# memory

==> config.mk <==
export PLATFORM = sky130hd
export DESIGN_NAME = memory
export DESIGN_NICKNAME = d
export VERILOG_FILES = /design/src/rtl/memory_pkg.sv /design/src/rtl/memory_dbus_ctrl.sv /design/src/rtl/memory.sv
export SDC_FILE = /design/constraint.sdc
export NUM_CORES = 1
export LEC_CHECK = 0
export CAP_MARGIN = 40
export CORE_AREA = 2 2 161 163
export DETAILED_ROUTE_END_ITERATION = 16
export DIE_AREA = 0 0 163 165
export PLACE_DENSITY = 0.65
export SYNTH_ARGS = -nofsm -noshare
export SYNTH_HDL_FRONTEND = slang
export SYNTH_SLANG_ARGS = --single-unit
==> constraint.sdc <==
create_clock -name clk -period 1.3 [get_ports clk]
set_input_delay 0.195 -clock clk [delete_from_list [all_inputs] [get_ports clk]]
set_output_delay 0.195 -clock clk [all_outputs]
set_load 0.03 [all_outputs]
==> src/rtl/memory_pkg.sv <==
// Shared MEM-stage types: E/M and M/W bundles, hazard controls,
// data-bus request and the access FSM states.
package memory_pkg;

  localparam logic [3:0] STORE_STRB_DEF = 4'b1111;

  typedef struct packed {
    logic [31:0] alu_result;
    logic        zero;
    logic [31:0] write_data;
    logic [4:0]  write_reg;
    logic [31:0] pc_branch;
    logic [31:0] pc_plus_4;
    logic        reg_write;
    logic        mem_to_reg;
    logic        mem_write;
    logic        branch;
    logic        jump;
  } e_m_reg_t;

  typedef struct packed {
    logic stallM;
    logic flushM;
  } hazard_data_t;

  typedef struct packed {
    logic [31:0] alu_result;
    logic [31:0] read_data;
    logic [4:0]  write_reg;
    logic        reg_write;
    logic        mem_to_reg;
    logic [31:0] pc_plus_4;
    logic        exc_misalign;
  } m_w_reg_t;

  typedef enum logic {
    REQ,
    DONE
  } mem_state_t;

  typedef struct packed {
    logic        valid;
    logic [31:0] addr;
    logic [3:0]  strobe;
    logic [31:0] data;
  } dbus_req_t;

endpackage

==> src/rtl/memory_dbus_ctrl.sv <==
// Single-outstanding data-bus access FSM; captures load data when
// the pipeline is stalled past the completing cycle.
import memory_pkg::*;

module dbus_ctrl #(
  parameter logic [3:0] STORE_STRB = STORE_STRB_DEF
) (
  input  logic        clk,
  input  logic        reset,
  input  logic        need_mem,
  input  logic        mem_write,
  input  logic [31:0] addr,
  input  logic [31:0] wdata,
  input  logic        stall,
  input  logic        dresp_ok,
  input  logic [31:0] dresp_data,
  output dbus_req_t   dreq,
  output logic        mem_busy,
  output logic [31:0] read_data
);

  mem_state_t  state;
  mem_state_t  next_state;
  logic [31:0] rdata_q;

  // state register
  always_ff @(posedge clk) begin
    if (reset) state <= REQ;
    else       state <= next_state;
  end

  // hold load data once the access has completed
  always_ff @(posedge clk) begin
    if (reset)
      rdata_q <= '0;
    else if (state == REQ && need_mem && dresp_ok)
      rdata_q <= dresp_data;
  end

  // next state and request drive
  always_comb begin
    next_state  = state;
    dreq        = '0;
    dreq.addr   = addr;
    dreq.data   = wdata;
    dreq.strobe = mem_write ? STORE_STRB : 4'b0000;
    unique case (state)
      REQ: begin
        dreq.valid = need_mem;
        if (need_mem && dresp_ok && stall)
          next_state = DONE;
      end
      DONE: begin
        if (!stall)
          next_state = REQ;
      end
      default: next_state = REQ;
    endcase
  end

  assign mem_busy  = need_mem && (state == REQ) && !dresp_ok;
  assign read_data = (state == DONE) ? rdata_q : dresp_data;

endmodule

==> src/rtl/memory.sv <==
// MEM pipeline stage: E/M register, branch resolve, data access.
// Optional MEM_MISALIGN_CHECK_EN suppresses misaligned accesses.
import memory_pkg::*;

module memory #(
  parameter logic [3:0] STORE_STRB = STORE_STRB_DEF
) (
  input  logic         clk,
  input  logic         reset,
  input  e_m_reg_t     e_m_reg,
  input  hazard_data_t hazard_data,
  input  logic         dresp_ok,
  input  logic [31:0]  dresp_data,
  output logic         dreq_valid,
  output logic [31:0]  dreq_addr,
  output logic [3:0]   dreq_strobe,
  output logic [31:0]  dreq_data,
  output m_w_reg_t     m_w_reg,
  output logic         pc_src,
  output logic [31:0]  pc_branch,
  output logic [31:0]  aluout,
  output logic         mem_busy
);

  e_m_reg_t    e_m;
  dbus_req_t   dreq;
  logic        need_mem;
  logic        misalign;
  logic [31:0] read_data;

  // E/M pipeline register; flush only lands when not stalled
  always_ff @(posedge clk) begin
    if (reset)
      e_m <= '0;
    else if (!hazard_data.stallM)
      e_m <= hazard_data.flushM ? '0 : e_m_reg;
  end

  assign need_mem = e_m.mem_to_reg | e_m.mem_write;

`ifdef MEM_MISALIGN_CHECK_EN
  assign misalign = need_mem && (e_m.alu_result[1:0] != 2'b00);
`else
  assign misalign = 1'b0;
`endif

  dbus_ctrl #(.STORE_STRB(STORE_STRB)) u_dbus (
    .clk        (clk),
    .reset      (reset),
    .need_mem   (need_mem & ~misalign),
    .mem_write  (e_m.mem_write),
    .addr       (e_m.alu_result),
    .wdata      (e_m.write_data),
    .stall      (hazard_data.stallM),
    .dresp_ok   (dresp_ok),
    .dresp_data (dresp_data),
    .dreq       (dreq),
    .mem_busy   (mem_busy),
    .read_data  (read_data)
  );

  assign dreq_valid  = dreq.valid;
  assign dreq_addr   = dreq.addr;
  assign dreq_strobe = dreq.strobe;
  assign dreq_data   = dreq.data;

  assign pc_src    = (e_m.branch & e_m.zero) | e_m.jump;
  assign pc_branch = e_m.pc_branch;
  assign aluout    = e_m.alu_result;

  // M/W bundle assembly
  always_comb begin
    m_w_reg              = '0;
    m_w_reg.alu_result   = e_m.alu_result;
    m_w_reg.read_data    = read_data;
    m_w_reg.write_reg    = e_m.write_reg;
    m_w_reg.reg_write    = e_m.reg_write & ~misalign;
    m_w_reg.mem_to_reg   = e_m.mem_to_reg;
    m_w_reg.pc_plus_4    = e_m.pc_plus_4;
    m_w_reg.exc_misalign = misalign;
  end

endmodule

# dram_arbiter_flat

**config.mk**
```make
export PLATFORM = sky130hd
export DESIGN_NAME = dram_arbiter_flat
export DESIGN_NICKNAME = d
export VERILOG_FILES = /design/src/rtl/dram_arbiter_pkg.sv /design/src/rtl/dram_arbiter_if.sv /design/src/rtl/dram_arb_rdret.sv /design/src/rtl/dram_arbiter.sv /design/src/flat_wrapper.sv
export SDC_FILE = /design/constraint.sdc
export NUM_CORES = 1
export LEC_CHECK = 0
export CAP_MARGIN = 40
export CORE_ASPECT_RATIO = 0.9
export CORE_UTILIZATION = 38
export DETAILED_ROUTE_END_ITERATION = 16
export GPL_TIMING_DRIVEN = 1
export PLACE_DENSITY = 0.86
export SETUP_SLACK_MARGIN = 0.05
export SYNTH_ARGS = -nofsm -noshare
export SYNTH_HDL_FRONTEND = slang
export SYNTH_HIERARCHICAL = 1
export SYNTH_SLANG_ARGS = --single-unit
```
**constraint.sdc**
```tcl
create_clock -name clk -period 4.8 [get_ports clk]
set_input_delay 0.72 -clock clk [delete_from_list [all_inputs] [get_ports clk]]
set_output_delay 0.72 -clock clk [all_outputs]
set_load 0.02 [all_outputs]
```
**src/rtl/dram_arbiter_pkg.sv**
```systemverilog
// rtl/dram_arbiter_pkg.sv - shared encodings and default widths for the data RAM arbiter
package dram_arbiter_pkg;

  localparam int DEF_ADR_W  = 10;
  localparam int DEF_DATA_W = 32;

  typedef enum logic {
    S_NORM = 1'b0,
    S_LOCK = 1'b1
  } state_t;

  typedef enum logic [1:0] {
    TAG_NONE = 2'd0,
    TAG_CPU  = 2'd1,
    TAG_MON  = 2'd2
  } tag_t;

endpackage

```
**src/rtl/dram_arbiter_if.sv**
```systemverilog
// rtl/dram_arbiter_if.sv - CPU, monitor and RAM signal bundle around the arbiter
interface dram_arbiter_if
  import dram_arbiter_pkg::*;
#(
  parameter int ADR_W  = DEF_ADR_W,
  parameter int DATA_W = DEF_DATA_W
);

  logic              cpu_running;
  logic              cpu_req;
  logic              cpu_we;
  logic [ADR_W-1:0]  cpu_adr;
  logic [DATA_W-1:0] cpu_wdata;
  logic              cpu_gnt;
  logic              cpu_rvalid;
  logic [DATA_W-1:0] cpu_rdata;

  logic              mon_req;
  logic              mon_we;
  logic [ADR_W-1:0]  mon_adr;
  logic [DATA_W-1:0] mon_wdata;
  logic              mon_gnt;
  logic              mon_rvalid;
  logic [DATA_W-1:0] mon_rdata;
  logic              mon_lock;
  logic              lock_ack;

  logic [ADR_W-1:0]  ram_radr;
  logic [ADR_W-1:0]  ram_wadr;
  logic [DATA_W-1:0] ram_wdata;
  logic              ram_wen;
  logic [DATA_W-1:0] ram_rdata;

  modport slave (
    input  cpu_running, cpu_req, cpu_we, cpu_adr, cpu_wdata,
    output cpu_gnt, cpu_rvalid, cpu_rdata,
    input  mon_req, mon_we, mon_adr, mon_wdata, mon_lock,
    output mon_gnt, mon_rvalid, mon_rdata, lock_ack,
    output ram_radr, ram_wadr, ram_wdata, ram_wen,
    input  ram_rdata
  );

  modport master (
    output cpu_running, cpu_req, cpu_we, cpu_adr, cpu_wdata,
    input  cpu_gnt, cpu_rvalid, cpu_rdata,
    output mon_req, mon_we, mon_adr, mon_wdata, mon_lock,
    input  mon_gnt, mon_rvalid, mon_rdata, lock_ack,
    input  ram_radr, ram_wadr, ram_wdata, ram_wen,
    output ram_rdata
  );

endinterface

```
**src/rtl/dram_arb_rdret.sv**
```systemverilog
// rtl/dram_arb_rdret.sv - routes 1-cycle RAM read data back to the port that issued the read
module dram_arb_rdret
  import dram_arbiter_pkg::*;
#(
  parameter int DATA_W = DEF_DATA_W
) (
  input  logic              clk,
  input  logic              rst_n,
  input  logic              cpu_rd_i,
  input  logic              mon_rd_i,
  input  logic [DATA_W-1:0] ram_rdata_i,
  output logic              cpu_rvalid_o,
  output logic [DATA_W-1:0] cpu_rdata_o,
  output logic              mon_rvalid_o,
  output logic [DATA_W-1:0] mon_rdata_o
);

  tag_t              tag_q, tag_d;
  logic [DATA_W-1:0] cpu_rdata_q, mon_rdata_q;

  always_comb begin
    tag_d = TAG_NONE;
    if (mon_rd_i)      tag_d = TAG_MON;
    else if (cpu_rd_i) tag_d = TAG_CPU;
  end

  always_ff @(posedge clk or negedge rst_n) begin
    if (!rst_n) begin
      tag_q       <= TAG_NONE;
      cpu_rdata_q <= '0;
      mon_rdata_q <= '0;
    end else begin
      tag_q <= tag_d;
      if (tag_q == TAG_CPU) cpu_rdata_q <= ram_rdata_i;
      if (tag_q == TAG_MON) mon_rdata_q <= ram_rdata_i;
    end
  end

  // The owner sees live RAM data on its valid cycle; the other port keeps its last capture.
  assign cpu_rvalid_o = (tag_q == TAG_CPU);
  assign mon_rvalid_o = (tag_q == TAG_MON);
  assign cpu_rdata_o  = cpu_rvalid_o ? ram_rdata_i : cpu_rdata_q;
  assign mon_rdata_o  = mon_rvalid_o ? ram_rdata_i : mon_rdata_q;

endmodule

```
**src/rtl/dram_arbiter.sv**
```systemverilog
// rtl/dram_arbiter.sv - CPU/monitor data RAM arbiter with starvation guard and monitor lock
module dram_arbiter
  import dram_arbiter_pkg::*;
#(
  parameter int ADR_W        = DEF_ADR_W,
  parameter int DATA_W       = DEF_DATA_W,
  parameter int MON_MAX_WAIT = 8,
  parameter int CNT_W        = 4
) (
  input  logic            clk,
  input  logic            rst_n,
  dram_arbiter_if.slave   bus
);

  localparam logic [CNT_W-1:0] MAX_CNT = CNT_W'(MON_MAX_WAIT);

  state_t            state_q, state_d;
  logic [CNT_W-1:0]  cnt_q, cnt_d;
  logic              cpu_gnt, mon_gnt, force_mon;
  logic [ADR_W-1:0]  win_adr;
  logic [DATA_W-1:0] win_wdata;

  assign force_mon = (cnt_q >= MAX_CNT);

  always_ff @(posedge clk or negedge rst_n) begin
    if (!rst_n) begin
      state_q <= S_NORM;
      cnt_q   <= '0;
    end else begin
      state_q <= state_d;
      cnt_q   <= cnt_d;
    end
  end

  always_comb begin
    state_d = bus.mon_lock ? S_LOCK : S_NORM;
    cpu_gnt = 1'b0;
    mon_gnt = 1'b0;
    cnt_d   = '0;
    if (state_q == S_LOCK) begin
      mon_gnt = bus.mon_req;
    end else begin
      // CPU keeps priority only while it runs and the monitor has not waited too long.
      if (bus.cpu_running && !force_mon) begin
        cpu_gnt = bus.cpu_req;
        mon_gnt = bus.mon_req & ~bus.cpu_req;
      end else begin
        mon_gnt = bus.mon_req;
        cpu_gnt = bus.cpu_req & ~bus.mon_req;
      end
      if (bus.mon_req && !mon_gnt)
        cnt_d = force_mon ? MAX_CNT : cnt_q + 1'b1;
    end
  end

  assign win_adr   = mon_gnt ? bus.mon_adr   : bus.cpu_adr;
  assign win_wdata = mon_gnt ? bus.mon_wdata : bus.cpu_wdata;

  assign bus.cpu_gnt   = cpu_gnt;
  assign bus.mon_gnt   = mon_gnt;
  assign bus.lock_ack  = (state_q == S_LOCK);
  assign bus.ram_radr  = win_adr;
  assign bus.ram_wadr  = win_adr;
  assign bus.ram_wdata = win_wdata;
  assign bus.ram_wen   = (mon_gnt & bus.mon_we) | (cpu_gnt & bus.cpu_we);

  dram_arb_rdret #(
    .DATA_W (DATA_W)
  ) u_rdret (
    .clk          (clk),
    .rst_n        (rst_n),
    .cpu_rd_i     (cpu_gnt & ~bus.cpu_we),
    .mon_rd_i     (mon_gnt & ~bus.mon_we),
    .ram_rdata_i  (bus.ram_rdata),
    .cpu_rvalid_o (bus.cpu_rvalid),
    .cpu_rdata_o  (bus.cpu_rdata),
    .mon_rvalid_o (bus.mon_rvalid),
    .mon_rdata_o  (bus.mon_rdata)
  );

endmodule
```
**src/flat_wrapper.sv**
```systemverilog
// flat-port wrapper written by rule: the top's interface ports become plain ports
module dram_arbiter_flat import dram_arbiter_pkg::*;
#(
  parameter int ADR_W        = DEF_ADR_W,
  parameter int DATA_W       = DEF_DATA_W,
  parameter int MON_MAX_WAIT = 8,
  parameter int CNT_W        = 4
)
  (clk, rst_n, bus_cpu_running, bus_cpu_req, bus_cpu_we, bus_cpu_adr, bus_cpu_wdata, bus_cpu_gnt, bus_cpu_rvalid, bus_cpu_rdata, bus_mon_req, bus_mon_we, bus_mon_adr, bus_mon_wdata, bus_mon_lock, bus_mon_gnt, bus_mon_rvalid, bus_mon_rdata, bus_lock_ack, bus_ram_radr, bus_ram_wadr, bus_ram_wdata, bus_ram_wen, bus_ram_rdata);
  dram_arbiter_if #(.ADR_W(ADR_W), .DATA_W(DATA_W)) bus_i ();
  input  logic clk;
  input  logic rst_n;
  input wire logic [$bits(bus_i.cpu_running)-1:0] bus_cpu_running;
  input wire logic [$bits(bus_i.cpu_req)-1:0] bus_cpu_req;
  input wire logic [$bits(bus_i.cpu_we)-1:0] bus_cpu_we;
  input wire logic [$bits(bus_i.cpu_adr)-1:0] bus_cpu_adr;
  input wire logic [$bits(bus_i.cpu_wdata)-1:0] bus_cpu_wdata;
  output wire logic [$bits(bus_i.cpu_gnt)-1:0] bus_cpu_gnt;
  output wire logic [$bits(bus_i.cpu_rvalid)-1:0] bus_cpu_rvalid;
  output wire logic [$bits(bus_i.cpu_rdata)-1:0] bus_cpu_rdata;
  input wire logic [$bits(bus_i.mon_req)-1:0] bus_mon_req;
  input wire logic [$bits(bus_i.mon_we)-1:0] bus_mon_we;
  input wire logic [$bits(bus_i.mon_adr)-1:0] bus_mon_adr;
  input wire logic [$bits(bus_i.mon_wdata)-1:0] bus_mon_wdata;
  input wire logic [$bits(bus_i.mon_lock)-1:0] bus_mon_lock;
  output wire logic [$bits(bus_i.mon_gnt)-1:0] bus_mon_gnt;
  output wire logic [$bits(bus_i.mon_rvalid)-1:0] bus_mon_rvalid;
  output wire logic [$bits(bus_i.mon_rdata)-1:0] bus_mon_rdata;
  output wire logic [$bits(bus_i.lock_ack)-1:0] bus_lock_ack;
  output wire logic [$bits(bus_i.ram_radr)-1:0] bus_ram_radr;
  output wire logic [$bits(bus_i.ram_wadr)-1:0] bus_ram_wadr;
  output wire logic [$bits(bus_i.ram_wdata)-1:0] bus_ram_wdata;
  output wire logic [$bits(bus_i.ram_wen)-1:0] bus_ram_wen;
  input wire logic [$bits(bus_i.ram_rdata)-1:0] bus_ram_rdata;
  assign bus_i.cpu_running = bus_cpu_running;
  assign bus_i.cpu_req = bus_cpu_req;
  assign bus_i.cpu_we = bus_cpu_we;
  assign bus_i.cpu_adr = bus_cpu_adr;
  assign bus_i.cpu_wdata = bus_cpu_wdata;
  assign bus_cpu_gnt = bus_i.cpu_gnt;
  assign bus_cpu_rvalid = bus_i.cpu_rvalid;
  assign bus_cpu_rdata = bus_i.cpu_rdata;
  assign bus_i.mon_req = bus_mon_req;
  assign bus_i.mon_we = bus_mon_we;
  assign bus_i.mon_adr = bus_mon_adr;
  assign bus_i.mon_wdata = bus_mon_wdata;
  assign bus_i.mon_lock = bus_mon_lock;
  assign bus_mon_gnt = bus_i.mon_gnt;
  assign bus_mon_rvalid = bus_i.mon_rvalid;
  assign bus_mon_rdata = bus_i.mon_rdata;
  assign bus_lock_ack = bus_i.lock_ack;
  assign bus_ram_radr = bus_i.ram_radr;
  assign bus_ram_wadr = bus_i.ram_wadr;
  assign bus_ram_wdata = bus_i.ram_wdata;
  assign bus_ram_wen = bus_i.ram_wen;
  assign bus_i.ram_rdata = bus_ram_rdata;
  dram_arbiter #(.ADR_W(ADR_W), .DATA_W(DATA_W), .MON_MAX_WAIT(MON_MAX_WAIT), .CNT_W(CNT_W)) u_core (.clk(clk), .rst_n(rst_n), .bus(bus_i));
endmodule
```
# sub_seq

[config.mk]
export PLATFORM = sky130hd
export DESIGN_NAME = sub_seq
export DESIGN_NICKNAME = d
export VERILOG_FILES = /design/src/rtl/sub_seq_pkg.sv /design/src/rtl/sub_seq_limb_sub.sv /design/src/rtl/sub_seq.sv
export SDC_FILE = /design/constraint.sdc
export NUM_CORES = 1
export LEC_CHECK = 0
export CELL_PAD_IN_SITES_DETAIL_PLACEMENT = 1
export CELL_PAD_IN_SITES_GLOBAL_PLACEMENT = 1
export CORE_MARGIN = 3
export CORE_UTILIZATION = 37
export CTS_CLUSTER_DIAMETER = 100
export DETAILED_ROUTE_END_ITERATION = 16
export PLACE_DENSITY = 0.8
export RECOVER_POWER = 100
export SETUP_SLACK_MARGIN = 0.15
export SKIP_CTS_REPAIR_TIMING = 1
export SLEW_MARGIN = 20
export SYNTH_ARGS = -nofsm -noshare
export SYNTH_HDL_FRONTEND = slang
export SYNTH_SLANG_ARGS = --single-unit
export TNS_END_PERCENT = 20
[constraint.sdc]
create_clock -name clk -period 3.3 [get_ports clk]
set_input_delay 0.66 -clock clk [delete_from_list [all_inputs] [get_ports clk]]
set_output_delay 0.66 -clock clk [all_outputs]
set_load 0.02 [all_outputs]
[src/rtl/sub_seq_pkg.sv]
// Shared types and sizing helpers for the limb-serial subtractor sequencer.
// The optional |a-b| mode is controlled by the SUB_SEQ_ABS_EN macro in sub_seq.sv.
package sub_seq_pkg;

  typedef enum logic [1:0] {
    IDLE = 2'd0,
    SUB  = 2'd1,
    NEG  = 2'd2,
    DONE = 2'd3
  } state_t;

  // Total operand width in bits.
  function automatic int sub_seq_w(input int n_bits, input int n_limbs);
    return n_bits * n_limbs;
  endfunction

  // Limb counter width; never narrower than one bit.
  function automatic int sub_seq_kw(input int n_limbs);
    return (n_limbs > 1) ? $clog2(n_limbs) : 1;
  endfunction

endpackage

[src/rtl/sub_seq_limb_sub.sv]
// Single-limb subtractor with borrow in/out: d = x - y - bin.
module limb_sub #(
  parameter int N_BITS = 4
) (
  input  logic [N_BITS-1:0] x,
  input  logic [N_BITS-1:0] y,
  input  logic              bin,
  output logic [N_BITS-1:0] d,
  output logic              bout
);

  // One extra bit catches the borrow: the result is negative iff the top bit is set.
  always_comb begin
    {bout, d} = {1'b0, x} - {1'b0, y} - {{N_BITS{1'b0}}, bin};
  end

endmodule

[src/rtl/sub_seq.sv]
// Limb-serial multi-precision subtractor sequencer.
// Optional feature macro: SUB_SEQ_ABS_EN -- when defined, a negative result is
// negated limb-serially in a NEG pass so diff = |a-b| and borrow = sign.
//
// Handshakes: a transfer happens on a rising edge where valid and ready are
// both high; valid never depends on ready, and in_ready/out_valid are decoded
// purely from the registered state (no input-to-output combinational paths).
module sub_seq
  import sub_seq_pkg::*;
#(
  parameter int  N_BITS  = 4,
  parameter int  N_LIMBS = 4,
  localparam int W       = sub_seq_w(N_BITS, N_LIMBS)
) (
  input  logic         clk,
  input  logic         rst,
  input  logic         in_valid,
  output logic         in_ready,
  input  logic [W-1:0] a,
  input  logic [W-1:0] b,
  output logic         out_valid,
  input  logic         out_ready,
  output logic [W-1:0] diff,
  output logic         borrow,
  output state_t       dbg_state
);

  localparam int            KW     = sub_seq_kw(N_LIMBS);
  localparam logic [KW-1:0] K_LAST = KW'(N_LIMBS - 1);

  state_t              state_q;
  logic [KW-1:0]       k_q;
  logic [W-1:0]        a_q;
  logic [W-1:0]        b_q;
  logic [W-1:0]        diff_q;
  logic                bin_q;
  logic                borrow_q;

  int                  limb_lo;
  logic [N_BITS-1:0]   x_d;
  logic [N_BITS-1:0]   y_d;
  logic [N_BITS-1:0]   d_d;
  logic                bout_d;

  // Operand mux into the shared limb subtractor: a-b in SUB, 0-diff in NEG.
  always_comb begin
    limb_lo = int'(k_q) * N_BITS;
    x_d     = a_q[limb_lo +: N_BITS];
    y_d     = b_q[limb_lo +: N_BITS];
`ifdef SUB_SEQ_ABS_EN
    if (state_q == NEG) begin
      x_d = '0;
      y_d = diff_q[limb_lo +: N_BITS];
    end
`endif
  end

  limb_sub #(
    .N_BITS(N_BITS)
  ) u_limb_sub (
    .x   (x_d),
    .y   (y_d),
    .bin (bin_q),
    .d   (d_d),
    .bout(bout_d)
  );

  // Sequencer FSM: capture, limb-serial subtract (and optional negate), hold result.
  always_ff @(posedge clk) begin
    if (rst) begin
      state_q  <= IDLE;
      k_q      <= '0;
      a_q      <= '0;
      b_q      <= '0;
      diff_q   <= '0;
      bin_q    <= 1'b0;
      borrow_q <= 1'b0;
    end else begin
      case (state_q)
        IDLE: begin
          if (in_valid) begin
            a_q      <= a;
            b_q      <= b;
            k_q      <= '0;
            bin_q    <= 1'b0;
            diff_q   <= '0;
            borrow_q <= 1'b0;
            state_q  <= SUB;
          end
        end
        SUB: begin
          diff_q[limb_lo +: N_BITS] <= d_d;
          bin_q                     <= bout_d;
          k_q                       <= k_q + KW'(1);
          if (k_q == K_LAST) begin
            borrow_q <= bout_d;
            k_q      <= '0;
            bin_q    <= 1'b0;
`ifdef SUB_SEQ_ABS_EN
            state_q  <= bout_d ? NEG : DONE;
`else
            state_q  <= DONE;
`endif
          end
        end
`ifdef SUB_SEQ_ABS_EN
        NEG: begin
          diff_q[limb_lo +: N_BITS] <= d_d;
          bin_q                     <= bout_d;
          k_q                       <= k_q + KW'(1);
          if (k_q == K_LAST) begin
            k_q     <= '0;
            bin_q   <= 1'b0;
            state_q <= DONE;
          end
        end
`endif
        DONE: begin
          if (out_ready) begin
            state_q <= IDLE;
          end
        end
        default: begin
          state_q <= IDLE;
        end
      endcase
    end
  end

  assign in_ready  = (state_q == IDLE);
  assign out_valid = (state_q == DONE);
  assign diff      = diff_q;
  assign borrow    = borrow_q;
  assign dbg_state = state_q;

endmodule
memory, the clock network:
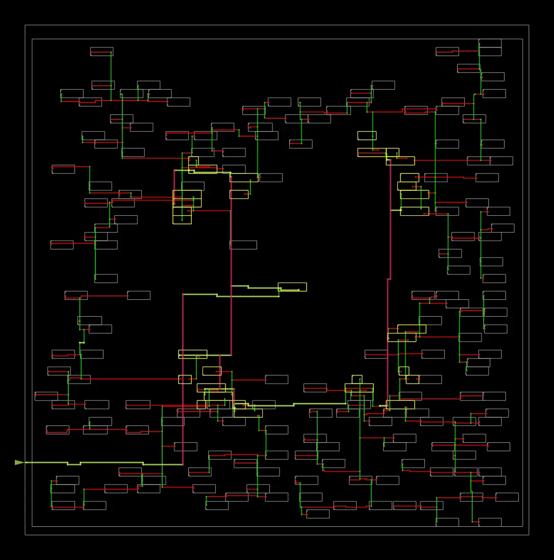
clk sinks: 172
clock buffers: 17
registers: 172
Num CTS Buffers: 17
clk latency late pin: 0.43 ns

==> Slide: Implementation Results, memory <==
Implementation Results

Run status
  • Status: finished with violations
  • Failing checks: negative setup slack

Clocking
  • Resize count post-CTS: 908
  • Post-CTS setup buffer count: 6
  • Clk Tree Root Cell: clkbuf_16

Floorplan
  • Row count: roughly 58
  • FP Util: 30.5%

Placement
  • I/O Buffers: 413
  • Detailed placement HPWL: 16,100 um

GRT
  • Overflow after GRT: 0
  • Antenna violations before repair: 2
  • Tot GR Track Use: 15.7%
  • GRT met2 Usage: roughly 27%

Synth
  • Post-synth seq share: a little under half
  • Mapped cell area: 7650 sq um
  • Post-Syn Nets: 874
  • Top cells by area: dfxtp_1 45%, buf_4 20%, a22o_1 16%
  • Synthesis area per yosys: 7650 sq um
  • Main logic family after synthesis: buffers and inverters
  • Simple Share, Synth: 5.78%
  • Area leader, netlist: dfxtp_1
  • Async set or reset register ratio after synthesis: 0%
  • Post-synth regs: 172
  • Most frequent cell after synthesis: buf_4

STA
  • Max Slew Vio Count: 0
  • Post-layout period usage: 132%
  • RSZ-0062 raised after global routing: true
  • # setup viols final: 67
  • Setup WS post-layout: -0.410 ns
  • Clk_skew: roughly 0.0096 ns

Critical path
  • Crit. Startpoint: u_dbus.state
  • Reg2Reg Capture Point: u_dbus.rdata_q[31]
  • R2R depth: 7
  • Reg2Reg Setup Slack: -0.32 ns
  • Critical Path AT: 1.51 ns

Detailed routing
  • WL met2: 10,800 um
  • # DRC: 0
  • DR WL/cell: 17.0 um
  • Post-route ant nets: 0

Pwr
  • VDD IR max: 811 uV
-- memory: layout make-up --
| class | instances | area (sq um) |
|---|---|---|
| flip-flops and latches | 172 | 3460 |
| diodes | 2 | 5.00 |
| clock buffers | 17 | 425 |
| fillers | 2383 | 13700 |
| repair buffers | 486 | 4390 |
| clock inverters | 15 | 193 |
| multi-input cells | 276 | 2450 |
| well taps | 330 | 413 |
-- memory: placed cells by master (no fill, tap or decap), types with 2 or more instances in the layout --
cell type        count
buf_2              142
inv_12               2
clkinv_8             5
mux2_4              19
inv_8                4
clkbuf_4             3
nor2_1               2
clkdlybuf4s50_1    175
clkinv_4             2
buf_6               42
buf_4               75
clkbuf_16           18
a22o_1             139
buf_16               4
nand2b_1            64
mux2i_1             32
clkdlybuf4s15_2     15
dfxtp_1            163
buf_12              27
mux2_2              13
dfxtp_2              8
clkdlybuf4s18_2      2
diode_2              2
-- memory: where the power goes --
part           leakage [nW]  switching [mW]  internal (mW)
sequential             1.41           0.139           5.47
clock                 0.296            2.62           2.64
combinational          3.35            1.19           1.27
total                  5.05            3.95           9.38
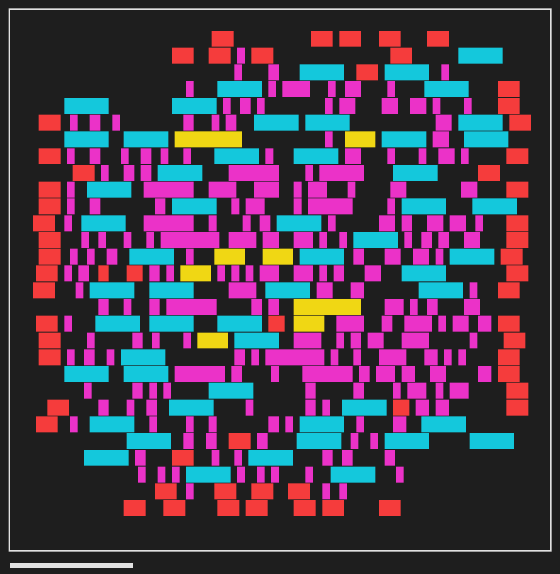
sub_seq: placed cells, one color a class
Bar = 20 um.
legend:
  remaining logic cells:
    color: magenta
    cells: 209
  registers:
    color: cyan
    cells: 54
  remaining buffers and delay cells:
    color: red
    cells: 59
  clock drivers and dummy loads:
    color: yellow
    cells: 8
core footprint: 6420 sq um
Final Util: 49.3%
row count: 29

sub_seq, PDN straps and rails:
Pins as bars on the die edge. Tap cells in gray.
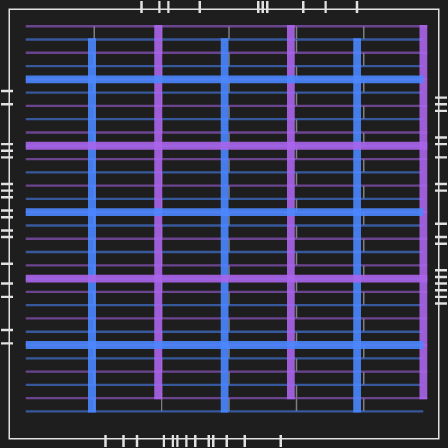
legend:
  VSS:
    color: blue
  VDD:
    color: purple
rows: 29
met1 rails: 30
tap cells: 77
signal pins: 57
met5 straps: 5
VDD IR max: 266 uV
Die H: 87.6 um
chip width: 87.6 um

==> Slide: Implementation Results, sub_seq <==
Implementation Results

Run status
  • Status: finished with violations
  • Failing checks: max-capacitance violations, max-slew violations

Worst hold path
  • Hold Crit Start: b_q[1]
  • Hold Crit Class: register to register

Run
  • Max-Cap Viols: 1

Synth
  • Syn Inst Count: 281
  • Post-synth regs: 54
  • Post-synth seq share: a little over two fifths
  • Synthesis area per yosys: 2470 sq um
  • Post-Syn Nets: approximately 330

Pwr
  • Design Power: 1.53 mW

Placement
  • Placed cell areas: approximately 3000 sq um
  • Detailed placement HPWL: about 4400 um

Final layout
  • Comb area share: between 30% and 40%
  • Sequential Area: 1080 sq um
  • Final Instance Area: 3170 sq um
  • Layout Nets: about 380
  • Non-clk buf share: roughly 18%
  • Registers: roughly 54
  • Clock buffers: 6

Critical path
  • Critical path endpoint category: register
  • Reg2Reg Capture Point: bin_q
  • Worst-path cell chain: clkdlybuf4s50_1 -> nand2b_1 -> or2_0 -> nand3_1 -> a21oi_1
  • CP peak stage delay: 1.42 ns

Detailed routing
  • First-pass detailed-route iteration total: 3
  • DR WL/cell: 14.6 um
  • Vias per cell: ~5

STA
  • Least-Margin Pin Slew: roughly 1.9 ns
  • Fmax: 347 MHz
  • Worst hold margin: about 0.46 ns
  • Max Slew Vio Count: 36
  • Setup TNS: 0 ns
  • Relative max-transition margin: -25.9%
  • Setup WS post-layout: 0.420 ns

Clocking
  • Clk sinks: 54

GRT
  • Overflow after GRT: 0
[sub_seq: state kept, by name, summed over array words and instances, names as in the netlist]
| name | flops |
|---|---|
| borrow | 1 |
| k_q | 2 |
| diff | 16 |
| bin_q | 1 |
| dbg_state | 2 |
| b_q | 16 |
| a_q | 16 |
[sub_seq: cells by family (layout without fill, tap and decap cells)]
group	count (synthesis)	count (layout)	share of synthesized area [%]
AOI/OAI and AO/OA	62	62	15.3
xor gates and xnor gates	2	2	0.710
adders and majority gates	10	10	5.68
buffers and inverters	35	84	7.10
DFF	54	54	43.8
muxes	8	8	7.61
and+or+nand+nor	110	110	19.8
[sub_seq: power by group]
part	internal (mW)	switching, mW	total [mW]
Combinational	0.129	0.152	0.281
Clock	0.324	0.218	0.541
Sequential	0.685	0.0251	0.710
[sub_seq: layer usage]
metal | track usage (%) | up-vias | part of all wire (%) | routed length, um
met2 | 29.9 | 43 | 52 | 3080
met4 | 5.02 | 0 | 1.3 | 80
met3 | 2.82 | 10 | 3.3 | 196
met5 | 0 | - | 0 | 0
li1 | - | 1045 | - | -
met1 | 20.0 | 980 | 44 | 2600
dram_arbiter_flat, the clock network:
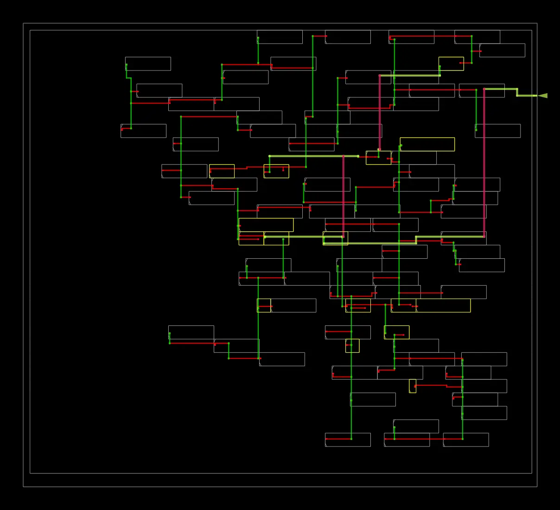
clk_skew: 0.0145 ns
clk sinks: 71

dram_arbiter_flat, clock network drawn from the DEF:
Bar = 20 um.
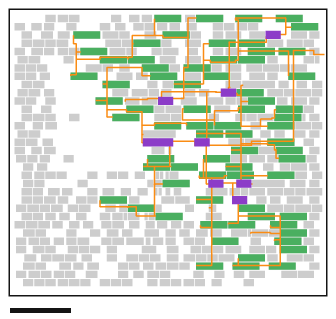
legend:
  clock wires:
    color: orange
    length: 851 um
  flip-flops:
    color: green
    count: 71
  clock-net drivers:
    color: purple
    count: 9
routed clock nets: 10
Clock group: 576 uW
clk latency late pin: 0.33 ns
clock share of power: 25.1%

==> Slide: Implementation Results, dram_arbiter_flat <==
Implementation Results

Run status
  • Status: complete, no violations

Pwr
  • Switching share of total power: a little under 30%
  • Internal power: roughly 1.6 mW

Detailed routing
  • First-pass detailed-route iteration total: 4
  • Met3 WL: 967 um
  • Vias: 2,716
  • Post-route ant nets: 0

Clocking
  • Post-CTS setup buffer count: 0

STA
  • # setup viols final: 0

Synth
  • Post-Synth XOR/XNOR Area: 0.246%
  • Syn Inst Count: 223
  • Number of flops mapped to enable cells by yosys: 0

Critical path
  • Largest delay share family, worst path: buffers and inverters
  • R2R depth: 3

GRT
  • Busiest grt layer: met2
  • Antenna violations before repair: 1

Final layout
  • Layout Nets: 587
  • MI comb cells: approximately 130
  • Non-clk buf share: 39.8%
  • Combinational gate area: 1580 sq um

Placement
  • Detailed placement HPWL: roughly 9000 um
  • I/O Buffers: 245
  • Placement Setup Slack: 1.00 ns

Floorplan
  • Die H: about 94 um
## dram_arbiter_flat: power by group through the flow
stage / registers (mW) / clock network [mW] / logic (mW)
final: 0.755 / 0.576 / 0.963
after global routing: 0.766 / 0.613 / 1.01
after CTS: 0.755 / 0.591 / 0.972
after detailed placement: 0.766 / 0 / 0.963
after global placement: 0.757 / 0 / 0.950
after floorplan: 0.753 / 0 / 0.510
## dram_arbiter_flat: how the worst max path moves through the flow
stage                         start                 to  slack (ns)  depth (start not counted)
finish              bus_cpu_running  bus_ram_wdata[20]        1.02                          6
CTS                 bus_cpu_running  bus_ram_wdata[20]        1.01                          6
detailed placement  bus_cpu_running  bus_ram_wdata[20]        1.00                          6
global placement    bus_cpu_running  bus_ram_wdata[20]        1.03                          6
floorplan           bus_cpu_running    bus_ram_wadr[0]        2.29                          5
global route        bus_cpu_running  bus_ram_wdata[20]        0.92                          6
## dram_arbiter_flat: state kept, by name, indices dropped and copies added, names as in the netlist
| register | cells |
|---|---|
| u_core/u_rdret/tag_q | 2 |
| u_core/cnt_q | 4 |
| u_core/u_rdret/cpu_rdata_q | 32 |
| u_core/u_rdret/mon_rdata_q | 32 |
| u_core/bus.lock_ack | 1 |

==> notes/layouts.md <==
Pictures saved along the way, in no particular order.

Gate-type map.
image #1
Bar = 20 um.
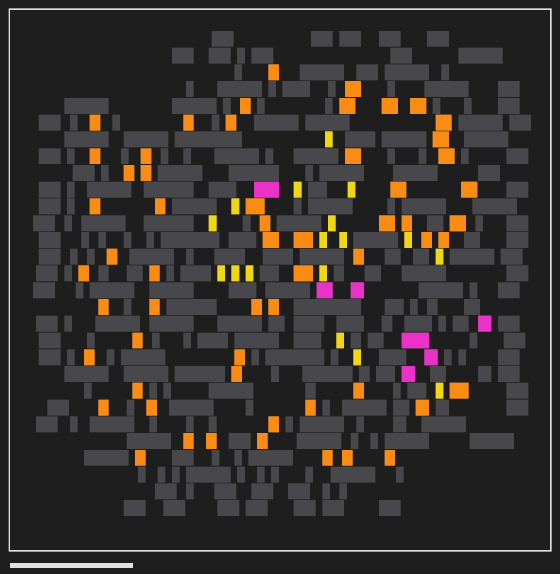
image #2
Bar = 20 um.
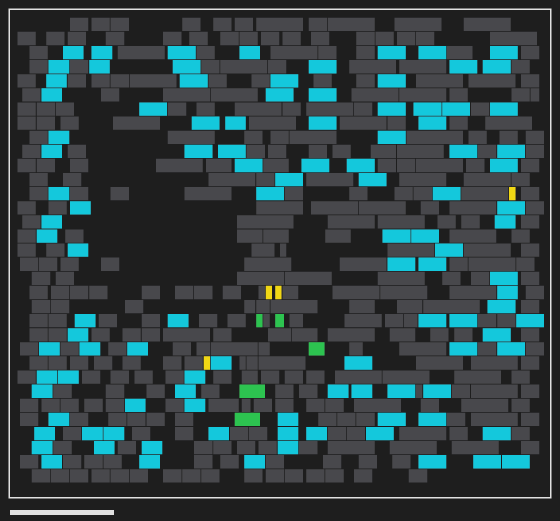
image #3
Bar = 50 um.
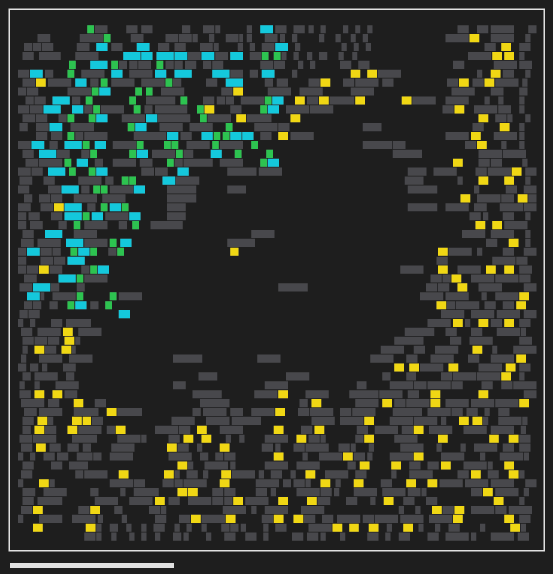
- image #2 = dram_arbiter_flat
- image #3 = memory
- image #1 = sub_seq
Of these, most cells: image #3
Of these, smallest die: image #1

Key to image #1:
legend:
  aoi and oai cells:
    color: orange
    cells: 58
  inv cells:
    color: yellow
    cells: 17
  and/or cells:
    color: magenta
    cells: 7
    where: east


# ps2_key_event_ctrl

ps2_key_event_ctrl, gate-type map:
Bar = 20 um.
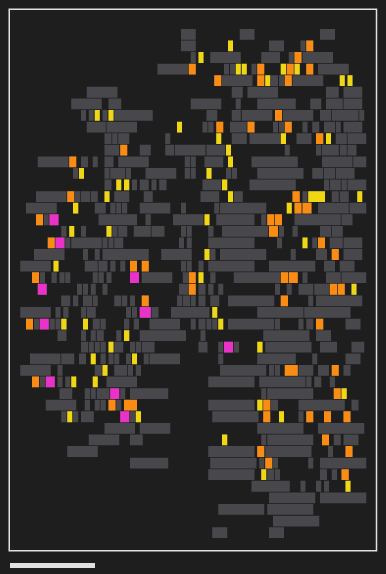

## src/rtl/ps2_key_event_ctrl.sv

```systemverilog
`default_nettype none
// ==== ps2_key_event_ctrl: PS/2 scan-code decoder + event FIFO on the PicoBlaze I/O bus (rev 1.0)
// ==== Optional macro KEY_BREAK_EVENTS_EN: when defined, F0 (break) events are queued as well.
module ps2_key_event_ctrl #(
  parameter int         DEPTH_LOG2  = 2,
  parameter logic [7:0] STATUS_PORT = 8'h01,
  parameter logic [7:0] DATA_PORT   = 8'h02,
  parameter int         TIMEOUT_CYC = 1_500_000
) (
  input  logic       clk,
  input  logic       reset,
  input  logic       rx_done_tick,
  input  logic [7:0] rx_byte,
  input  logic [7:0] port_id,
  input  logic       read_strobe,
  input  logic       interrupt_ack,
  output logic [7:0] in_port,
  output logic       interrupt,
  output logic       overflow
);

  localparam int          DEPTH    = 1 << DEPTH_LOG2;
  localparam logic [2:0]  DEPTH_C  = 3'(DEPTH);
  localparam logic [23:0] TMO_LAST = 24'(TIMEOUT_CYC - 1);
  localparam logic [7:0]  B_E0     = 8'hE0;
  localparam logic [7:0]  B_F0     = 8'hF0;

  typedef enum logic [1:0] {
    ST_IDLE     = 2'd0,
    ST_GOT_E0   = 2'd1,
    ST_GOT_F0   = 2'd2,
    ST_GOT_E0F0 = 2'd3
  } state_e;

  state_e      state_q, state_d;
  logic [23:0] tmo_q, tmo_d;
  logic        ev_valid, ev_ext, ev_brk, ev_push;

  logic [9:0]            mem_q [DEPTH];
  logic [DEPTH_LOG2-1:0] wr_ptr_q, wr_ptr_d, rd_ptr_q, rd_ptr_d;
  logic [2:0]            count_q, count_d;
  logic                  irq_q, irq_d, ovf_q, ovf_d;

  logic       nonempty, full, pop, accept, status_rd;
  logic [9:0] head;
  logic       head_ext, head_brk;

  // ---------------- decoder FSM ----------------
  always_ff @(posedge clk) begin
    if (reset) begin
      state_q <= ST_IDLE;
      tmo_q   <= '0;
    end else begin
      state_q <= state_d;
      tmo_q   <= tmo_d;
    end
  end

  always_comb begin
    state_d  = state_q;
    tmo_d    = tmo_q;
    ev_valid = 1'b0;
    ev_ext   = 1'b0;
    ev_brk   = 1'b0;
    if (rx_done_tick) begin
      tmo_d = '0;
      unique case (state_q)
        ST_IDLE: begin
          if (rx_byte == B_E0)      state_d = ST_GOT_E0;
          else if (rx_byte == B_F0) state_d = ST_GOT_F0;
          else                      ev_valid = 1'b1;
        end
        ST_GOT_E0: begin
          if (rx_byte == B_F0)      state_d = ST_GOT_E0F0;
          else if (rx_byte != B_E0) begin
            ev_valid = 1'b1;
            ev_ext   = 1'b1;
            state_d  = ST_IDLE;
          end
        end
        ST_GOT_F0: begin
          state_d = ST_IDLE;
          if (rx_byte != B_E0 && rx_byte != B_F0) begin
            ev_valid = 1'b1;
            ev_brk   = 1'b1;
          end
        end
        default: begin
          state_d = ST_IDLE;
          if (rx_byte != B_E0 && rx_byte != B_F0) begin
            ev_valid = 1'b1;
            ev_ext   = 1'b1;
            ev_brk   = 1'b1;
          end
        end
      endcase
    end else if (state_q == ST_IDLE) begin
      tmo_d = '0;
    end else if (tmo_q == TMO_LAST) begin
      // Stale prefix: abandon it so a lost byte cannot corrupt the next key.
      state_d = ST_IDLE;
      tmo_d   = '0;
    end else begin
      tmo_d = tmo_q + 24'd1;
    end
  end

`ifdef KEY_BREAK_EVENTS_EN
  assign ev_push = ev_valid;
`else
  assign ev_push = ev_valid & ~ev_brk;
`endif

  // ---------------- event FIFO ----------------
  assign nonempty  = (count_q != 3'd0);
  assign full      = (count_q == DEPTH_C);
  assign pop       = read_strobe && (port_id == DATA_PORT) && nonempty;
  assign status_rd = read_strobe && (port_id == STATUS_PORT);
  // When full, a simultaneous pop frees the head slot this very edge.
  assign accept    = ev_push && (!full || pop);

  always_comb begin
    wr_ptr_d = wr_ptr_q;
    rd_ptr_d = rd_ptr_q;
    count_d  = count_q;
    irq_d    = irq_q;
    ovf_d    = ovf_q;
    if (accept) wr_ptr_d = wr_ptr_q + 1'b1;
    if (pop)    rd_ptr_d = rd_ptr_q + 1'b1;
    if (accept && !pop)      count_d = count_q + 3'd1;
    else if (pop && !accept) count_d = count_q - 3'd1;
    if (accept)             irq_d = 1'b1;
    else if (interrupt_ack) irq_d = 1'b0;
    if (ev_push && !accept) ovf_d = 1'b1;
    else if (status_rd)     ovf_d = 1'b0;
  end

  always_ff @(posedge clk) begin
    if (reset) begin
      wr_ptr_q <= '0;
      rd_ptr_q <= '0;
      count_q  <= '0;
      irq_q    <= 1'b0;
      ovf_q    <= 1'b0;
    end else begin
      wr_ptr_q <= wr_ptr_d;
      rd_ptr_q <= rd_ptr_d;
      count_q  <= count_d;
      irq_q    <= irq_d;
      ovf_q    <= ovf_d;
    end
  end

  always_ff @(posedge clk) begin
    if (accept) mem_q[wr_ptr_q] <= {ev_ext, ev_brk, rx_byte};
  end

  // ---------------- read port ----------------
  assign head     = mem_q[rd_ptr_q];
  assign head_ext = nonempty & head[9];
`ifdef KEY_BREAK_EVENTS_EN
  assign head_brk = nonempty & head[8];
`else
  assign head_brk = 1'b0;
`endif

  always_comb begin
    in_port = 8'h00;
    if (port_id == STATUS_PORT)
      in_port = {nonempty, full, ovf_q, head_ext, head_brk, count_q};
    else if (port_id == DATA_PORT && nonempty)
      in_port = head[7:0];
  end

  assign interrupt = irq_q;
  assign overflow  = ovf_q;

endmodule
`default_nettype wire

```

## config.mk

```make
export PLATFORM = sky130hd
export DESIGN_NAME = ps2_key_event_ctrl
export DESIGN_NICKNAME = d
export VERILOG_FILES = /design/src/rtl/ps2_key_event_ctrl.sv
export SDC_FILE = /design/constraint.sdc
export NUM_CORES = 1
export LEC_CHECK = 0
export ABC_AREA = 1
export CAP_MARGIN = 30
export CORE_ASPECT_RATIO = 1.5
export CORE_MARGIN = 2
export CORE_UTILIZATION = 35
export CTS_BUF_LIST = sky130_fd_sc_hd__clkbuf_4 sky130_fd_sc_hd__clkbuf_8 sky130_fd_sc_hd__clkbuf_16
export DETAILED_ROUTE_END_ITERATION = 10
export GPL_TIMING_DRIVEN = 0
export PLACE_DENSITY = 0.57
export SLEW_MARGIN = 20
export SYNTH_ARGS = -nofsm -noshare
export SYNTH_HDL_FRONTEND = slang
export SYNTH_SLANG_ARGS = --single-unit
export TNS_END_PERCENT = 100
```

## constraint.sdc

```tcl
create_clock -name clk -period 3.6 [get_ports clk]
set_input_delay 1.08 -clock clk [delete_from_list [all_inputs] [get_ports clk]]
set_output_delay 1.08 -clock clk [all_outputs]
set_load 0.005 [all_outputs]
```

# lbp_window_gen

## src/rtl/lbp_window_gen_pkg.sv

```systemverilog
// Shared definitions for the LBP window generator.
// Holds the codebase log2 helper used to size counters and addresses, the
// window slot indices the LBP processor relies on, and the default patch size.
package lbp_window_gen_pkg;

    // Default detection-window patch geometry in pixels.
    localparam int DEFAULT_WIN_COL = 26;
    localparam int DEFAULT_WIN_ROW = 26;

    // Window slot layout: 8|7|6 top, 5|4|3 middle, 2|1|0 bottom.
    localparam int SLOT_NEWEST = 0;
    localparam int SLOT_CENTRE = 4;
    localparam int SLOT_COUNT  = 9;

    // Number of bits needed to index 'value' entries; never less than 1.
    function automatic int log2(input int value);
        int result;
        result = 32'sd1;
        while ((32'sd1 <<< result) < value) begin
            result = result + 32'sd1;
        end
        return result;
    endfunction

endpackage

```

## src/rtl/lbp_line_buffer.sv

```systemverilog
// Single-row line buffer for the window generator.
// Ports:
//   clock - write clock (posedge)
//   we    - write enable
//   addr  - shared read/write address (column index)
//   din   - write data
//   dout  - combinational read data; a read at the address being written in
//           the same cycle returns the old contents
// Contents are not reset; every entry is written before it is read in a patch.
module lbp_line_buffer
    import lbp_window_gen_pkg::*;
#(
    parameter int depth = DEFAULT_WIN_COL,
    parameter int width = 8
) (
    input  logic                   clock,
    input  logic                   we,
    input  logic [log2(depth)-1:0] addr,
    input  logic [width-1:0]       din,
    output logic [width-1:0]       dout
);

    logic [width-1:0] mem_r [0:depth-1];

    // Write port: the new value lands at the clock edge, after the read.
    always_ff @(posedge clock) begin
        if (we) begin
            mem_r[addr] <= din;
        end
    end

    assign dout = mem_r[addr];

endmodule

```

## src/rtl/lbp_window_gen.sv

```systemverilog
// Streaming 3x3 window generator feeding the LBP processor.
// Accepts one winCol x winRow patch in raster order and emits every interior
// 3x3 neighbourhood, one clock after the pixel that completes it.
// Ports:
//   clock       - single clock, posedge
//   reset_lbp   - synchronous active-high reset
//   frame_start - pulse that (re)starts a patch at (0,0)
//   pixel_valid - pixel_in qualifier
//   pixel_in    - patch pixel, raster order
//   windowIn    - packed window, slot k at [k*inputWidth +: inputWidth]
//   enable_lbp  - windowIn valid strobe
//   frame_done  - pulse coincident with the final window of the patch
//   busy        - patch in progress
module lbp_window_gen
    import lbp_window_gen_pkg::*;
#(
    parameter int inputWidth = 8,
    parameter int winCol     = DEFAULT_WIN_COL,
    parameter int winRow     = DEFAULT_WIN_ROW
) (
    input  logic                      clock,
    input  logic                      reset_lbp,
    input  logic                      frame_start,
    input  logic                      pixel_valid,
    input  logic [inputWidth-1:0]     pixel_in,
    output logic [inputWidth*9-1:0]   windowIn,
    output logic                      enable_lbp,
    output logic                      frame_done,
    output logic                      busy
);

    localparam int W  = inputWidth;
    localparam int CW = log2(winCol);
    localparam int RW = log2(winRow);

    localparam logic [CW-1:0] COL_LAST = CW'(winCol - 1);
    localparam logic [RW-1:0] ROW_LAST = RW'(winRow - 1);
    localparam logic [CW-1:0] COL_TWO  = CW'(2);
    localparam logic [RW-1:0] ROW_TWO  = RW'(2);
    localparam logic [CW-1:0] COL_ZERO = CW'(0);
    localparam logic [RW-1:0] ROW_ZERO = RW'(0);

    logic [CW-1:0]          col_r;
    logic [RW-1:0]          row_r;
    logic                   busy_r;
    logic                   enable_r;
    logic                   done_r;
    logic [W*SLOT_COUNT-1:0] window_r;

    logic                   accept_s;
    logic [CW-1:0]          col_s;
    logic [RW-1:0]          row_s;
    logic [CW-1:0]          col_next_s;
    logic [RW-1:0]          row_next_s;
    logic                   last_s;
    logic                   interior_s;
    logic [W-1:0]           row_a_s;   // pixel from row r-2
    logic [W-1:0]           row_b_s;   // pixel from row r-1

    // Position of the pixel on pixel_in this cycle; frame_start relabels it (0,0).
    always_comb begin
        accept_s   = pixel_valid & (busy_r | frame_start);
        col_s      = col_r;
        row_s      = row_r;
        col_next_s = col_r;
        row_next_s = row_r;
        if (frame_start) begin
            col_s = COL_ZERO;
            row_s = ROW_ZERO;
        end else begin
            col_s = col_r;
            row_s = row_r;
        end
        last_s     = (col_s == COL_LAST) && (row_s == ROW_LAST);
        interior_s = (col_s >= COL_TWO) && (row_s >= ROW_TWO);
        if (col_s == COL_LAST) begin
            col_next_s = COL_ZERO;
            if (row_s == ROW_LAST) begin
                row_next_s = ROW_ZERO;
            end else begin
                row_next_s = row_s + 1'b1;
            end
        end else begin
            col_next_s = col_s + 1'b1;
            row_next_s = row_s;
        end
    end

    // lb1 holds row r-1; its old entry cascades into lb2 as row r-2.
    lbp_line_buffer #(
        .depth (winCol),
        .width (W)
    ) u_lb1 (
        .clock (clock),
        .we    (accept_s),
        .addr  (col_s),
        .din   (pixel_in),
        .dout  (row_b_s)
    );

    lbp_line_buffer #(
        .depth (winCol),
        .width (W)
    ) u_lb2 (
        .clock (clock),
        .we    (accept_s),
        .addr  (col_s),
        .din   (row_b_s),
        .dout  (row_a_s)
    );

    // Counters, patch state, strobes and window shift register.
    always_ff @(posedge clock) begin
        if (reset_lbp) begin
            col_r    <= COL_ZERO;
            row_r    <= ROW_ZERO;
            busy_r   <= 1'b0;
            enable_r <= 1'b0;
            done_r   <= 1'b0;
            window_r <= '0;
        end else begin
            // Windows with c < 2 straddle a row boundary and are never flagged.
            enable_r <= accept_s & interior_s;
            done_r   <= accept_s & last_s;
            if (accept_s) begin
                col_r  <= col_next_s;
                row_r  <= row_next_s;
                busy_r <= ~last_s;
                // Oldest column: slots {8,5,2} take the previous {7,4,1}.
                window_r[8*W +: W] <= window_r[7*W +: W];
                window_r[5*W +: W] <= window_r[SLOT_CENTRE*W +: W];
                window_r[2*W +: W] <= window_r[1*W +: W];
                // Middle column: slots {7,4,1} take the previous {6,3,0}.
                window_r[7*W +: W]           <= window_r[6*W +: W];
                window_r[SLOT_CENTRE*W +: W] <= window_r[3*W +: W];
                window_r[1*W +: W]           <= window_r[SLOT_NEWEST*W +: W];
                // Newest column: slots {6,3,0} = rows r-2, r-1, r.
                window_r[6*W +: W]           <= row_a_s;
                window_r[3*W +: W]           <= row_b_s;
                window_r[SLOT_NEWEST*W +: W] <= pixel_in;
            end else if (frame_start) begin
                col_r  <= COL_ZERO;
                row_r  <= ROW_ZERO;
                busy_r <= 1'b1;
            end else begin
                col_r  <= col_r;
                row_r  <= row_r;
                busy_r <= busy_r;
            end
        end
    end

    assign windowIn   = window_r;
    assign enable_lbp = enable_r;
    assign frame_done = done_r;
    assign busy       = busy_r;

endmodule

```

## config.mk

```make
export PLATFORM = sky130hd
export DESIGN_NAME = lbp_window_gen
export DESIGN_NICKNAME = d
export VERILOG_FILES = /design/src/rtl/lbp_window_gen_pkg.sv /design/src/rtl/lbp_line_buffer.sv /design/src/rtl/lbp_window_gen.sv
export SDC_FILE = /design/constraint.sdc
export NUM_CORES = 1
export LEC_CHECK = 0
export ABC_CLOCK_PERIOD_IN_PS = 4300
export CORE_MARGIN = 5
export CORE_UTILIZATION = 29
export CTS_CLUSTER_SIZE = 8
export DETAILED_ROUTE_END_ITERATION = 6
export MAX_ROUTING_LAYER = met4
export PLACE_DENSITY_LB_ADDON = 0.3
export SYNTH_ARGS = -nofsm -noshare
export SYNTH_HDL_FRONTEND = slang
export SYNTH_HIERARCHICAL = 1
export SYNTH_SLANG_ARGS = --single-unit
```

## constraint.sdc

```tcl
create_clock -name clock -period 4.3 [get_ports clock]
set_input_delay 0.86 -clock clock [delete_from_list [all_inputs] [get_ports clock]]
set_output_delay 0.86 -clock clock [all_outputs]
set_load 0.01 [all_outputs]
```

# dff_write_arbiter

## config.mk

```make
export PLATFORM = sky130hd
export DESIGN_NAME = dff_write_arbiter
export DESIGN_NICKNAME = d
export VERILOG_FILES = /design/src/rtl/dff_write_arbiter.sv
export SDC_FILE = /design/constraint.sdc
export NUM_CORES = 1
export LEC_CHECK = 0
export CAP_MARGIN = 20
export CORE_MARGIN = 1
export CORE_UTILIZATION = 30
export DETAILED_ROUTE_END_ITERATION = 8
export PLACE_DENSITY = 0.55
export SLEW_MARGIN = 20
export SYNTH_ARGS = -nofsm -noshare
export SYNTH_HDL_FRONTEND = slang
export SYNTH_SLANG_ARGS = --single-unit
```

## constraint.sdc

```tcl
create_clock -name clk -period 2.2 [get_ports clk]
set_input_delay 0.33 -clock clk [delete_from_list [all_inputs] [get_ports clk]]
set_output_delay 0.33 -clock clk [all_outputs]
set_load 0.03 [all_outputs]
```

## src/rtl/dff_write_arbiter.sv

```systemverilog
// Round-robin write arbiter in front of a shared W-bit enabled register.
// Grants at most one write per cycle and enforces GAP idle cycles after each write.
module dff_write_arbiter #(
    parameter int unsigned N   = 4,
    parameter int unsigned W   = 4,
    parameter int unsigned GAP = 0
) (
    input  logic             clk,
    input  logic             reset_n,
    input  logic [N-1:0]     req,
    input  logic [N*W-1:0]   wdata,
    output logic [N-1:0]     gnt,
    output logic [W-1:0]     reg_d,
    output logic             reg_en,
    output logic             busy
);

    localparam int unsigned PW = (N > 1) ? $clog2(N) : 1;

    typedef enum logic {
        IDLE,
        COOL
    } state_t;

    state_t         state, state_nxt;
    logic [PW-1:0]  ptr, ptr_nxt;
    logic [3:0]     cnt, cnt_nxt;
    logic [N-1:0]   gnt_nxt;
    logic [W-1:0]   d_nxt;
    logic           busy_nxt;

    logic [N-1:0]   elig;
    logic           found;
    logic [PW-1:0]  win;
    logic [PW-1:0]  idx;

    // Rotating first-set search starting at ptr; the requester granted this cycle is masked.
    always_comb begin
        elig  = req & ~gnt;
        found = 1'b0;
        win   = '0;
        idx   = '0;
        for (int unsigned k = 0; k < N; k++) begin
            idx = PW'((32'(ptr) + k) % N);
            if (!found && elig[idx]) begin
                found = 1'b1;
                win   = idx;
            end
        end
    end

    // busy is registered from the state that governed the previous decision, so it covers
    // exactly the forced-idle output cycles and never overlaps the write cycle.
    always_comb begin
        state_nxt = state;
        cnt_nxt   = cnt;
        ptr_nxt   = ptr;
        gnt_nxt   = '0;
        d_nxt     = reg_d;
        busy_nxt  = 1'b0;
        unique case (state)
            IDLE: begin
                if (found) begin
                    gnt_nxt[win] = 1'b1;
                    d_nxt        = wdata[32'(win)*W +: W];
                    ptr_nxt      = (win == PW'(N - 1)) ? '0 : win + PW'(1);
                    if (GAP > 0) begin
                        state_nxt = COOL;
                        cnt_nxt   = 4'(GAP);
                    end
                end
            end
            COOL: begin
                busy_nxt = 1'b1;
                cnt_nxt  = cnt - 4'd1;
                if (cnt == 4'd1) begin
                    state_nxt = IDLE;
                end
            end
            default: state_nxt = IDLE;
        endcase
    end

    always_ff @(posedge clk) begin
        if (!reset_n) begin
            state  <= IDLE;
            cnt    <= '0;
            ptr    <= '0;
            gnt    <= '0;
            reg_d  <= '0;
            reg_en <= 1'b0;
            busy   <= 1'b0;
        end else begin
            state  <= state_nxt;
            cnt    <= cnt_nxt;
            ptr    <= ptr_nxt;
            gnt    <= gnt_nxt;
            reg_d  <= d_nxt;
            reg_en <= |gnt_nxt;
            busy   <= busy_nxt;
        end
    end

    a_gnt_onehot0: assert property (@(posedge clk) disable iff (!reset_n) $onehot0(gnt));
    a_en_matches:  assert property (@(posedge clk) disable iff (!reset_n) reg_en == (|gnt));
    a_gnt_had_req: assert property (@(posedge clk) disable iff (!reset_n) (gnt & ~$past(req)) == '0);
    a_busy_no_en:  assert property (@(posedge clk) disable iff (!reset_n) busy |-> !reg_en);

endmodule

```

ps2_key_event_ctrl, placed cells, one color a class:
Bar = 20 um.
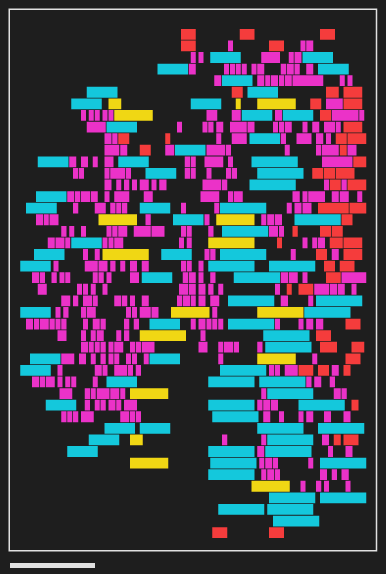
legend:
  remaining logic cells:
    color: magenta
    cells: 353
  registers:
    color: cyan
    cells: 73
  remaining buffers and delay cells:
    color: red
    cells: 53
  clock drivers and dummy loads:
    color: yellow
    cells: 16
core footprint: 9740 sq um
Final Instance Area: 4560 sq um
Final Util: 46.8%
row count: 44
Seq area share: 40.0%

Notes on 'gate-type map' of ps2_key_event_ctrl above:
legend:
  inv cells:
    color: yellow
    cells: 56
    where: spread over the die
  and/or cells:
    color: magenta
    cells: 10
    where: west
  aoi and oai cells:
    color: orange
    cells: 56
    where: spread over the die
Top cell excl fill/tap: nand2_1
fin cells: 610
Comb area share: 33.6%

==> Slide: Implementation Results, ps2_key_event_ctrl <==
Implementation Results

GRT
  • Antenna violations before repair: 0
  • Largest net degree at the start of global routing: 14
  • Busiest grt layer: met2

Critical path
  • Crit path depth: 7
  • Reg2Reg Capture Point: count_q[2]

Synth
  • Number of flops mapped to enable cells by yosys: 36
  • Synthesis area per yosys: around 3500 sq um
  • Most frequent cell after synthesis: nand2_1
  • Fa+ha+maj area frac: 2.70%
  • Post-synth regs: 73
  • Mapped cell area: 3520 sq um
  • Synth warnings: 0

STA
  • # setup viols final: 0
  • Setup WS post-layout: 0.110 ns

Final layout
  • Number of buffers outside the clock class in the layout: 53
  • Largest registers: mem_q: 36 flops, tmo_q: 24 flops, count_q: 3 flops
  • Layout cells sized above 1: 13.5%
  • Sequential Area: 1820 sq um
  • Biggest register: mem_q

Pwr
  • Gate power share: 7.3%
  • Clock group: 1.10 mW

Detailed routing
  • # DRC: 5

Clocking
  • TritonCTS clock tree: yes
  • Post-CTS setup buffer count: 11
  • Cts-stage hold buffer count: 0
  • Clock buffer depth: 2

Floorplan
  • I/O pin count: 31

Run status
  • Status: finished with violations
  • Failing checks: design-rule violations
-- ps2_key_event_ctrl: per-stage QoR --
step	hold slack [ns]	power, mW	setup TNS [ns]
after global placement	0.454	1.09	-5.13
after CTS	0.468	2.20	-0.631
final	0.463	2.19	0
after detailed placement	0.459	1.09	-5.31
after global routing	0.506	2.28	0
after floorplan	0.444	1.03	0
-- ps2_key_event_ctrl: cell usage in the layout, fill, tap and decap left out, drive strengths merged, types with 6 or more instances in the layout --
| cell | netlist | layout |
|---|---|---|
| or2 | 7 | 7 |
| o21ai | 25 | 25 |
| nor3 | 8 | 8 |
| dfxtp | 37 | 37 |
| nand3 | 23 | 23 |
| buf | 3 | 22 |
| nand4 | 11 | 11 |
| a21oi | 28 | 28 |
| nand2 | 93 | 93 |
| ha | 6 | 6 |
| clkbuf | 4 | 13 |
| edfxtp | 36 | 36 |
| inv | 56 | 57 |
| xor2 | 6 | 6 |
| clkdlybuf4s50 | 0 | 15 |
| nor2 | 76 | 76 |
| dlymetal6s2s | 0 | 8 |
lbp_window_gen, PDN straps and rails:
Pins as bars on the die edge. Tap cells in gray.
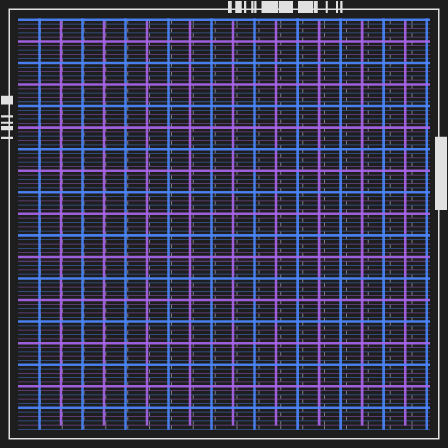
legend:
  VSS:
    color: blue
  VDD:
    color: purple
tap cells: 873
met4 straps: 19
signal pins: 87
rows: 95
Die H: 270 um
core footprint: 67,200 sq um
chip width: 270 um
VDD IR max: 256 uV

lbp_window_gen, clock network drawn from the DEF:
Bar = 100 um.
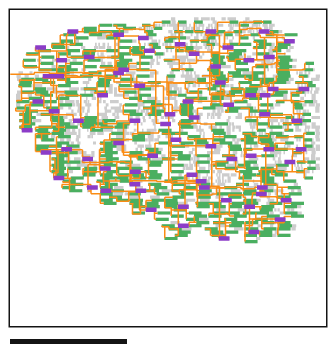
legend:
  flip-flops:
    color: green
    count: 501
  clock-net drivers:
    color: purple
    count: 72
  clock wires:
    color: orange
    length: 6,460 um
routed clock nets: 73
clk latency late pin: 0.59 ns
Clock group: 5.08 mW
clk_skew: 0.0263 ns
clock share of power: 46.7%

==> Slide: Implementation Results, lbp_window_gen <==
Implementation Results

Run status
  • Status: complete, no violations

Floorplan
  • Row count: 95

Pwr
  • Seq power: 5.36 mW
  • Design Power: 10.9 mW
  • Pleak: approximately 7.4 nW
  • Sequential cell fraction of total power: between 40% and 50%

Final layout
  • Layout cells sized above 1: about 15%
  • Fin cells: 2,382

STA
  • Setup WS post-layout: 0.913 ns
  • RSZ-0062 raised after global routing: false

Clocking
  • CTS H-tree lvls: 3
  • Post-CTS setup buffer count: 0
  • Num CTS Buffers: 72

Synth
  • Syn Inst Count: 1,302
  • Mapped cell area: 19,600 sq um
  • Simple Share, Synth: 9.10%

Critical path
  • Worst-path fanout max: 27
  • Critical Path AT: 3.81 ns
  • CP peak stage delay: 0.74 ns
  • Worst-path cell chain: clkdlybuf4s50_1 -> nor2b_4 -> buf_4 -> mux4_2 -> a22o_1 -> nand2_1 -> nand4_1 -> buf_4 -> nand2_1 -> a21oi_1
  • Crit path depth: 10
  • Reg2Reg Setup Slack: between 1 and 1.5 ns
  • Worst path bufs/invs: 3
  • R2r startpoint: col_r[0]

Placement
  • Placed insts: 2,275

GRT
  • Largest net degree at the start of global routing: 86
  • Global Route met1 Usage: approximately 17%

Detailed routing
  • Total wire length: 47,700 um
  • # DRC: 0
lbp_window_gen: worst register-to-register path, delay by kind of cell (launching register included):
| kind | cells | cell delay, ns |
|---|---|---|
| compound gates | 2 | 0.35 |
| buf+inv | 2 | 0.55 |
| flops | 1 | 0.44 |
| mux | 1 | 0.51 |
| simple gates | 4 | 1.11 |
lbp_window_gen: final cells by class:
cell class	instances	area, sq um	area share [%]
multi-input cells	720	5020	20.9
clock buffers	103	1980	8.26
inverters	3	11.3	0.0470
diodes	1	2.50	0.0104
well taps	873	1090	4.55
repair buffers	178	1650	6.87
flip-flops and latches	501	14200	59.2
clock inverters	3	33.8	0.141
lbp_window_gen: cell usage in the layout (no fill, tap or decap), drive strengths merged, types with 2 or more instances in the layout:
cell type	count
a21o	4
a21oi	84
a22o	4
a22oi	42
and2	13
and4b	2
buf	93
clkbuf	103
clkdlybuf4s50	85
dfxtp	85
edfxtp	416
inv	5
mux2	4
mux2i	124
mux4	38
nand2	185
nand2b	6
nand3	31
nand3b	6
nand4	25
nor2	70
nor2b	22
nor3	10
nor3b	5
o211ai	4
o21ai	9
o2bb2ai	8
or3	4
or3b	4
xnor2	2
xor2	4
dff_write_arbiter, clock network drawn from the DEF:
Bar = 20 um.
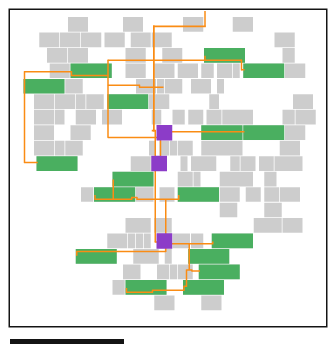
legend:
  clock-net drivers:
    color: purple
    count: 3
  flip-flops:
    color: green
    count: 17
  clock wires:
    color: orange
    length: 238 um
routed clock nets: 4
Clock group: 172 uW
clk_skew: 0.00744 ns
clk latency late pin: 0.29 ns
clock share of power: 14.2%

==> Slide: Implementation Results, dff_write_arbiter <==
Implementation Results

Run status
  • Status: complete, no violations

Critical path
  • Reg2Reg Capture Point: reg_d[3]
  • Critical Path AT: 1.92 ns

Detailed routing
  • Post-route ant nets: 0
  • Max layer used: met4
  • M1 WL: about 900 um

Floorplan
  • Tapcell Cnt: 31
  • I/O pin count: 32

Clocking
  • TritonCTS clock tree: yes

GRT
  • Global Route met1 Usage: 17.6%
  • First-pass GRT wire length: 3240 um

Synth
  • Post-Syn Nets: 109
  • Post-Synth XOR/XNOR Area: under 10%
  • Yosys Instances: ~84
  • Post-synth regs: 17

Pwr
  • Seq power: 425 uW
==> dff_write_arbiter: cells in the final DEF (no fill, tap or decap), types with 2 or more instances in the layout <==
cell              n
clkbuf_4          3
buf_4             3
and2_1            4
a21boi_0          2
mux2i_1           8
dfxtp_1          17
inv_1             3
o21a_1            2
nand2b_1          2
clkdlybuf4s50_1  31
nor2_1            2
nand2_1           6
o221ai_1          4
nand2b_4          2
nand3_1           5
o211a_1           2
nor3b_1           4
xor2_1            2
ha_1              3
==> dff_write_arbiter: worst max-delay path by stage <==
stage	endpoint	slack, ns	depth (start not counted)	startpoint
3_5_place_dp	reg_d[1]	0.16	6	req[0]
6_report	reg_d[1]	0.50	6	req[0]
5_1_grt	reg_d[0]	0.28	6	req[0]
3_3_place_gp	reg_d[3]	0.21	7	req[0]
2_1_floorplan	ptr[1]	0.42	8	gnt[0]
4_1_cts	reg_d[1]	0.48	6	req[0]
==> dff_write_arbiter: worst min-delay path, stage by stage, from the launching register on <==
cell and delay (ns):
dfxtp_1 0.35, nand3_1 0.06, o221ai_1 0.06
==> dff_write_arbiter: sequential cells by signal (all words and copies together), names as in the netlist <==
register	cells
cnt	4
state	1
reg_d	4
gnt	4
ptr	2
reg_en	1
busy	1

==> layout pictures side by side <==
The clock network.
picture 1
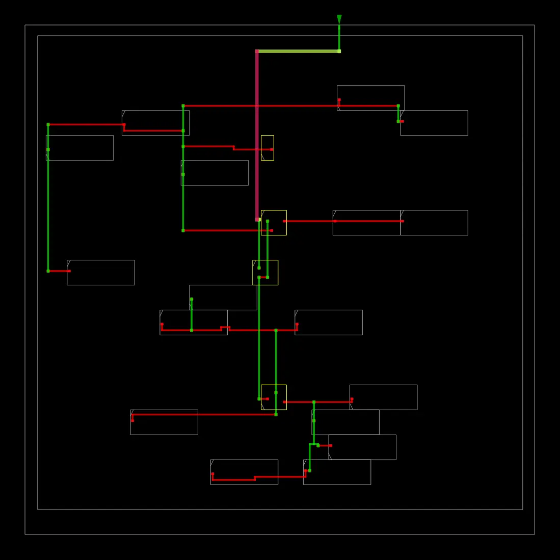
picture 2
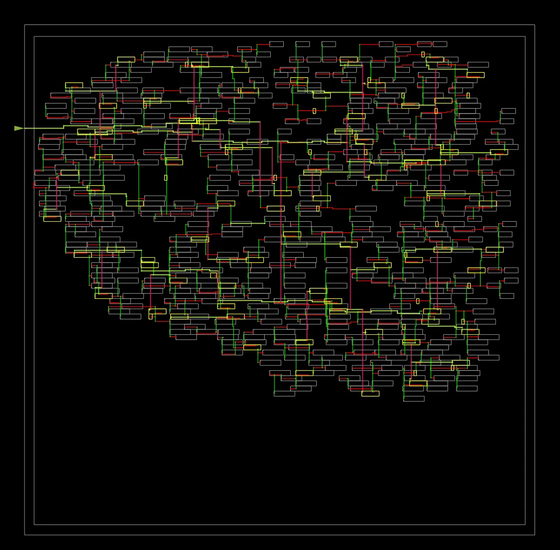
picture 3
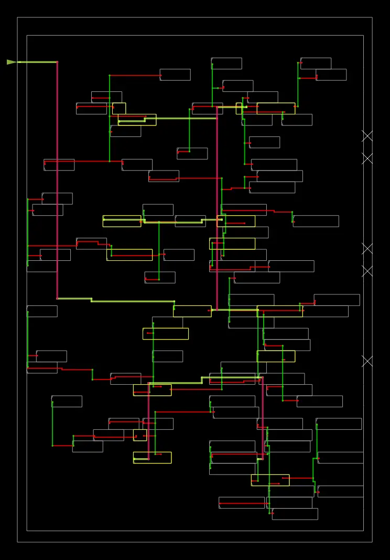
picture 3: ps2_key_event_ctrl
picture 2: lbp_window_gen
picture 1: dff_write_arbiter
- fewest sequential cells: picture 1
- fewest clock buffers: picture 1


# sd_route_ctrl

==> src/rtl/sd_route_pkg.sv <==
// Shared types and constants for the SD SPI route controller.
// The state enum is 2 bits wide; the park levels define an idle, deselected card interface.
package sd_route_pkg;

  typedef enum logic [1:0] {
    ST_ROUTE_PHY = 2'd0,
    ST_ROUTE_VSD = 2'd1,
    ST_GUARD     = 2'd2,
    ST_PARK      = 2'd3
  } route_state_e;

  localparam logic PARK_SCK  = 1'b0;
  localparam logic PARK_MOSI = 1'b1;
  localparam logic PARK_SS_N = 1'b1;

endpackage

==> src/rtl/sd_act_timer.sv <==
// SD activity detector: a change on mosi or the routed miso keeps o_act high
// for ACT_TIMEOUT cycles after the last change.
module sd_act_timer #(
  parameter int ACT_TIMEOUT = 1000000
) (
  input  logic clk_sys,
  input  logic reset,
  input  logic i_mosi,
  input  logic i_miso,
  output logic o_act
);

  localparam int AW = $clog2(ACT_TIMEOUT + 1);
  localparam logic [AW-1:0] RELOAD = AW'(ACT_TIMEOUT - 1);

  logic          r_mosi_d;
  logic          r_miso_d;
  logic [AW-1:0] r_cnt;
  logic          r_act;
  logic          w_toggle;

  assign w_toggle = (i_mosi != r_mosi_d) || (i_miso != r_miso_d);
  assign o_act    = r_act;

  // The delayed copies also track during reset, so leaving reset never looks like a toggle.
  always_ff @(posedge clk_sys) begin
    r_mosi_d <= i_mosi;
    r_miso_d <= i_miso;
    if (reset) begin
      r_cnt <= '0;
      r_act <= 1'b0;
    end else if (w_toggle) begin
      r_cnt <= RELOAD;
      r_act <= 1'b1;
    end else begin
      r_act <= (r_cnt != '0);
      if (r_cnt != '0) r_cnt <= r_cnt - AW'(1);
    end
  end

endmodule

==> src/rtl/sd_route_ctrl.sv <==
// Owner of the shared SD SPI port: routes the core's SPI master to the physical pins or to the
// virtual card. It switches only at a bus-idle point, and drives the activity LED and the mount reset pulse.
module sd_route_ctrl
  import sd_route_pkg::*;
#(
  parameter int GUARD_CYCLES = 16,
  parameter int GAP_CYCLES   = 8,
  parameter int ACT_TIMEOUT  = 1000000,
  parameter int RST_LEN      = 256
) (
  input  logic clk_sys,
  input  logic reset,
  input  logic img_mounted,
  input  logic img_size_nz,
  input  logic rst_after_mount,
  input  logic spi_sck,
  input  logic spi_mosi,
  input  logic spi_ss_n,
  output logic spi_miso,
  output logic vsd_sck,
  output logic vsd_mosi,
  output logic vsd_ss_n,
  input  logic vsd_miso,
  output logic phy_sck,
  output logic phy_mosi,
  output logic phy_ss_n,
  input  logic phy_miso,
  output logic vsd_sel,
  output logic sd_act,
  output logic mount_rst
);

  localparam int GW = $clog2(GUARD_CYCLES + 1);
  localparam int PW = $clog2(GAP_CYCLES + 1);
  localparam int RW = $clog2(RST_LEN + 1);
  localparam logic [GW-1:0] GUARD_LAST = GW'(GUARD_CYCLES - 1);
  localparam logic [PW-1:0] PARK_LAST  = PW'(GAP_CYCLES - 1);
  localparam logic [RW-1:0] RST_RELOAD = RW'(RST_LEN - 1);

  route_state_e  r_state;
  route_state_e  w_state_next;
  logic [GW-1:0] r_guard_cnt;
  logic [PW-1:0] r_park_cnt;
  logic [RW-1:0] r_rst_cnt;
  logic          r_miso_meta, r_miso_sync;
  logic          r_mnt_d, r_target, r_vsd_sel, r_mount_rst;
  logic          w_mount_ev, w_target_next, w_phy_on, w_vsd_on, w_miso;

  assign w_mount_ev    = img_mounted && !r_mnt_d;
  assign w_target_next = w_mount_ev ? img_size_nz : r_target;
  assign vsd_sel       = r_vsd_sel;
  assign mount_rst     = r_mount_rst;

  always_ff @(posedge clk_sys) begin
    if (reset) begin
      r_miso_meta <= 1'b1;
      r_miso_sync <= 1'b1;
    end else begin
      r_miso_meta <= phy_miso;
      r_miso_sync <= r_miso_meta;
    end
  end

  always_ff @(posedge clk_sys) begin
    if (reset) begin
      r_state     <= ST_ROUTE_PHY;
      r_guard_cnt <= '0;
      r_park_cnt  <= '0;
      r_target    <= 1'b0;
      r_mnt_d     <= 1'b0;
      r_vsd_sel   <= 1'b0;
    end else begin
      r_state     <= w_state_next;
      r_target    <= w_target_next;
      r_mnt_d     <= img_mounted;
      r_guard_cnt <= (r_state == ST_GUARD && w_state_next == ST_GUARD && spi_ss_n)
                     ? r_guard_cnt + GW'(1) : '0;
      r_park_cnt  <= (r_state == ST_PARK && w_state_next == ST_PARK)
                     ? r_park_cnt + PW'(1) : '0;
      if (r_state == ST_PARK && w_state_next != ST_PARK) r_vsd_sel <= w_target_next;
    end
  end

  // The newest target (including a mount seen this cycle) drives every decision.
  always_comb begin
    w_state_next = r_state;
    unique case (r_state)
      ST_ROUTE_PHY, ST_ROUTE_VSD: begin
        if (w_target_next != r_vsd_sel) w_state_next = ST_GUARD;
      end
      ST_GUARD: begin
        if (w_target_next == r_vsd_sel)
          w_state_next = r_vsd_sel ? ST_ROUTE_VSD : ST_ROUTE_PHY;
        else if (spi_ss_n && r_guard_cnt == GUARD_LAST)
          w_state_next = ST_PARK;
      end
      ST_PARK: begin
        if (r_park_cnt == PARK_LAST)
          w_state_next = w_target_next ? ST_ROUTE_VSD : ST_ROUTE_PHY;
      end
      default: w_state_next = ST_ROUTE_PHY;
    endcase
  end

  always_comb begin
    w_phy_on = (r_state != ST_PARK) && !r_vsd_sel;
    w_vsd_on = (r_state != ST_PARK) && r_vsd_sel;
    phy_sck  = w_phy_on ? spi_sck  : PARK_SCK;
    phy_mosi = w_phy_on ? spi_mosi : PARK_MOSI;
    phy_ss_n = w_phy_on ? spi_ss_n : PARK_SS_N;
    vsd_sck  = w_vsd_on ? spi_sck  : PARK_SCK;
    vsd_mosi = w_vsd_on ? spi_mosi : PARK_MOSI;
    vsd_ss_n = w_vsd_on ? spi_ss_n : PARK_SS_N;
    if (r_state == ST_PARK) w_miso = 1'b1;
    else if (r_vsd_sel)     w_miso = vsd_miso;
    else                    w_miso = r_miso_sync;
    spi_miso = w_miso;
  end

  // A qualifying mount during a running pulse restarts the full length.
  always_ff @(posedge clk_sys) begin
    if (reset) begin
      r_rst_cnt   <= '0;
      r_mount_rst <= 1'b0;
    end else if (w_mount_ev && rst_after_mount) begin
      r_rst_cnt   <= RST_RELOAD;
      r_mount_rst <= 1'b1;
    end else begin
      r_mount_rst <= (r_rst_cnt != '0);
      if (r_rst_cnt != '0) r_rst_cnt <= r_rst_cnt - RW'(1);
    end
  end

  sd_act_timer #(
    .ACT_TIMEOUT(ACT_TIMEOUT)
  ) u_act_timer (
    .clk_sys(clk_sys),
    .reset  (reset),
    .i_mosi (spi_mosi),
    .i_miso (w_miso),
    .o_act  (sd_act)
  );

endmodule
==> config.mk <==
export PLATFORM = sky130hd
export DESIGN_NAME = sd_route_ctrl
export DESIGN_NICKNAME = d
export VERILOG_FILES = /design/src/rtl/sd_route_pkg.sv /design/src/rtl/sd_act_timer.sv /design/src/rtl/sd_route_ctrl.sv
export SDC_FILE = /design/constraint.sdc
export NUM_CORES = 1
export LEC_CHECK = 0
export ABC_AREA = 1
export CAP_MARGIN = 20
export CORE_ASPECT_RATIO = 0.6
export CORE_MARGIN = 2
export CORE_UTILIZATION = 60
export CTS_CLUSTER_DIAMETER = 120
export DETAILED_ROUTE_END_ITERATION = 8
export PLACE_DENSITY_LB_ADDON = 0.1
export SYNTH_ARGS = -nofsm -noshare
export SYNTH_HDL_FRONTEND = slang
export SYNTH_HIERARCHICAL = 1
export SYNTH_SLANG_ARGS = --single-unit
==> constraint.sdc <==
create_clock -name clk_sys -period 3.16 [get_ports clk_sys]
set_input_delay 0.948 -clock clk_sys [delete_from_list [all_inputs] [get_ports clk_sys]]
set_output_delay 0.948 -clock clk_sys [all_outputs]
set_load 0.1 [all_outputs]
# stream_frame_sequencer

### src/rtl/nn_stream_pkg.sv
// nn_stream_pkg: shared sequencer state type, default geometry and index-width helper
package nn_stream_pkg;
  typedef enum logic [1:0] {IDLE, ACTIVE, COMPUTE} seq_state_t;
  localparam int DATA_W_DEF = 16;
  localparam int COLS_DEF = 28;
  localparam int ROWS_DEF = 28;
  function automatic int IDX_W(input int cols, input int rows);
    return (cols * rows > 1) ? $clog2(cols * rows) : 1;
  endfunction
endpackage

### src/rtl/sync_edge_det.sv
// sync_edge_det: registers a sync level and flags its edges; register resets high so a level held at reset release is not an edge
module sync_edge_det (
  input  logic clk,
  input  logic rst_n,
  input  logic sig,
  output logic rise,
  output logic fall
);
  logic q;
  always_ff @(posedge clk or negedge rst_n)
    if (!rst_n) q <= 1'b1;
    else q <= sig;
  assign rise = sig & ~q;
  assign fall = ~sig & q;
endmodule

### src/rtl/stream_frame_sequencer.sv
// stream_frame_sequencer: VSYNC/HSYNC framed pixels to indexed beats, frame checks, result hand-off.
// Define SEQ_TIMEOUT_EN to add the COMPUTE timeout counter, TIMEOUT parameter and timeout port.
module stream_frame_sequencer
  import nn_stream_pkg::*;
#(
  parameter int dataWidth = DATA_W_DEF,
  parameter int COLS = COLS_DEF,
  parameter int ROWS = ROWS_DEF,
  parameter int RES_W = 4,
`ifdef SEQ_TIMEOUT_EN
  parameter int TIMEOUT = 4096,
`endif
  localparam int IW = IDX_W(COLS, ROWS)
) (
  input  logic                 clk,
  input  logic                 rst_n,
  input  logic                 VSYNC,
  input  logic                 HSYNC,
  input  logic [dataWidth-1:0] pix_in,
  output logic [dataWidth-1:0] pix_out,
  output logic                 pix_valid,
  output logic [IW-1:0]        pix_idx,
  output logic                 frame_start,
  output logic                 frame_end,
  output logic                 frame_err,
  output logic                 overrun,
  output logic                 busy,
  input  logic                 net_done,
  input  logic [RES_W-1:0]     net_result,
  output logic [RES_W-1:0]     result,
  output logic                 result_valid
`ifdef SEQ_TIMEOUT_EN
  ,
  output logic                 timeout
`endif
);
  localparam int CW = $clog2(COLS + 1);
  localparam int RW = $clog2(ROWS + 1);
  localparam logic [CW-1:0] COLS_C = CW'(COLS);
  localparam logic [RW-1:0] ROWS_C = RW'(ROWS);
  seq_state_t state, state_n;
  logic [CW-1:0] col, col_n;
  logic [RW-1:0] row, row_n;
  logic err, err_n, accept;
  logic fe_n, ferr_n, ovr_n, rv_n;
  logic [RES_W-1:0] result_n;
  logic vs_rise, vs_fall, hs_rise, hs_fall;
  logic unused_hs;
  sync_edge_det u_vs (.clk(clk), .rst_n(rst_n), .sig(VSYNC), .rise(vs_rise), .fall(vs_fall));
  sync_edge_det u_hs (.clk(clk), .rst_n(rst_n), .sig(HSYNC), .rise(hs_rise), .fall(hs_fall));
  assign unused_hs = hs_rise;
  assign busy = state != IDLE;
`ifdef SEQ_TIMEOUT_EN
  localparam int TW = $clog2(TIMEOUT + 1);
  logic [TW-1:0] tcnt;
  logic to_n;
  always_ff @(posedge clk or negedge rst_n)
    if (!rst_n) begin
      tcnt <= '0;
      timeout <= 1'b0;
    end else begin
      tcnt <= state == COMPUTE ? tcnt + TW'(1) : '0;
      timeout <= to_n;
    end
`endif
  always_ff @(posedge clk or negedge rst_n)
    if (!rst_n) state <= IDLE;
    else state <= state_n;
  always_comb begin
    state_n = state;
    col_n = col;
    row_n = row;
    err_n = err;
    accept = 1'b0;
    fe_n = 1'b0;
    ferr_n = 1'b0;
    ovr_n = 1'b0;
    rv_n = 1'b0;
    result_n = result;
`ifdef SEQ_TIMEOUT_EN
    to_n = 1'b0;
`endif
    case (state)
      IDLE:
        if (vs_rise) begin
          state_n = ACTIVE;
          col_n = '0;
          row_n = '0;
          err_n = 1'b0;
        end
      ACTIVE: begin
        if (VSYNC && HSYNC) begin
          if (col < COLS_C) begin
            accept = 1'b1;
            col_n = col + CW'(1);
          end else err_n = 1'b1;
        end
        // line closes before the frame is judged when both syncs drop together
        if (hs_fall) begin
          if (col != COLS_C || row == ROWS_C) err_n = 1'b1;
          row_n = row == ROWS_C ? row : row + RW'(1);
          col_n = '0;
        end
        if (vs_fall) begin
          if (row_n == ROWS_C && !err_n) begin
            state_n = COMPUTE;
            fe_n = 1'b1;
          end else begin
            state_n = IDLE;
            ferr_n = 1'b1;
          end
        end
      end
      COMPUTE: begin
        ovr_n = vs_rise;
        if (net_done) begin
          state_n = IDLE;
          result_n = net_result;
          rv_n = 1'b1;
        end
`ifdef SEQ_TIMEOUT_EN
        else if (tcnt == TW'(TIMEOUT - 1)) begin
          state_n = IDLE;
          ferr_n = 1'b1;
          to_n = 1'b1;
        end
`endif
      end
      default: state_n = IDLE;
    endcase
  end
  always_ff @(posedge clk or negedge rst_n)
    if (!rst_n) begin
      col <= '0;
      row <= '0;
      err <= 1'b0;
      pix_out <= '0;
      pix_valid <= 1'b0;
      pix_idx <= '0;
      frame_start <= 1'b0;
      frame_end <= 1'b0;
      frame_err <= 1'b0;
      overrun <= 1'b0;
      result <= '0;
      result_valid <= 1'b0;
    end else begin
      col <= col_n;
      row <= row_n;
      err <= err_n;
      pix_valid <= accept;
      if (accept) begin
        pix_out <= pix_in;
        pix_idx <= IW'(row) * IW'(COLS) + IW'(col);
      end
      frame_start <= accept && row == '0 && col == '0;
      frame_end <= fe_n;
      frame_err <= ferr_n;
      overrun <= ovr_n;
      result <= result_n;
      result_valid <= rv_n;
    end
endmodule

### config.mk
export PLATFORM = sky130hd
export DESIGN_NAME = stream_frame_sequencer
export DESIGN_NICKNAME = d
export VERILOG_FILES = /design/src/rtl/nn_stream_pkg.sv /design/src/rtl/sync_edge_det.sv /design/src/rtl/stream_frame_sequencer.sv
export SDC_FILE = /design/constraint.sdc
export NUM_CORES = 1
export LEC_CHECK = 0
export ABC_AREA = 1
export CAP_MARGIN = 20
export CORE_ASPECT_RATIO = 0.9
export CORE_MARGIN = 2
export CORE_UTILIZATION = 52
export DETAILED_ROUTE_END_ITERATION = 8
export DONT_BUFFER_PORTS = 1
export GPL_TIMING_DRIVEN = 0
export PLACE_DENSITY = 0.67
export SYNTH_ARGS = -nofsm -noshare
export SYNTH_HDL_FRONTEND = slang
export SYNTH_SLANG_ARGS = --single-unit
### constraint.sdc
create_clock -name clk -period 6.5 [get_ports clk]
set_input_delay 1.625 -clock clk [delete_from_list [all_inputs] [get_ports clk]]
set_output_delay 1.625 -clock clk [all_outputs]
set_load 0.005 [all_outputs]
# alu_issue_stage

### config.mk
export PLATFORM = sky130hd
export DESIGN_NAME = alu_issue_stage
export DESIGN_NICKNAME = d
export VERILOG_FILES = /design/src/rtl/alu_pkg.sv /design/src/rtl/alu_ctrl.sv /design/src/rtl/alu_issue_stage.sv
export SDC_FILE = /design/constraint.sdc
export NUM_CORES = 1
export LEC_CHECK = 0
export CORE_ASPECT_RATIO = 2
export CORE_MARGIN = 3
export CORE_UTILIZATION = 35
export CTS_CLUSTER_SIZE = 25
export DETAILED_ROUTE_END_ITERATION = 16
export GPL_ROUTABILITY_DRIVEN = 0
export PLACE_DENSITY = 0.86
export SLEW_MARGIN = 15
export SYNTH_ARGS = -nofsm -noshare
export SYNTH_HDL_FRONTEND = slang
export SYNTH_SLANG_ARGS = --single-unit
### constraint.sdc
create_clock -name clk -period 1.3 [get_ports clk]
set_input_delay 0.39 -clock clk [delete_from_list [all_inputs] [get_ports clk]]
set_output_delay 0.39 -clock clk [all_outputs]
set_load 0.01 [all_outputs]
### src/rtl/alu_pkg.sv
// alu_pkg: ALU op encodings, main-decoder ALUOp classes and R-type funct codes
package alu_pkg;
    localparam logic [2:0] ALU_AND   = 3'b000;
    localparam logic [2:0] ALU_OR    = 3'b001;
    localparam logic [2:0] ALU_ADD   = 3'b010;
    localparam logic [2:0] ALU_SUB   = 3'b110;
    localparam logic [1:0] ALUOP_MEM = 2'b00;
    localparam logic [1:0] ALUOP_BR  = 2'b01;
    localparam logic [1:0] ALUOP_R   = 2'b10;
    localparam logic [3:0] F_ADD     = 4'b0000;
    localparam logic [3:0] F_SUB     = 4'b1000;
    localparam logic [3:0] F_AND     = 4'b0111;
    localparam logic [3:0] F_OR      = 4'b0110;
endpackage

### src/rtl/alu_ctrl.sv
// alu_ctrl: maps ALUOp and {funct7[5], funct3} to the 3-bit ALU op.
// Unknown encodings fall back to ADD and raise err so the instruction still flows.
module alu_ctrl
    import alu_pkg::*;
(
    input  logic [1:0] aluop,
    input  logic [3:0] funct,
    output logic [2:0] op,
    output logic       err
);
    always_comb begin
        op  = ALU_ADD;
        err = 1'b0;
        case (aluop)
            ALUOP_MEM: op = ALU_ADD;
            ALUOP_BR:  op = ALU_SUB;
            ALUOP_R: begin
                case (funct)
                    F_ADD:   op = ALU_ADD;
                    F_SUB:   op = ALU_SUB;
                    F_AND:   op = ALU_AND;
                    F_OR:    op = ALU_OR;
                    default: err = 1'b1;
                endcase
            end
            default: err = 1'b1;
        endcase
    end
endmodule

### src/rtl/alu_issue_stage.sv
// alu_issue_stage: ID/EX and EX/WB registers around an external combinational ALU,
// with valid/ready handshakes on both sides and one op per cycle throughput.
module alu_issue_stage
    import alu_pkg::*;
#(
    parameter int WIDTH = 32
) (
    input  logic             clk,
    input  logic             rst_n,
    input  logic             in_valid,
    output logic             in_ready,
    input  logic [1:0]       in_aluop,
    input  logic [3:0]       in_funct,
    input  logic             in_alusrc,
    input  logic [WIDTH-1:0] in_rs1,
    input  logic [WIDTH-1:0] in_rs2,
    input  logic [WIDTH-1:0] in_imm,
    output logic [WIDTH-1:0] alu_a,
    output logic [WIDTH-1:0] alu_b,
    output logic [2:0]       alu_op,
    input  logic [WIDTH-1:0] alu_z,
    input  logic             alu_ex,
    output logic             out_valid,
    input  logic             out_ready,
    output logic [WIDTH-1:0] out_result,
    output logic             out_zero,
    output logic             out_err
);
    logic             s1_valid_q, s1_valid_d, s2_valid_q, s2_valid_d;
    logic [WIDTH-1:0] a_q, a_d, b_q, b_d, result_q, result_d;
    logic [2:0]       op_q, op_d;
    logic             err1_q, err1_d, zero_q, zero_d, err2_q, err2_d;
    logic [2:0]       dec_op;
    logic             dec_err, s2_free, s1_adv;

    alu_ctrl u_ctrl (
        .aluop (in_aluop),
        .funct (in_funct),
        .op    (dec_op),
        .err   (dec_err)
    );

    assign s2_free    = !s2_valid_q || out_ready;
    assign s1_adv     = s1_valid_q && s2_free;
    assign in_ready   = !s1_valid_q || s2_free;
    assign alu_a      = a_q;
    assign alu_b      = b_q;
    assign alu_op     = op_q;
    assign out_valid  = s2_valid_q;
    assign out_result = result_q;
    assign out_zero   = zero_q;
    assign out_err    = err2_q;

    always_comb begin
        s1_valid_d = s1_valid_q;
        a_d        = a_q;
        b_d        = b_q;
        op_d       = op_q;
        err1_d     = err1_q;
        s2_valid_d = s2_valid_q;
        result_d   = result_q;
        zero_d     = zero_q;
        err2_d     = err2_q;
        if (in_valid && in_ready) begin
            s1_valid_d = 1'b1;
            a_d        = in_rs1;
            b_d        = in_alusrc ? in_imm : in_rs2;
            op_d       = dec_op;
            err1_d     = dec_err;
        end else if (s1_adv) begin
            s1_valid_d = 1'b0;
        end
        // Stage 2 samples the ALU output while stage 1 still presents the operands
        if (s1_adv) begin
            s2_valid_d = 1'b1;
            result_d   = alu_z;
            zero_d     = alu_ex;
            err2_d     = err1_q;
        end else if (s2_valid_q && out_ready) begin
            s2_valid_d = 1'b0;
        end
    end

    always_ff @(posedge clk) begin
        if (!rst_n) begin
            s1_valid_q <= 1'b0;
            a_q        <= '0;
            b_q        <= '0;
            op_q       <= ALU_ADD;
            err1_q     <= 1'b0;
            s2_valid_q <= 1'b0;
            result_q   <= '0;
            zero_q     <= 1'b0;
            err2_q     <= 1'b0;
        end else begin
            s1_valid_q <= s1_valid_d;
            a_q        <= a_d;
            b_q        <= b_d;
            op_q       <= op_d;
            err1_q     <= err1_d;
            s2_valid_q <= s2_valid_d;
            result_q   <= result_d;
            zero_q     <= zero_d;
            err2_q     <= err2_d;
        end
    end
endmodule

# charge_meter_display

File: config.mk
export PLATFORM = sky130hd
export DESIGN_NAME = charge_meter_display
export DESIGN_NICKNAME = d
export VERILOG_FILES = /design/src/rtl/charge_meter_display_pkg.sv /design/src/rtl/charge_meter_display_tick_gen.sv /design/src/rtl/charge_meter_display.sv
export SDC_FILE = /design/constraint.sdc
export NUM_CORES = 1
export LEC_CHECK = 0
export CAP_MARGIN = 20
export CORE_MARGIN = 2
export CORE_UTILIZATION = 49
export DETAILED_ROUTE_END_ITERATION = 8
export GPL_TIMING_DRIVEN = 0
export HOLD_SLACK_MARGIN = 0.1
export PLACE_DENSITY_LB_ADDON = 0.12
export RECOVER_POWER = 50
export SYNTH_ARGS = -nofsm -noshare
export SYNTH_HDL_FRONTEND = slang
export SYNTH_SLANG_ARGS = --single-unit
export TNS_END_PERCENT = 5
File: constraint.sdc
create_clock -name sys_clk -period 6.4 [get_ports sys_clk]
set_input_delay 1.28 -clock sys_clk [delete_from_list [all_inputs] [get_ports sys_clk]]
set_output_delay 1.28 -clock sys_clk [all_outputs]
set_load 0.01 [all_outputs]
File: src/rtl/charge_meter_display_pkg.sv
// Shared encodings for the charge meter display: display modes and segment patterns.
// Segment byte order is {CA,CB,CC,CD,CE,CF,CG,DP}, active-low.
package charge_meter_display_pkg;

  typedef enum logic [1:0] {
    ModeBar   = 2'd0,
    ModeDot   = 2'd1,
    ModePeak  = 2'd2,
    ModeBlank = 2'd3
  } mode_e;

  localparam logic [7:0] SEG_LIT  = 8'b0000_0001;
  localparam logic [7:0] SEG_PEAK = 8'b1111_1110;
  localparam logic [7:0] SEG_OFF  = 8'hFF;

  // Active-low one-hot digit enable for a 3-bit digit index.
  function automatic logic [7:0] an_onehot_n(input logic [2:0] idx);
    return ~(8'd1 << idx);
  endfunction

endpackage

File: src/rtl/charge_meter_display_tick_gen.sv
// Scan tick generator: one-cycle pulse every DIV clocks, counter wraps to zero.
module tick_gen #(
  parameter int unsigned DIV = 5000
) (
  input  logic sys_clk,
  input  logic sys_rst_n,
  output logic o_tick
);

  localparam int unsigned CW = (DIV > 1) ? $clog2(DIV) : 1;

  logic [CW-1:0] r_cnt;

  assign o_tick = (r_cnt == CW'(DIV - 1));

  always_ff @(posedge sys_clk or negedge sys_rst_n) begin
    if (!sys_rst_n) begin
      r_cnt <= '0;
    end else if (o_tick) begin
      r_cnt <= '0;
    end else begin
      r_cnt <= r_cnt + 1'b1;
    end
  end

endmodule

File: src/rtl/charge_meter_display.sv
// Multiplexed bar-graph charge meter: quantises level into lit digits, scans the digits,
// and adds dot, peak-hold, blank and full-scale blink behaviour.
module charge_meter_display
  import charge_meter_display_pkg::*;
#(
  parameter int unsigned VAL_WIDTH    = 16,
  parameter int unsigned NUM_DIGITS   = 8,
  parameter int unsigned STEP         = 55,
  parameter int unsigned SCAN_DIV     = 5000,
  parameter int unsigned BLINK_FRAMES = 64,
  parameter int unsigned PEAK_FRAMES  = 256
) (
  input  logic                 sys_clk,
  input  logic                 sys_rst_n,
  input  logic [VAL_WIDTH-1:0] level,
  input  logic [1:0]           mode,
  input  logic                 peak_clr,
  output logic [7:0]           seg,
  output logic [7:0]           an,
  output logic [3:0]           lit_cnt
);

  localparam int unsigned THR_W = $clog2((NUM_DIGITS + 1) * STEP + 1);
  localparam int unsigned CMP_W = ((VAL_WIDTH > THR_W) ? VAL_WIDTH : THR_W) + 1;
  localparam int unsigned BW    = (BLINK_FRAMES > 1) ? $clog2(BLINK_FRAMES) : 1;
  localparam int unsigned DW    = (PEAK_FRAMES > 1) ? $clog2(PEAK_FRAMES) : 1;

  localparam logic [CMP_W-1:0] STEP_W  = CMP_W'(STEP);
  localparam logic [3:0]       ND4     = 4'(NUM_DIGITS);
  localparam logic [2:0]       IDX_MAX = 3'(NUM_DIGITS - 1);

  logic [VAL_WIDTH-1:0] r_level;
  logic [CMP_W-1:0]     r_thr, w_thr_d, w_level_ext;
  logic [3:0]           r_lit, w_lit_d;
  logic [3:0]           r_peak, w_peak_d;
  logic [DW-1:0]        r_dcnt, w_dcnt_d;
  logic [BW-1:0]        r_bcnt, w_bcnt_d;
  logic                 r_boff, w_boff_d;
  logic [2:0]           r_idx, w_idx_d;
  logic [7:0]           r_seg, r_an, w_seg_d, w_lit_pat;
  logic [3:0]           w_idx4;
  logic                 w_tick, w_frame_end;

  tick_gen #(
    .DIV (SCAN_DIV)
  ) u_tick_gen (
    .sys_clk   (sys_clk),
    .sys_rst_n (sys_rst_n),
    .o_tick    (w_tick)
  );

  assign w_level_ext = CMP_W'(r_level);
  assign w_frame_end = w_tick && (r_idx == IDX_MAX);

  // Threshold tracks lit_cnt*STEP, so one compare per direction replaces a divider.
  always_comb begin
    w_lit_d = r_lit;
    w_thr_d = r_thr;
    if ((r_lit < ND4) && (w_level_ext >= r_thr + STEP_W)) begin
      w_lit_d = r_lit + 4'd1;
      w_thr_d = r_thr + STEP_W;
    end else if ((r_lit != 4'd0) && (w_level_ext < r_thr)) begin
      w_lit_d = r_lit - 4'd1;
      w_thr_d = r_thr - STEP_W;
    end
  end

  always_comb begin
    w_idx_d = r_idx;
    if (w_tick) begin
      w_idx_d = w_frame_end ? 3'd0 : r_idx + 3'd1;
    end
  end

  always_comb begin
    w_bcnt_d = r_bcnt;
    w_boff_d = r_boff;
    if (r_lit != ND4) begin
      w_bcnt_d = '0;
      w_boff_d = 1'b0;
    end else if (w_frame_end) begin
      if (r_bcnt == BW'(BLINK_FRAMES - 1)) begin
        w_bcnt_d = '0;
        w_boff_d = ~r_boff;
      end else begin
        w_bcnt_d = r_bcnt + 1'b1;
      end
    end
  end

  always_comb begin
    w_peak_d = r_peak;
    w_dcnt_d = r_dcnt;
    if (peak_clr || (r_lit >= r_peak)) begin
      w_peak_d = r_lit;
      w_dcnt_d = '0;
    end else if (w_frame_end) begin
      if (r_dcnt == DW'(PEAK_FRAMES - 1)) begin
        w_peak_d = r_peak - 4'd1;
        w_dcnt_d = '0;
      end else begin
        w_dcnt_d = r_dcnt + 1'b1;
      end
    end
  end

  // Pattern uses next-state values so a whole frame sees one consistent state.
  always_comb begin
    w_seg_d   = SEG_OFF;
    w_idx4    = {1'b0, w_idx_d};
    w_lit_pat = ((w_lit_d == ND4) && w_boff_d) ? SEG_OFF : SEG_LIT;
    unique case (mode_e'(mode))
      ModeBar: begin
        if (w_idx4 < w_lit_d) w_seg_d = w_lit_pat;
      end
      ModeDot: begin
        if ((w_lit_d != 4'd0) && (w_idx4 == w_lit_d - 4'd1)) w_seg_d = w_lit_pat;
      end
      ModePeak: begin
        if (w_idx4 < w_lit_d) begin
          w_seg_d = w_lit_pat;
        end else if ((w_peak_d > w_lit_d) && (w_idx4 == w_peak_d - 4'd1)) begin
          w_seg_d = SEG_PEAK;
        end
      end
      ModeBlank: w_seg_d = SEG_OFF;
    endcase
  end

  always_ff @(posedge sys_clk or negedge sys_rst_n) begin
    if (!sys_rst_n) begin
      r_level <= '0;
      r_thr   <= '0;
      r_lit   <= '0;
      r_peak  <= '0;
      r_dcnt  <= '0;
      r_bcnt  <= '0;
      r_boff  <= 1'b0;
      r_idx   <= '0;
      r_seg   <= SEG_OFF;
      r_an    <= 8'hFE;
    end else begin
      r_level <= level;
      r_thr   <= w_thr_d;
      r_lit   <= w_lit_d;
      r_peak  <= w_peak_d;
      r_dcnt  <= w_dcnt_d;
      r_bcnt  <= w_bcnt_d;
      r_boff  <= w_boff_d;
      r_idx   <= w_idx_d;
      if (w_tick) begin
        r_seg <= w_seg_d;
        r_an  <= an_onehot_n(w_idx_d);
      end
    end
  end

  assign seg     = r_seg;
  assign an      = r_an;
  assign lit_cnt = r_lit;

endmodule

sd_route_ctrl, clock network drawn from the DEF:
Bar = 20 um.
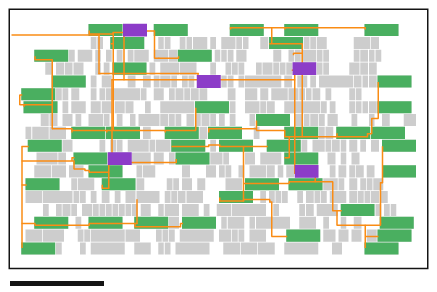
legend:
  flip-flops:
    color: green
    count: 49
  clock-net drivers:
    color: purple
    count: 5
  clock wires:
    color: orange
    length: 606 um
routed clock nets: 6
flops lie: spread over the die
clk_skew: 0.00402 ns
clock share of power: 25.0%
Clock group: 379 uW
clk latency late pin: 0.30 ns

==> Slide: Implementation Results, sd_route_ctrl <==
Implementation Results

Run status
  • Status: complete, no violations

Worst hold path
  • Hold Crit Class: register to register

Clocking
  • Cts-stage hold buffer count: 0

Synth
  • Synth warnings: 6
  • Mapped cell area: approximately 2600 sq um

Final layout
  • Clock buffers: 7
  • Max reg flops: 20

Detailed routing
  • Vias per cell: 5.03

Critical path
  • Critical Path AT: 1.92 ns
  • Slowest-stage cell, CP: clkdlybuf4s50_1

Pwr
  • Internal power: 1.00 mW
  • Gate power share: 27.5%

Floorplan
  • Chip Area: about 4800 sq um

STA
  • RSZ-0062 raised after global routing: false

Placement
  • Detailed placement HPWL: between 4000 and 5000 um
==> sd_route_ctrl: through the flow <==
stage	setup slack [ns]	power (mW)	setup TNS [ns]
CTS	0.287	1.53	0
global route	0.280	1.61	0
global placement	0.325	1.14	0
floorplan	-0.337	1.05	-0.337
finish	0.295	1.52	0
detailed placement	0.287	1.15	0
==> sd_route_ctrl: layer usage <==
layer	track usage (%)	share of wire, %	up-vias
met5	0	0	-
met4	6.06	0.87	0
met3	4.52	5.6	7
met2	34.8	39	43
met1	37.2	54	963
li1	-	-	1148
==> sd_route_ctrl: cell families after synthesis <==
kind of cell	count (synthesis)	synth area share, %
xor gates and xnor gates	14	4.79
and+or+nand+nor	201	41.3
adders and majority gates	5	2.45
buffers and inverters	48	7.39
DFF	49	38.4
AOI/OAI and AO/OA	28	5.72
==> sd_route_ctrl: worst paths after layout <==
check                                 start                   end  slack, ns  cells past startpoint
worst min register to register  r_miso_meta           r_miso_sync       0.43                      1
worst max register to register      vsd_sel  u_act_timer/r_cnt[7]       1.24                      8
worst min-delay path            r_miso_meta           r_miso_sync       0.43                      1
worst max-delay path                spi_sck               vsd_sck       0.29                      4
stream_frame_sequencer, placed cells, one color a class:
Bar = 20 um.
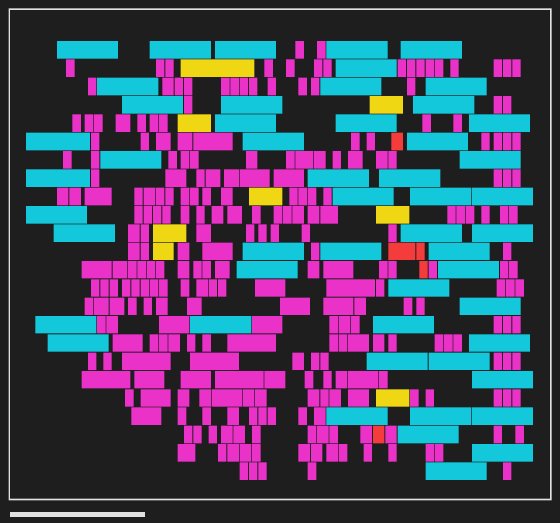
legend:
  registers:
    color: cyan
    cells: 51
  remaining logic cells:
    color: magenta
    cells: 273
  clock drivers and dummy loads:
    color: yellow
    cells: 8
  remaining buffers and delay cells:
    color: red
    cells: 5
Seq area share: 43.8%
Final Util: 59.3%
row count: 24
core footprint: 4920 sq um

stream_frame_sequencer, gate-type map:
Bar = 20 um.
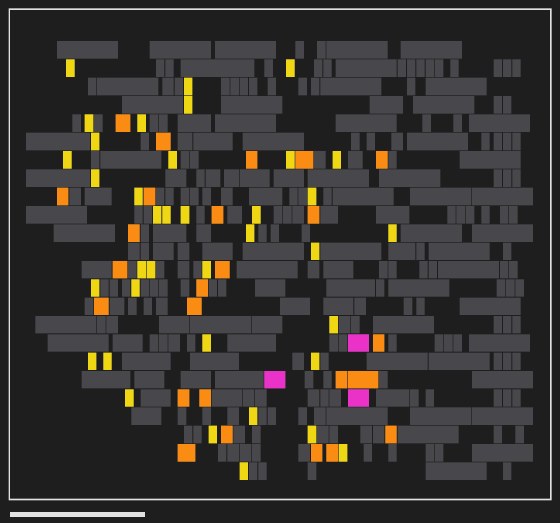
legend:
  aoi and oai cells:
    color: orange
    cells: 25
  inv cells:
    color: yellow
    cells: 37
  xor and xnor cells:
    color: magenta
    cells: 3
fin cells: 402
Top cell excl fill/tap: nand2_1
Comb area share: 43.5%

==> Slide: Implementation Results, stream_frame_sequencer <==
Implementation Results

Run status
  • Status: complete, no violations

Pwr
  • VDD IR max: 129 uV

Synth
  • Main logic family after synthesis: simple AND/OR/NAND/NOR gates
  • Synth Area in Compound Gates: around 5.7%
  • Synthesis area per yosys: about 2700 sq um
  • Most frequent cell after synthesis: nand2_1

GRT
  • First-pass GRT wire length: 8400 um
  • Overflow after GRT: 0
  • Antenna violations before repair: 0

Clocking
  • Num CTS Buffers: 5

Critical path
  • Startpoint Class: register

Final layout
  • Layout cells sized above 1: 6.53%

Detailed routing
  • Post-route ant nets: 0

Placement
  • Detailed placement HPWL: 3780 um

STA
  • Worst hold margin: 0.503 ns
[stream_frame_sequencer: worst max-delay path by stage]
stage	from	endpoint	slack (ns)
6_report	row[2]	pix_idx[8]	3.88
5_1_grt	row[2]	pix_idx[9]	3.68
4_1_cts	row[2]	pix_idx[8]	3.89
3_5_place_dp	VSYNC	pix_out[13]	3.79
3_3_place_gp	VSYNC	pix_out[5]	3.83
2_1_floorplan	HSYNC	state[1]	4.05
[stream_frame_sequencer: area by class of cell]
cell class | count | area share (%)
well taps | 65 | 2.79
plain buffers | 5 | 0.986
clock inverters | 2 | 1.33
flip-flops and latches | 51 | 43.8
multi-input cells | 236 | 43.5
inverters | 37 | 4.76
clock buffers | 6 | 2.83
[stream_frame_sequencer: routing by layer]
layer | part of all wire [%] | up-vias | global-route usage (%)
met2 | 43 | 65 | 29.0
met4 | 0.61 | 0 | 4.71
li1 | - | 1044 | -
met5 | 0 | - | 0
met3 | 7.4 | 5 | 4.73
met1 | 48 | 915 | 25.3
[stream_frame_sequencer: power breakdown]
group	internal (mW)	total [mW]	switching [mW]
Sequential	0.392	0.464	0.0718
Clock	0.127	0.231	0.104
Combinational	0.124	0.309	0.185
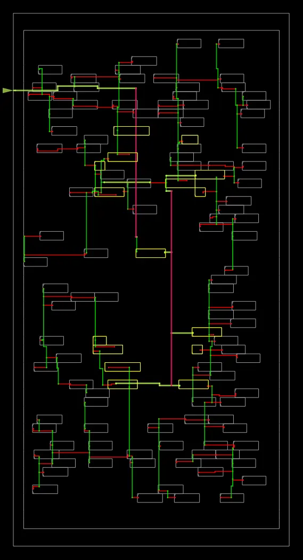
alu_issue_stage: the clock network
registers: 104
Num CTS Buffers: 9
clock buffers: 10

alu_issue_stage, clock network drawn from the DEF:
Bar = 20 um.
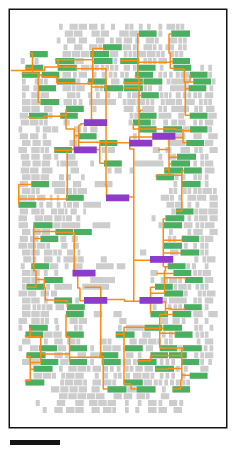
legend:
  flip-flops:
    color: green
    count: 104
  clock-net drivers:
    color: purple
    count: 9
  clock wires:
    color: orange
    length: 1,180 um
routed clock nets: 10
flops lie: spread over the die
clock share of power: 37.5%
clk_skew: 0.00827 ns
Clock group: 2.99 mW
clk latency late pin: 0.33 ns

==> Slide: Implementation Results, alu_issue_stage <==
Implementation Results

Clocking
  • Resize count post-CTS: 409
  • CTS H-tree lvls: 3
  • Post-CTS setup buffer count: 3
  • Clock buffer depth: 2
  • Clk sinks: 104
  • TritonCTS clock tree: yes

STA
  • Post-layout period usage: 111%
  • Setup WS post-layout: -0.146 ns
  • # setup viols final: roughly 73
  • Fmax: around 700 MHz
  • Max Slew Vio Count: 0

Run status
  • Status: finished with violations
  • Failing checks: negative setup slack

Placement
  • Detailed placement HPWL: 11,900 um

Critical path
  • Critical path endpoint category: output port
  • Critical Path AT: about 1.1 ns
  • R2R depth: 5
  • Worst-path fanout max: 2
  • Reg2Reg Setup Slack: -0.13 ns
  • Worst path bufs/invs: 2
  • WS Path Type: register to output port

Synth
  • Synthesis area per yosys: ~4500 sq um
  • Post-synth seq share: 46.6%
  • Simple Share, Synth: 14.1%
  • Fa+ha+maj area frac: 0.840%
  • Mux area share: a little over 7%
  • Post-Synth XOR/XNOR Area: 0%

Floorplan
  • Chip width: 85.9 um
  • Chip Area: roughly 14,000 sq um
  • Die H: 166 um

Final layout
  • MI comb cells: ~320
  • Fin cells: 877
  • Inverters excl. clock: 6
  • Clock-cell share of area: approximately 4.6%
  • Combinational gate area: 2130 sq um
  • Sequential Area: 2130 sq um

GRT
  • First-pass GRT wire length: roughly 25,000 um
  • Antenna violations before repair: 0

Detailed routing
  • Initial DRC Count: approximately 240
  • Post-route ant nets: 0
  • First-pass detailed-route iteration total: 4

Worst hold path
  • Worst Hold Path EP: alu_op[1]
  • Hold Crit Start: in_valid
-- alu_issue_stage: routing by layer --
layer	track usage (%)	up-vias	wire length [um]
li1	-	2245	-
met1	19.8	2272	5090
met2	42.5	218	9140
met3	4.92	42	1040
met4	9.03	0	543
met5	0	-	0
-- alu_issue_stage: cells in the final DEF (no fill, tap or decap), types with 2 or more instances in the layout --
| cell type | n |
|---|---|
| buf_4 | 21 |
| clkdlybuf4s50_1 | 134 |
| inv_2 | 3 |
| buf_2 | 89 |
| inv_1 | 2 |
| dfxtp_2 | 42 |
| mux2i_1 | 32 |
| bufinv_16 | 2 |
| clkdlybuf4s15_2 | 10 |
| a21oi_1 | 60 |
| a21oi_2 | 10 |
| o211a_1 | 32 |
| clkbuf_16 | 9 |
| dfxtp_1 | 62 |
| nand3_1 | 88 |
| buf_12 | 12 |
| nand3b_1 | 2 |
| o21ai_2 | 4 |
| nand3_2 | 10 |
| o21ai_0 | 48 |
| ha_1 | 2 |
| dlygate4sd2_1 | 2 |
| nand2_1 | 3 |
| o21ai_1 | 14 |
| clkbuf_2 | 4 |
| inv_6 | 2 |
| buf_6 | 6 |
charge_meter_display, gate-type map:
Bar = 20 um.
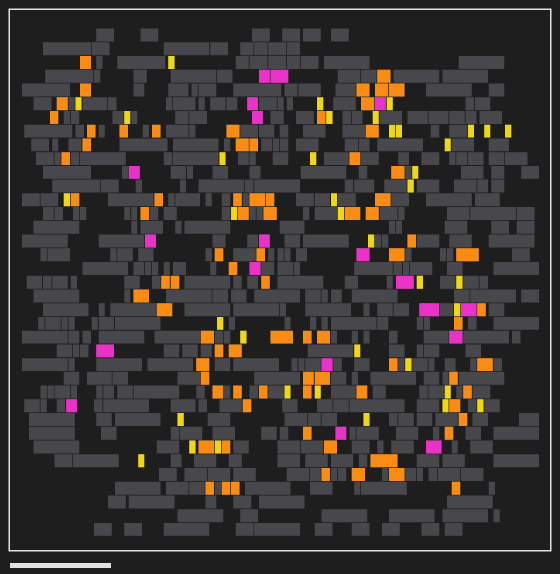
legend:
  inv cells:
    color: yellow
    cells: 39
  aoi and oai cells:
    color: orange
    cells: 80
    where: spread over the die
  and/or cells:
    color: magenta
    cells: 19
Top cell excl fill/tap: dfrtp_1
fin cells: 741
Comb area share: 48.1%

charge_meter_display, clock network drawn from the DEF:
Bar = 20 um.
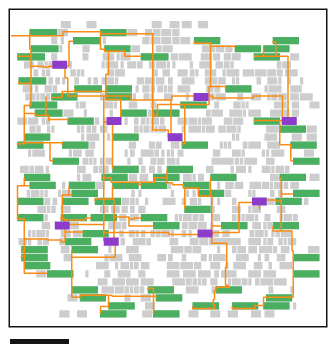
legend:
  flip-flops:
    color: green
    count: 82
  clock-net drivers:
    color: purple
    count: 9
  clock wires:
    color: orange
    length: 1,160 um
flops lie: spread over the die
routed clock nets: 10
Clock group: 393 uW
clk_skew: 0.0145 ns
clock share of power: 15.8%
clk latency late pin: 0.38 ns

==> Slide: Implementation Results, charge_meter_display <==
Implementation Results

Detailed routing
  • DR WL/cell: about 15 um
  • Vias: 4,136
  • Met3 WL: 564 um
  • First-pass detailed-route iteration total: 4

Synth
  • Top cells by area: dfrtp_1 35%, ha_1 13%, xnor2_1 7.1%
  • Synthesis area per yosys: 5190 sq um
  • Most frequent cell after synthesis: dfrtp_1
  • Top cells by count: 73 x dfrtp_1, 62 x nor2_1, 53 x ha_1
  • Area leader, netlist: dfrtp_1
  • Post-synth top area share: around a third
  • Number of flops mapped to enable cells by yosys: 0
  • Post-synth seq share: 39.7%
  • Simple Share, Synth: 18.4%
  • Synth Area in Compound Gates: 12.9%

Critical path
  • Reg2Reg Capture Point: seg[6]
  • Critical Path AT: 6.11 ns
  • Largest delay share family, worst path: simple AND/OR/NAND/NOR gates
  • CP required: 6.71 ns

Run status
  • Status: finished with violations
  • Failing checks: max-capacitance violations, max-slew violations

STA
  • Relative max-transition margin: -56.0%
  • Max Slew Vio Count: 85
  • RSZ-0062 raised after global routing: false
  • # setup viols final: 0
  • Final hold vios: 0
  • Fmax: about 170 MHz

Pwr
  • Internal power: 1.39 mW
  • NetSw: approximately 1.1 mW
  • Sequential cell fraction of total power: between 20 and 30%

Placement
  • Detailed placement HPWL: 8560 um
  • GP Congestion: 0.812

Clocking
  • Num CTS Buffers: 9

GRT
  • Global Route met1 Usage: between 20% and 30%
  • Vias in the first global route: approximately 4,100
  • GRT met2 Usage: 35.1%

Worst hold path
  • Hold Crit Class: register to register
  • Hold depth: 1

Final layout
  • Top cells excl fill/tap: 73 x dfrtp_1, 60 x nor2_1, 53 x ha_1
  • Biggest register: r_thr
  • N_diodes: 0

Run
  • Max-Cap Viols: 2
==> charge_meter_display: worst max path at each step <==
stage             start  endpoint  slack (ns)  depth (start not counted)
2_1_floorplan  r_thr[2]    seg[6]        1.26                         22
3_3_place_gp   r_thr[2]    seg[6]       -0.04                         22
3_5_place_dp   r_thr[2]    seg[6]        0.01                         22
4_1_cts        r_thr[2]    seg[6]        0.06                         22
5_1_grt        r_thr[2]    seg[6]        0.03                         22
6_report       r_thr[2]    seg[6]        0.60                         22
==> charge_meter_display: final cells by class <==
class | instances | area (sq um) | share of cell area (%)
well taps | 136 | 170 | 2.84
repair buffers | 41 | 398 | 6.64
flip-flops and latches | 82 | 2060 | 34.4
clock inverters | 7 | 76.3 | 1.27
multi-input cells | 404 | 2880 | 48.1
inverters | 39 | 146 | 2.44
clock buffers | 9 | 124 | 2.07
plain buffers | 23 | 131 | 2.19
==> charge_meter_display: per-stage QoR <==
step                cell area [sq um]  instances  setup WS, ns  util (%)
floorplan                        5190        548          1.26         -
global placement                 5760        724       -0.0381      55.8
detailed placement               5790        725        0.0135      56.1
CTS                              6000        741        0.0560      58.1
global route                     5990        741        0.0330      58.1
finish                           5990        741         0.603      58.1

==> layout pictures side by side <==
PDN straps and rails.
Pins as bars on the die edge. Tap cells in gray.
panel A
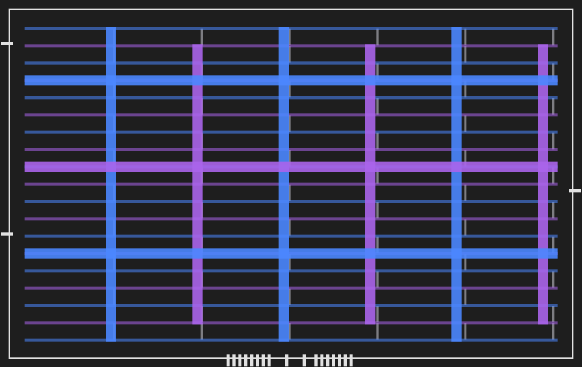
panel B
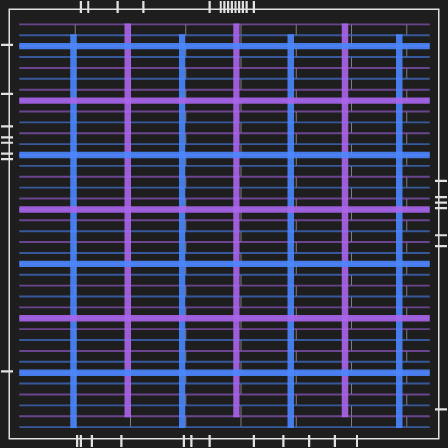
panel C
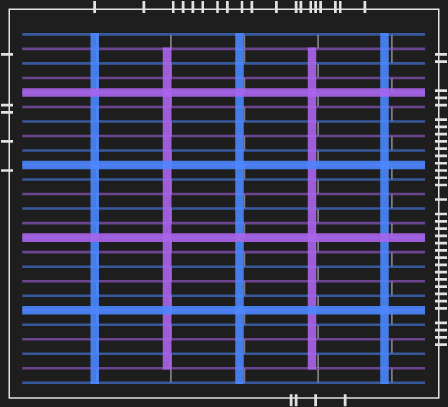
panel D
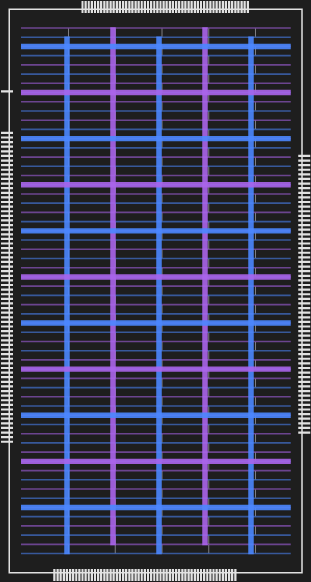
| from | picture |
|---|---|
| alu_issue_stage | panel D |
| charge_meter_display | panel B |
| sd_route_ctrl | panel A |
| stream_frame_sequencer | panel C |
Of these, largest die: panel D
Of these, smallest die: panel A



==> screenshots <==
Placed cells, one color a class.
shot_01.png
Bar = 20 um.
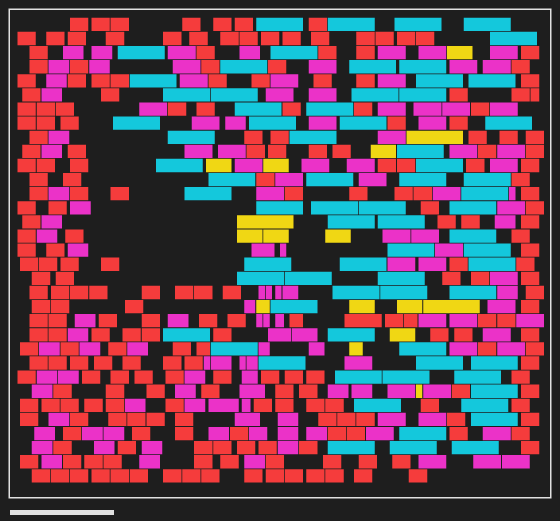
shot_02.png
Bar = 100 um.
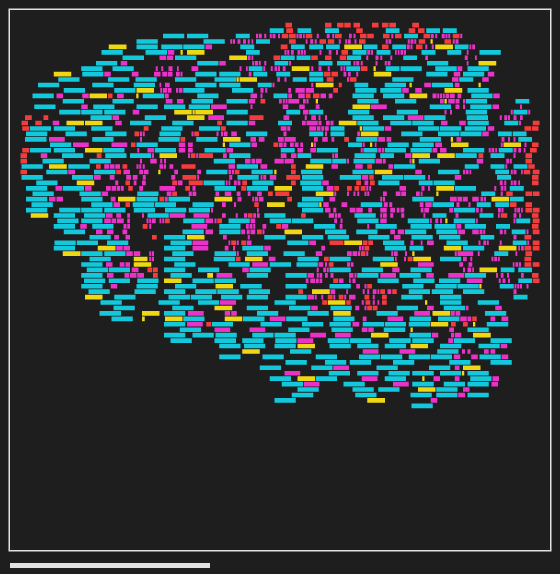
shot_03.png
Bar = 20 um.
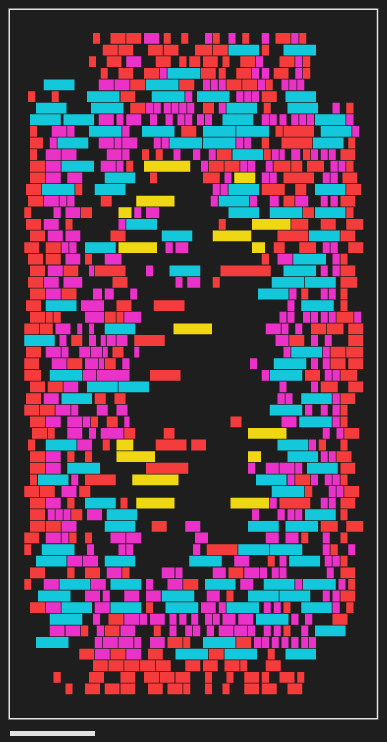
shot_04.png
Bar = 20 um.
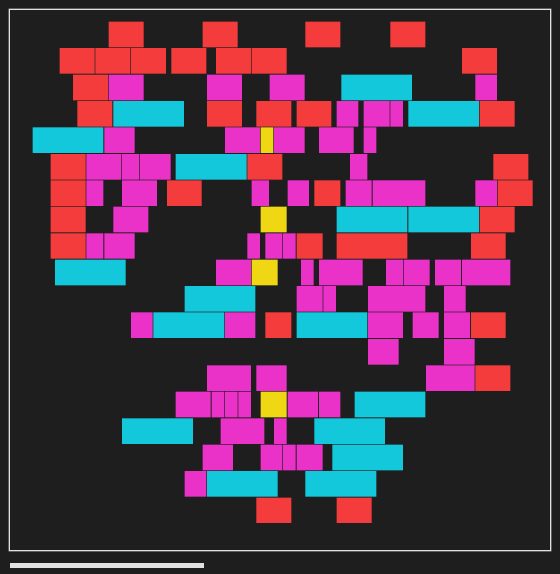
shot_05.png
Bar = 50 um.
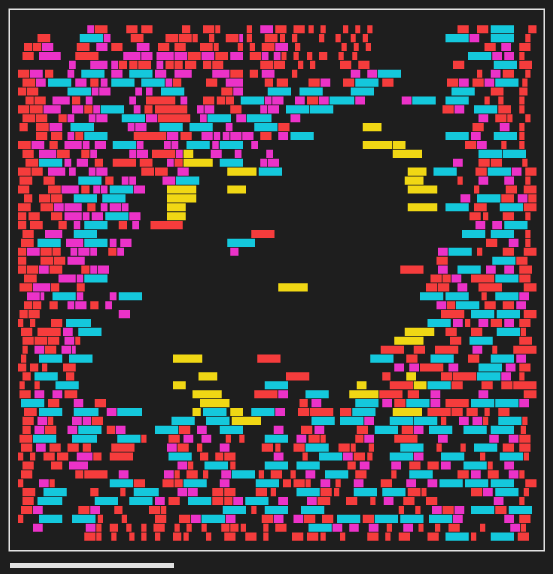
shot_06.png
Bar = 20 um.
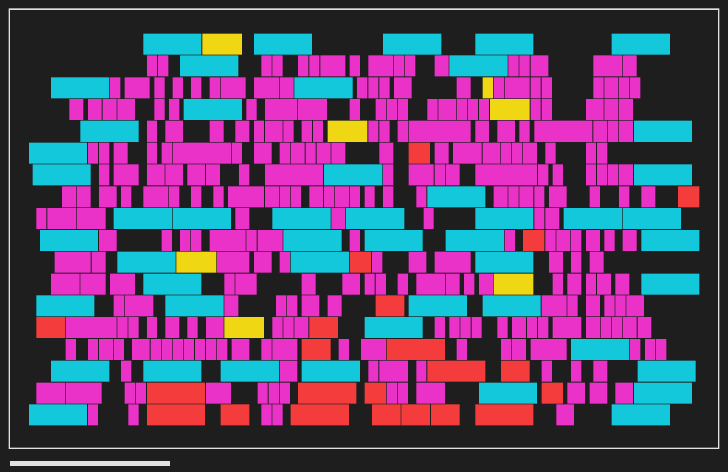
| picture | from |
|---|---|
| shot_04.png | dff_write_arbiter |
| shot_05.png | memory |
| shot_02.png | lbp_window_gen |
| shot_06.png | sd_route_ctrl |
| shot_03.png | alu_issue_stage |
| shot_01.png | dram_arbiter_flat |
Of these, smallest die: shot_04.png
Of these, most sequential cells: shot_02.png

Key to shot_03.png:
legend:
  remaining buffers and delay cells:
    color: red
    cells: 282
  remaining logic cells:
    color: magenta
    cells: 328
  registers:
    color: cyan
    cells: 104
  clock drivers and dummy loads:
    color: yellow
    cells: 16


==> gallery <==
PDN straps and rails.
Pins as bars on the die edge. Tap cells in gray.
Plate I
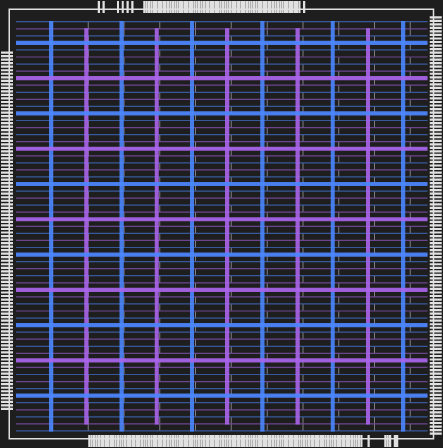
Plate II
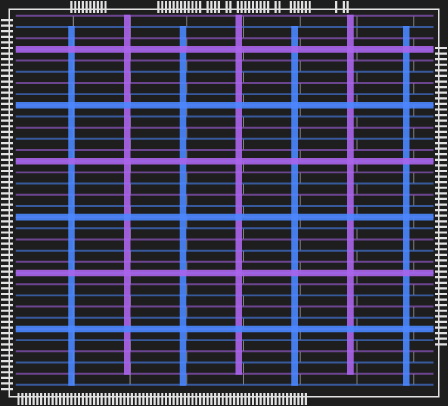
Plate III
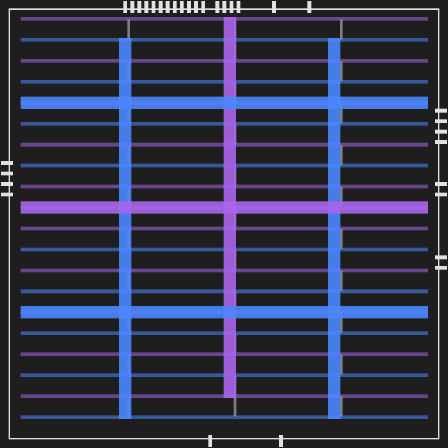
Plate IV
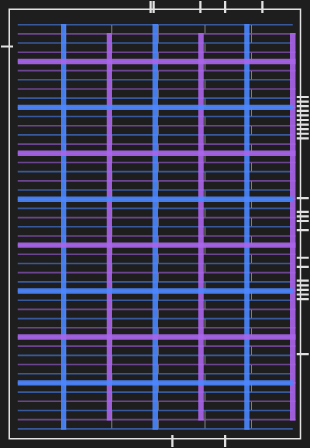
| picture | from |
|---|---|
| Plate III | dff_write_arbiter |
| Plate IV | ps2_key_event_ctrl |
| Plate I | memory |
| Plate II | dram_arbiter_flat |
Of these, smallest die: Plate III
Of these, largest die: Plate I

Key to Plate I:
legend:
  VSS:
    color: blue
  VDD:
    color: purple
met4 straps: 11
met5 straps: 11
met1 rails: 59
signal pins: 415
rows: 58

Power and IR drop assume default switching activity.
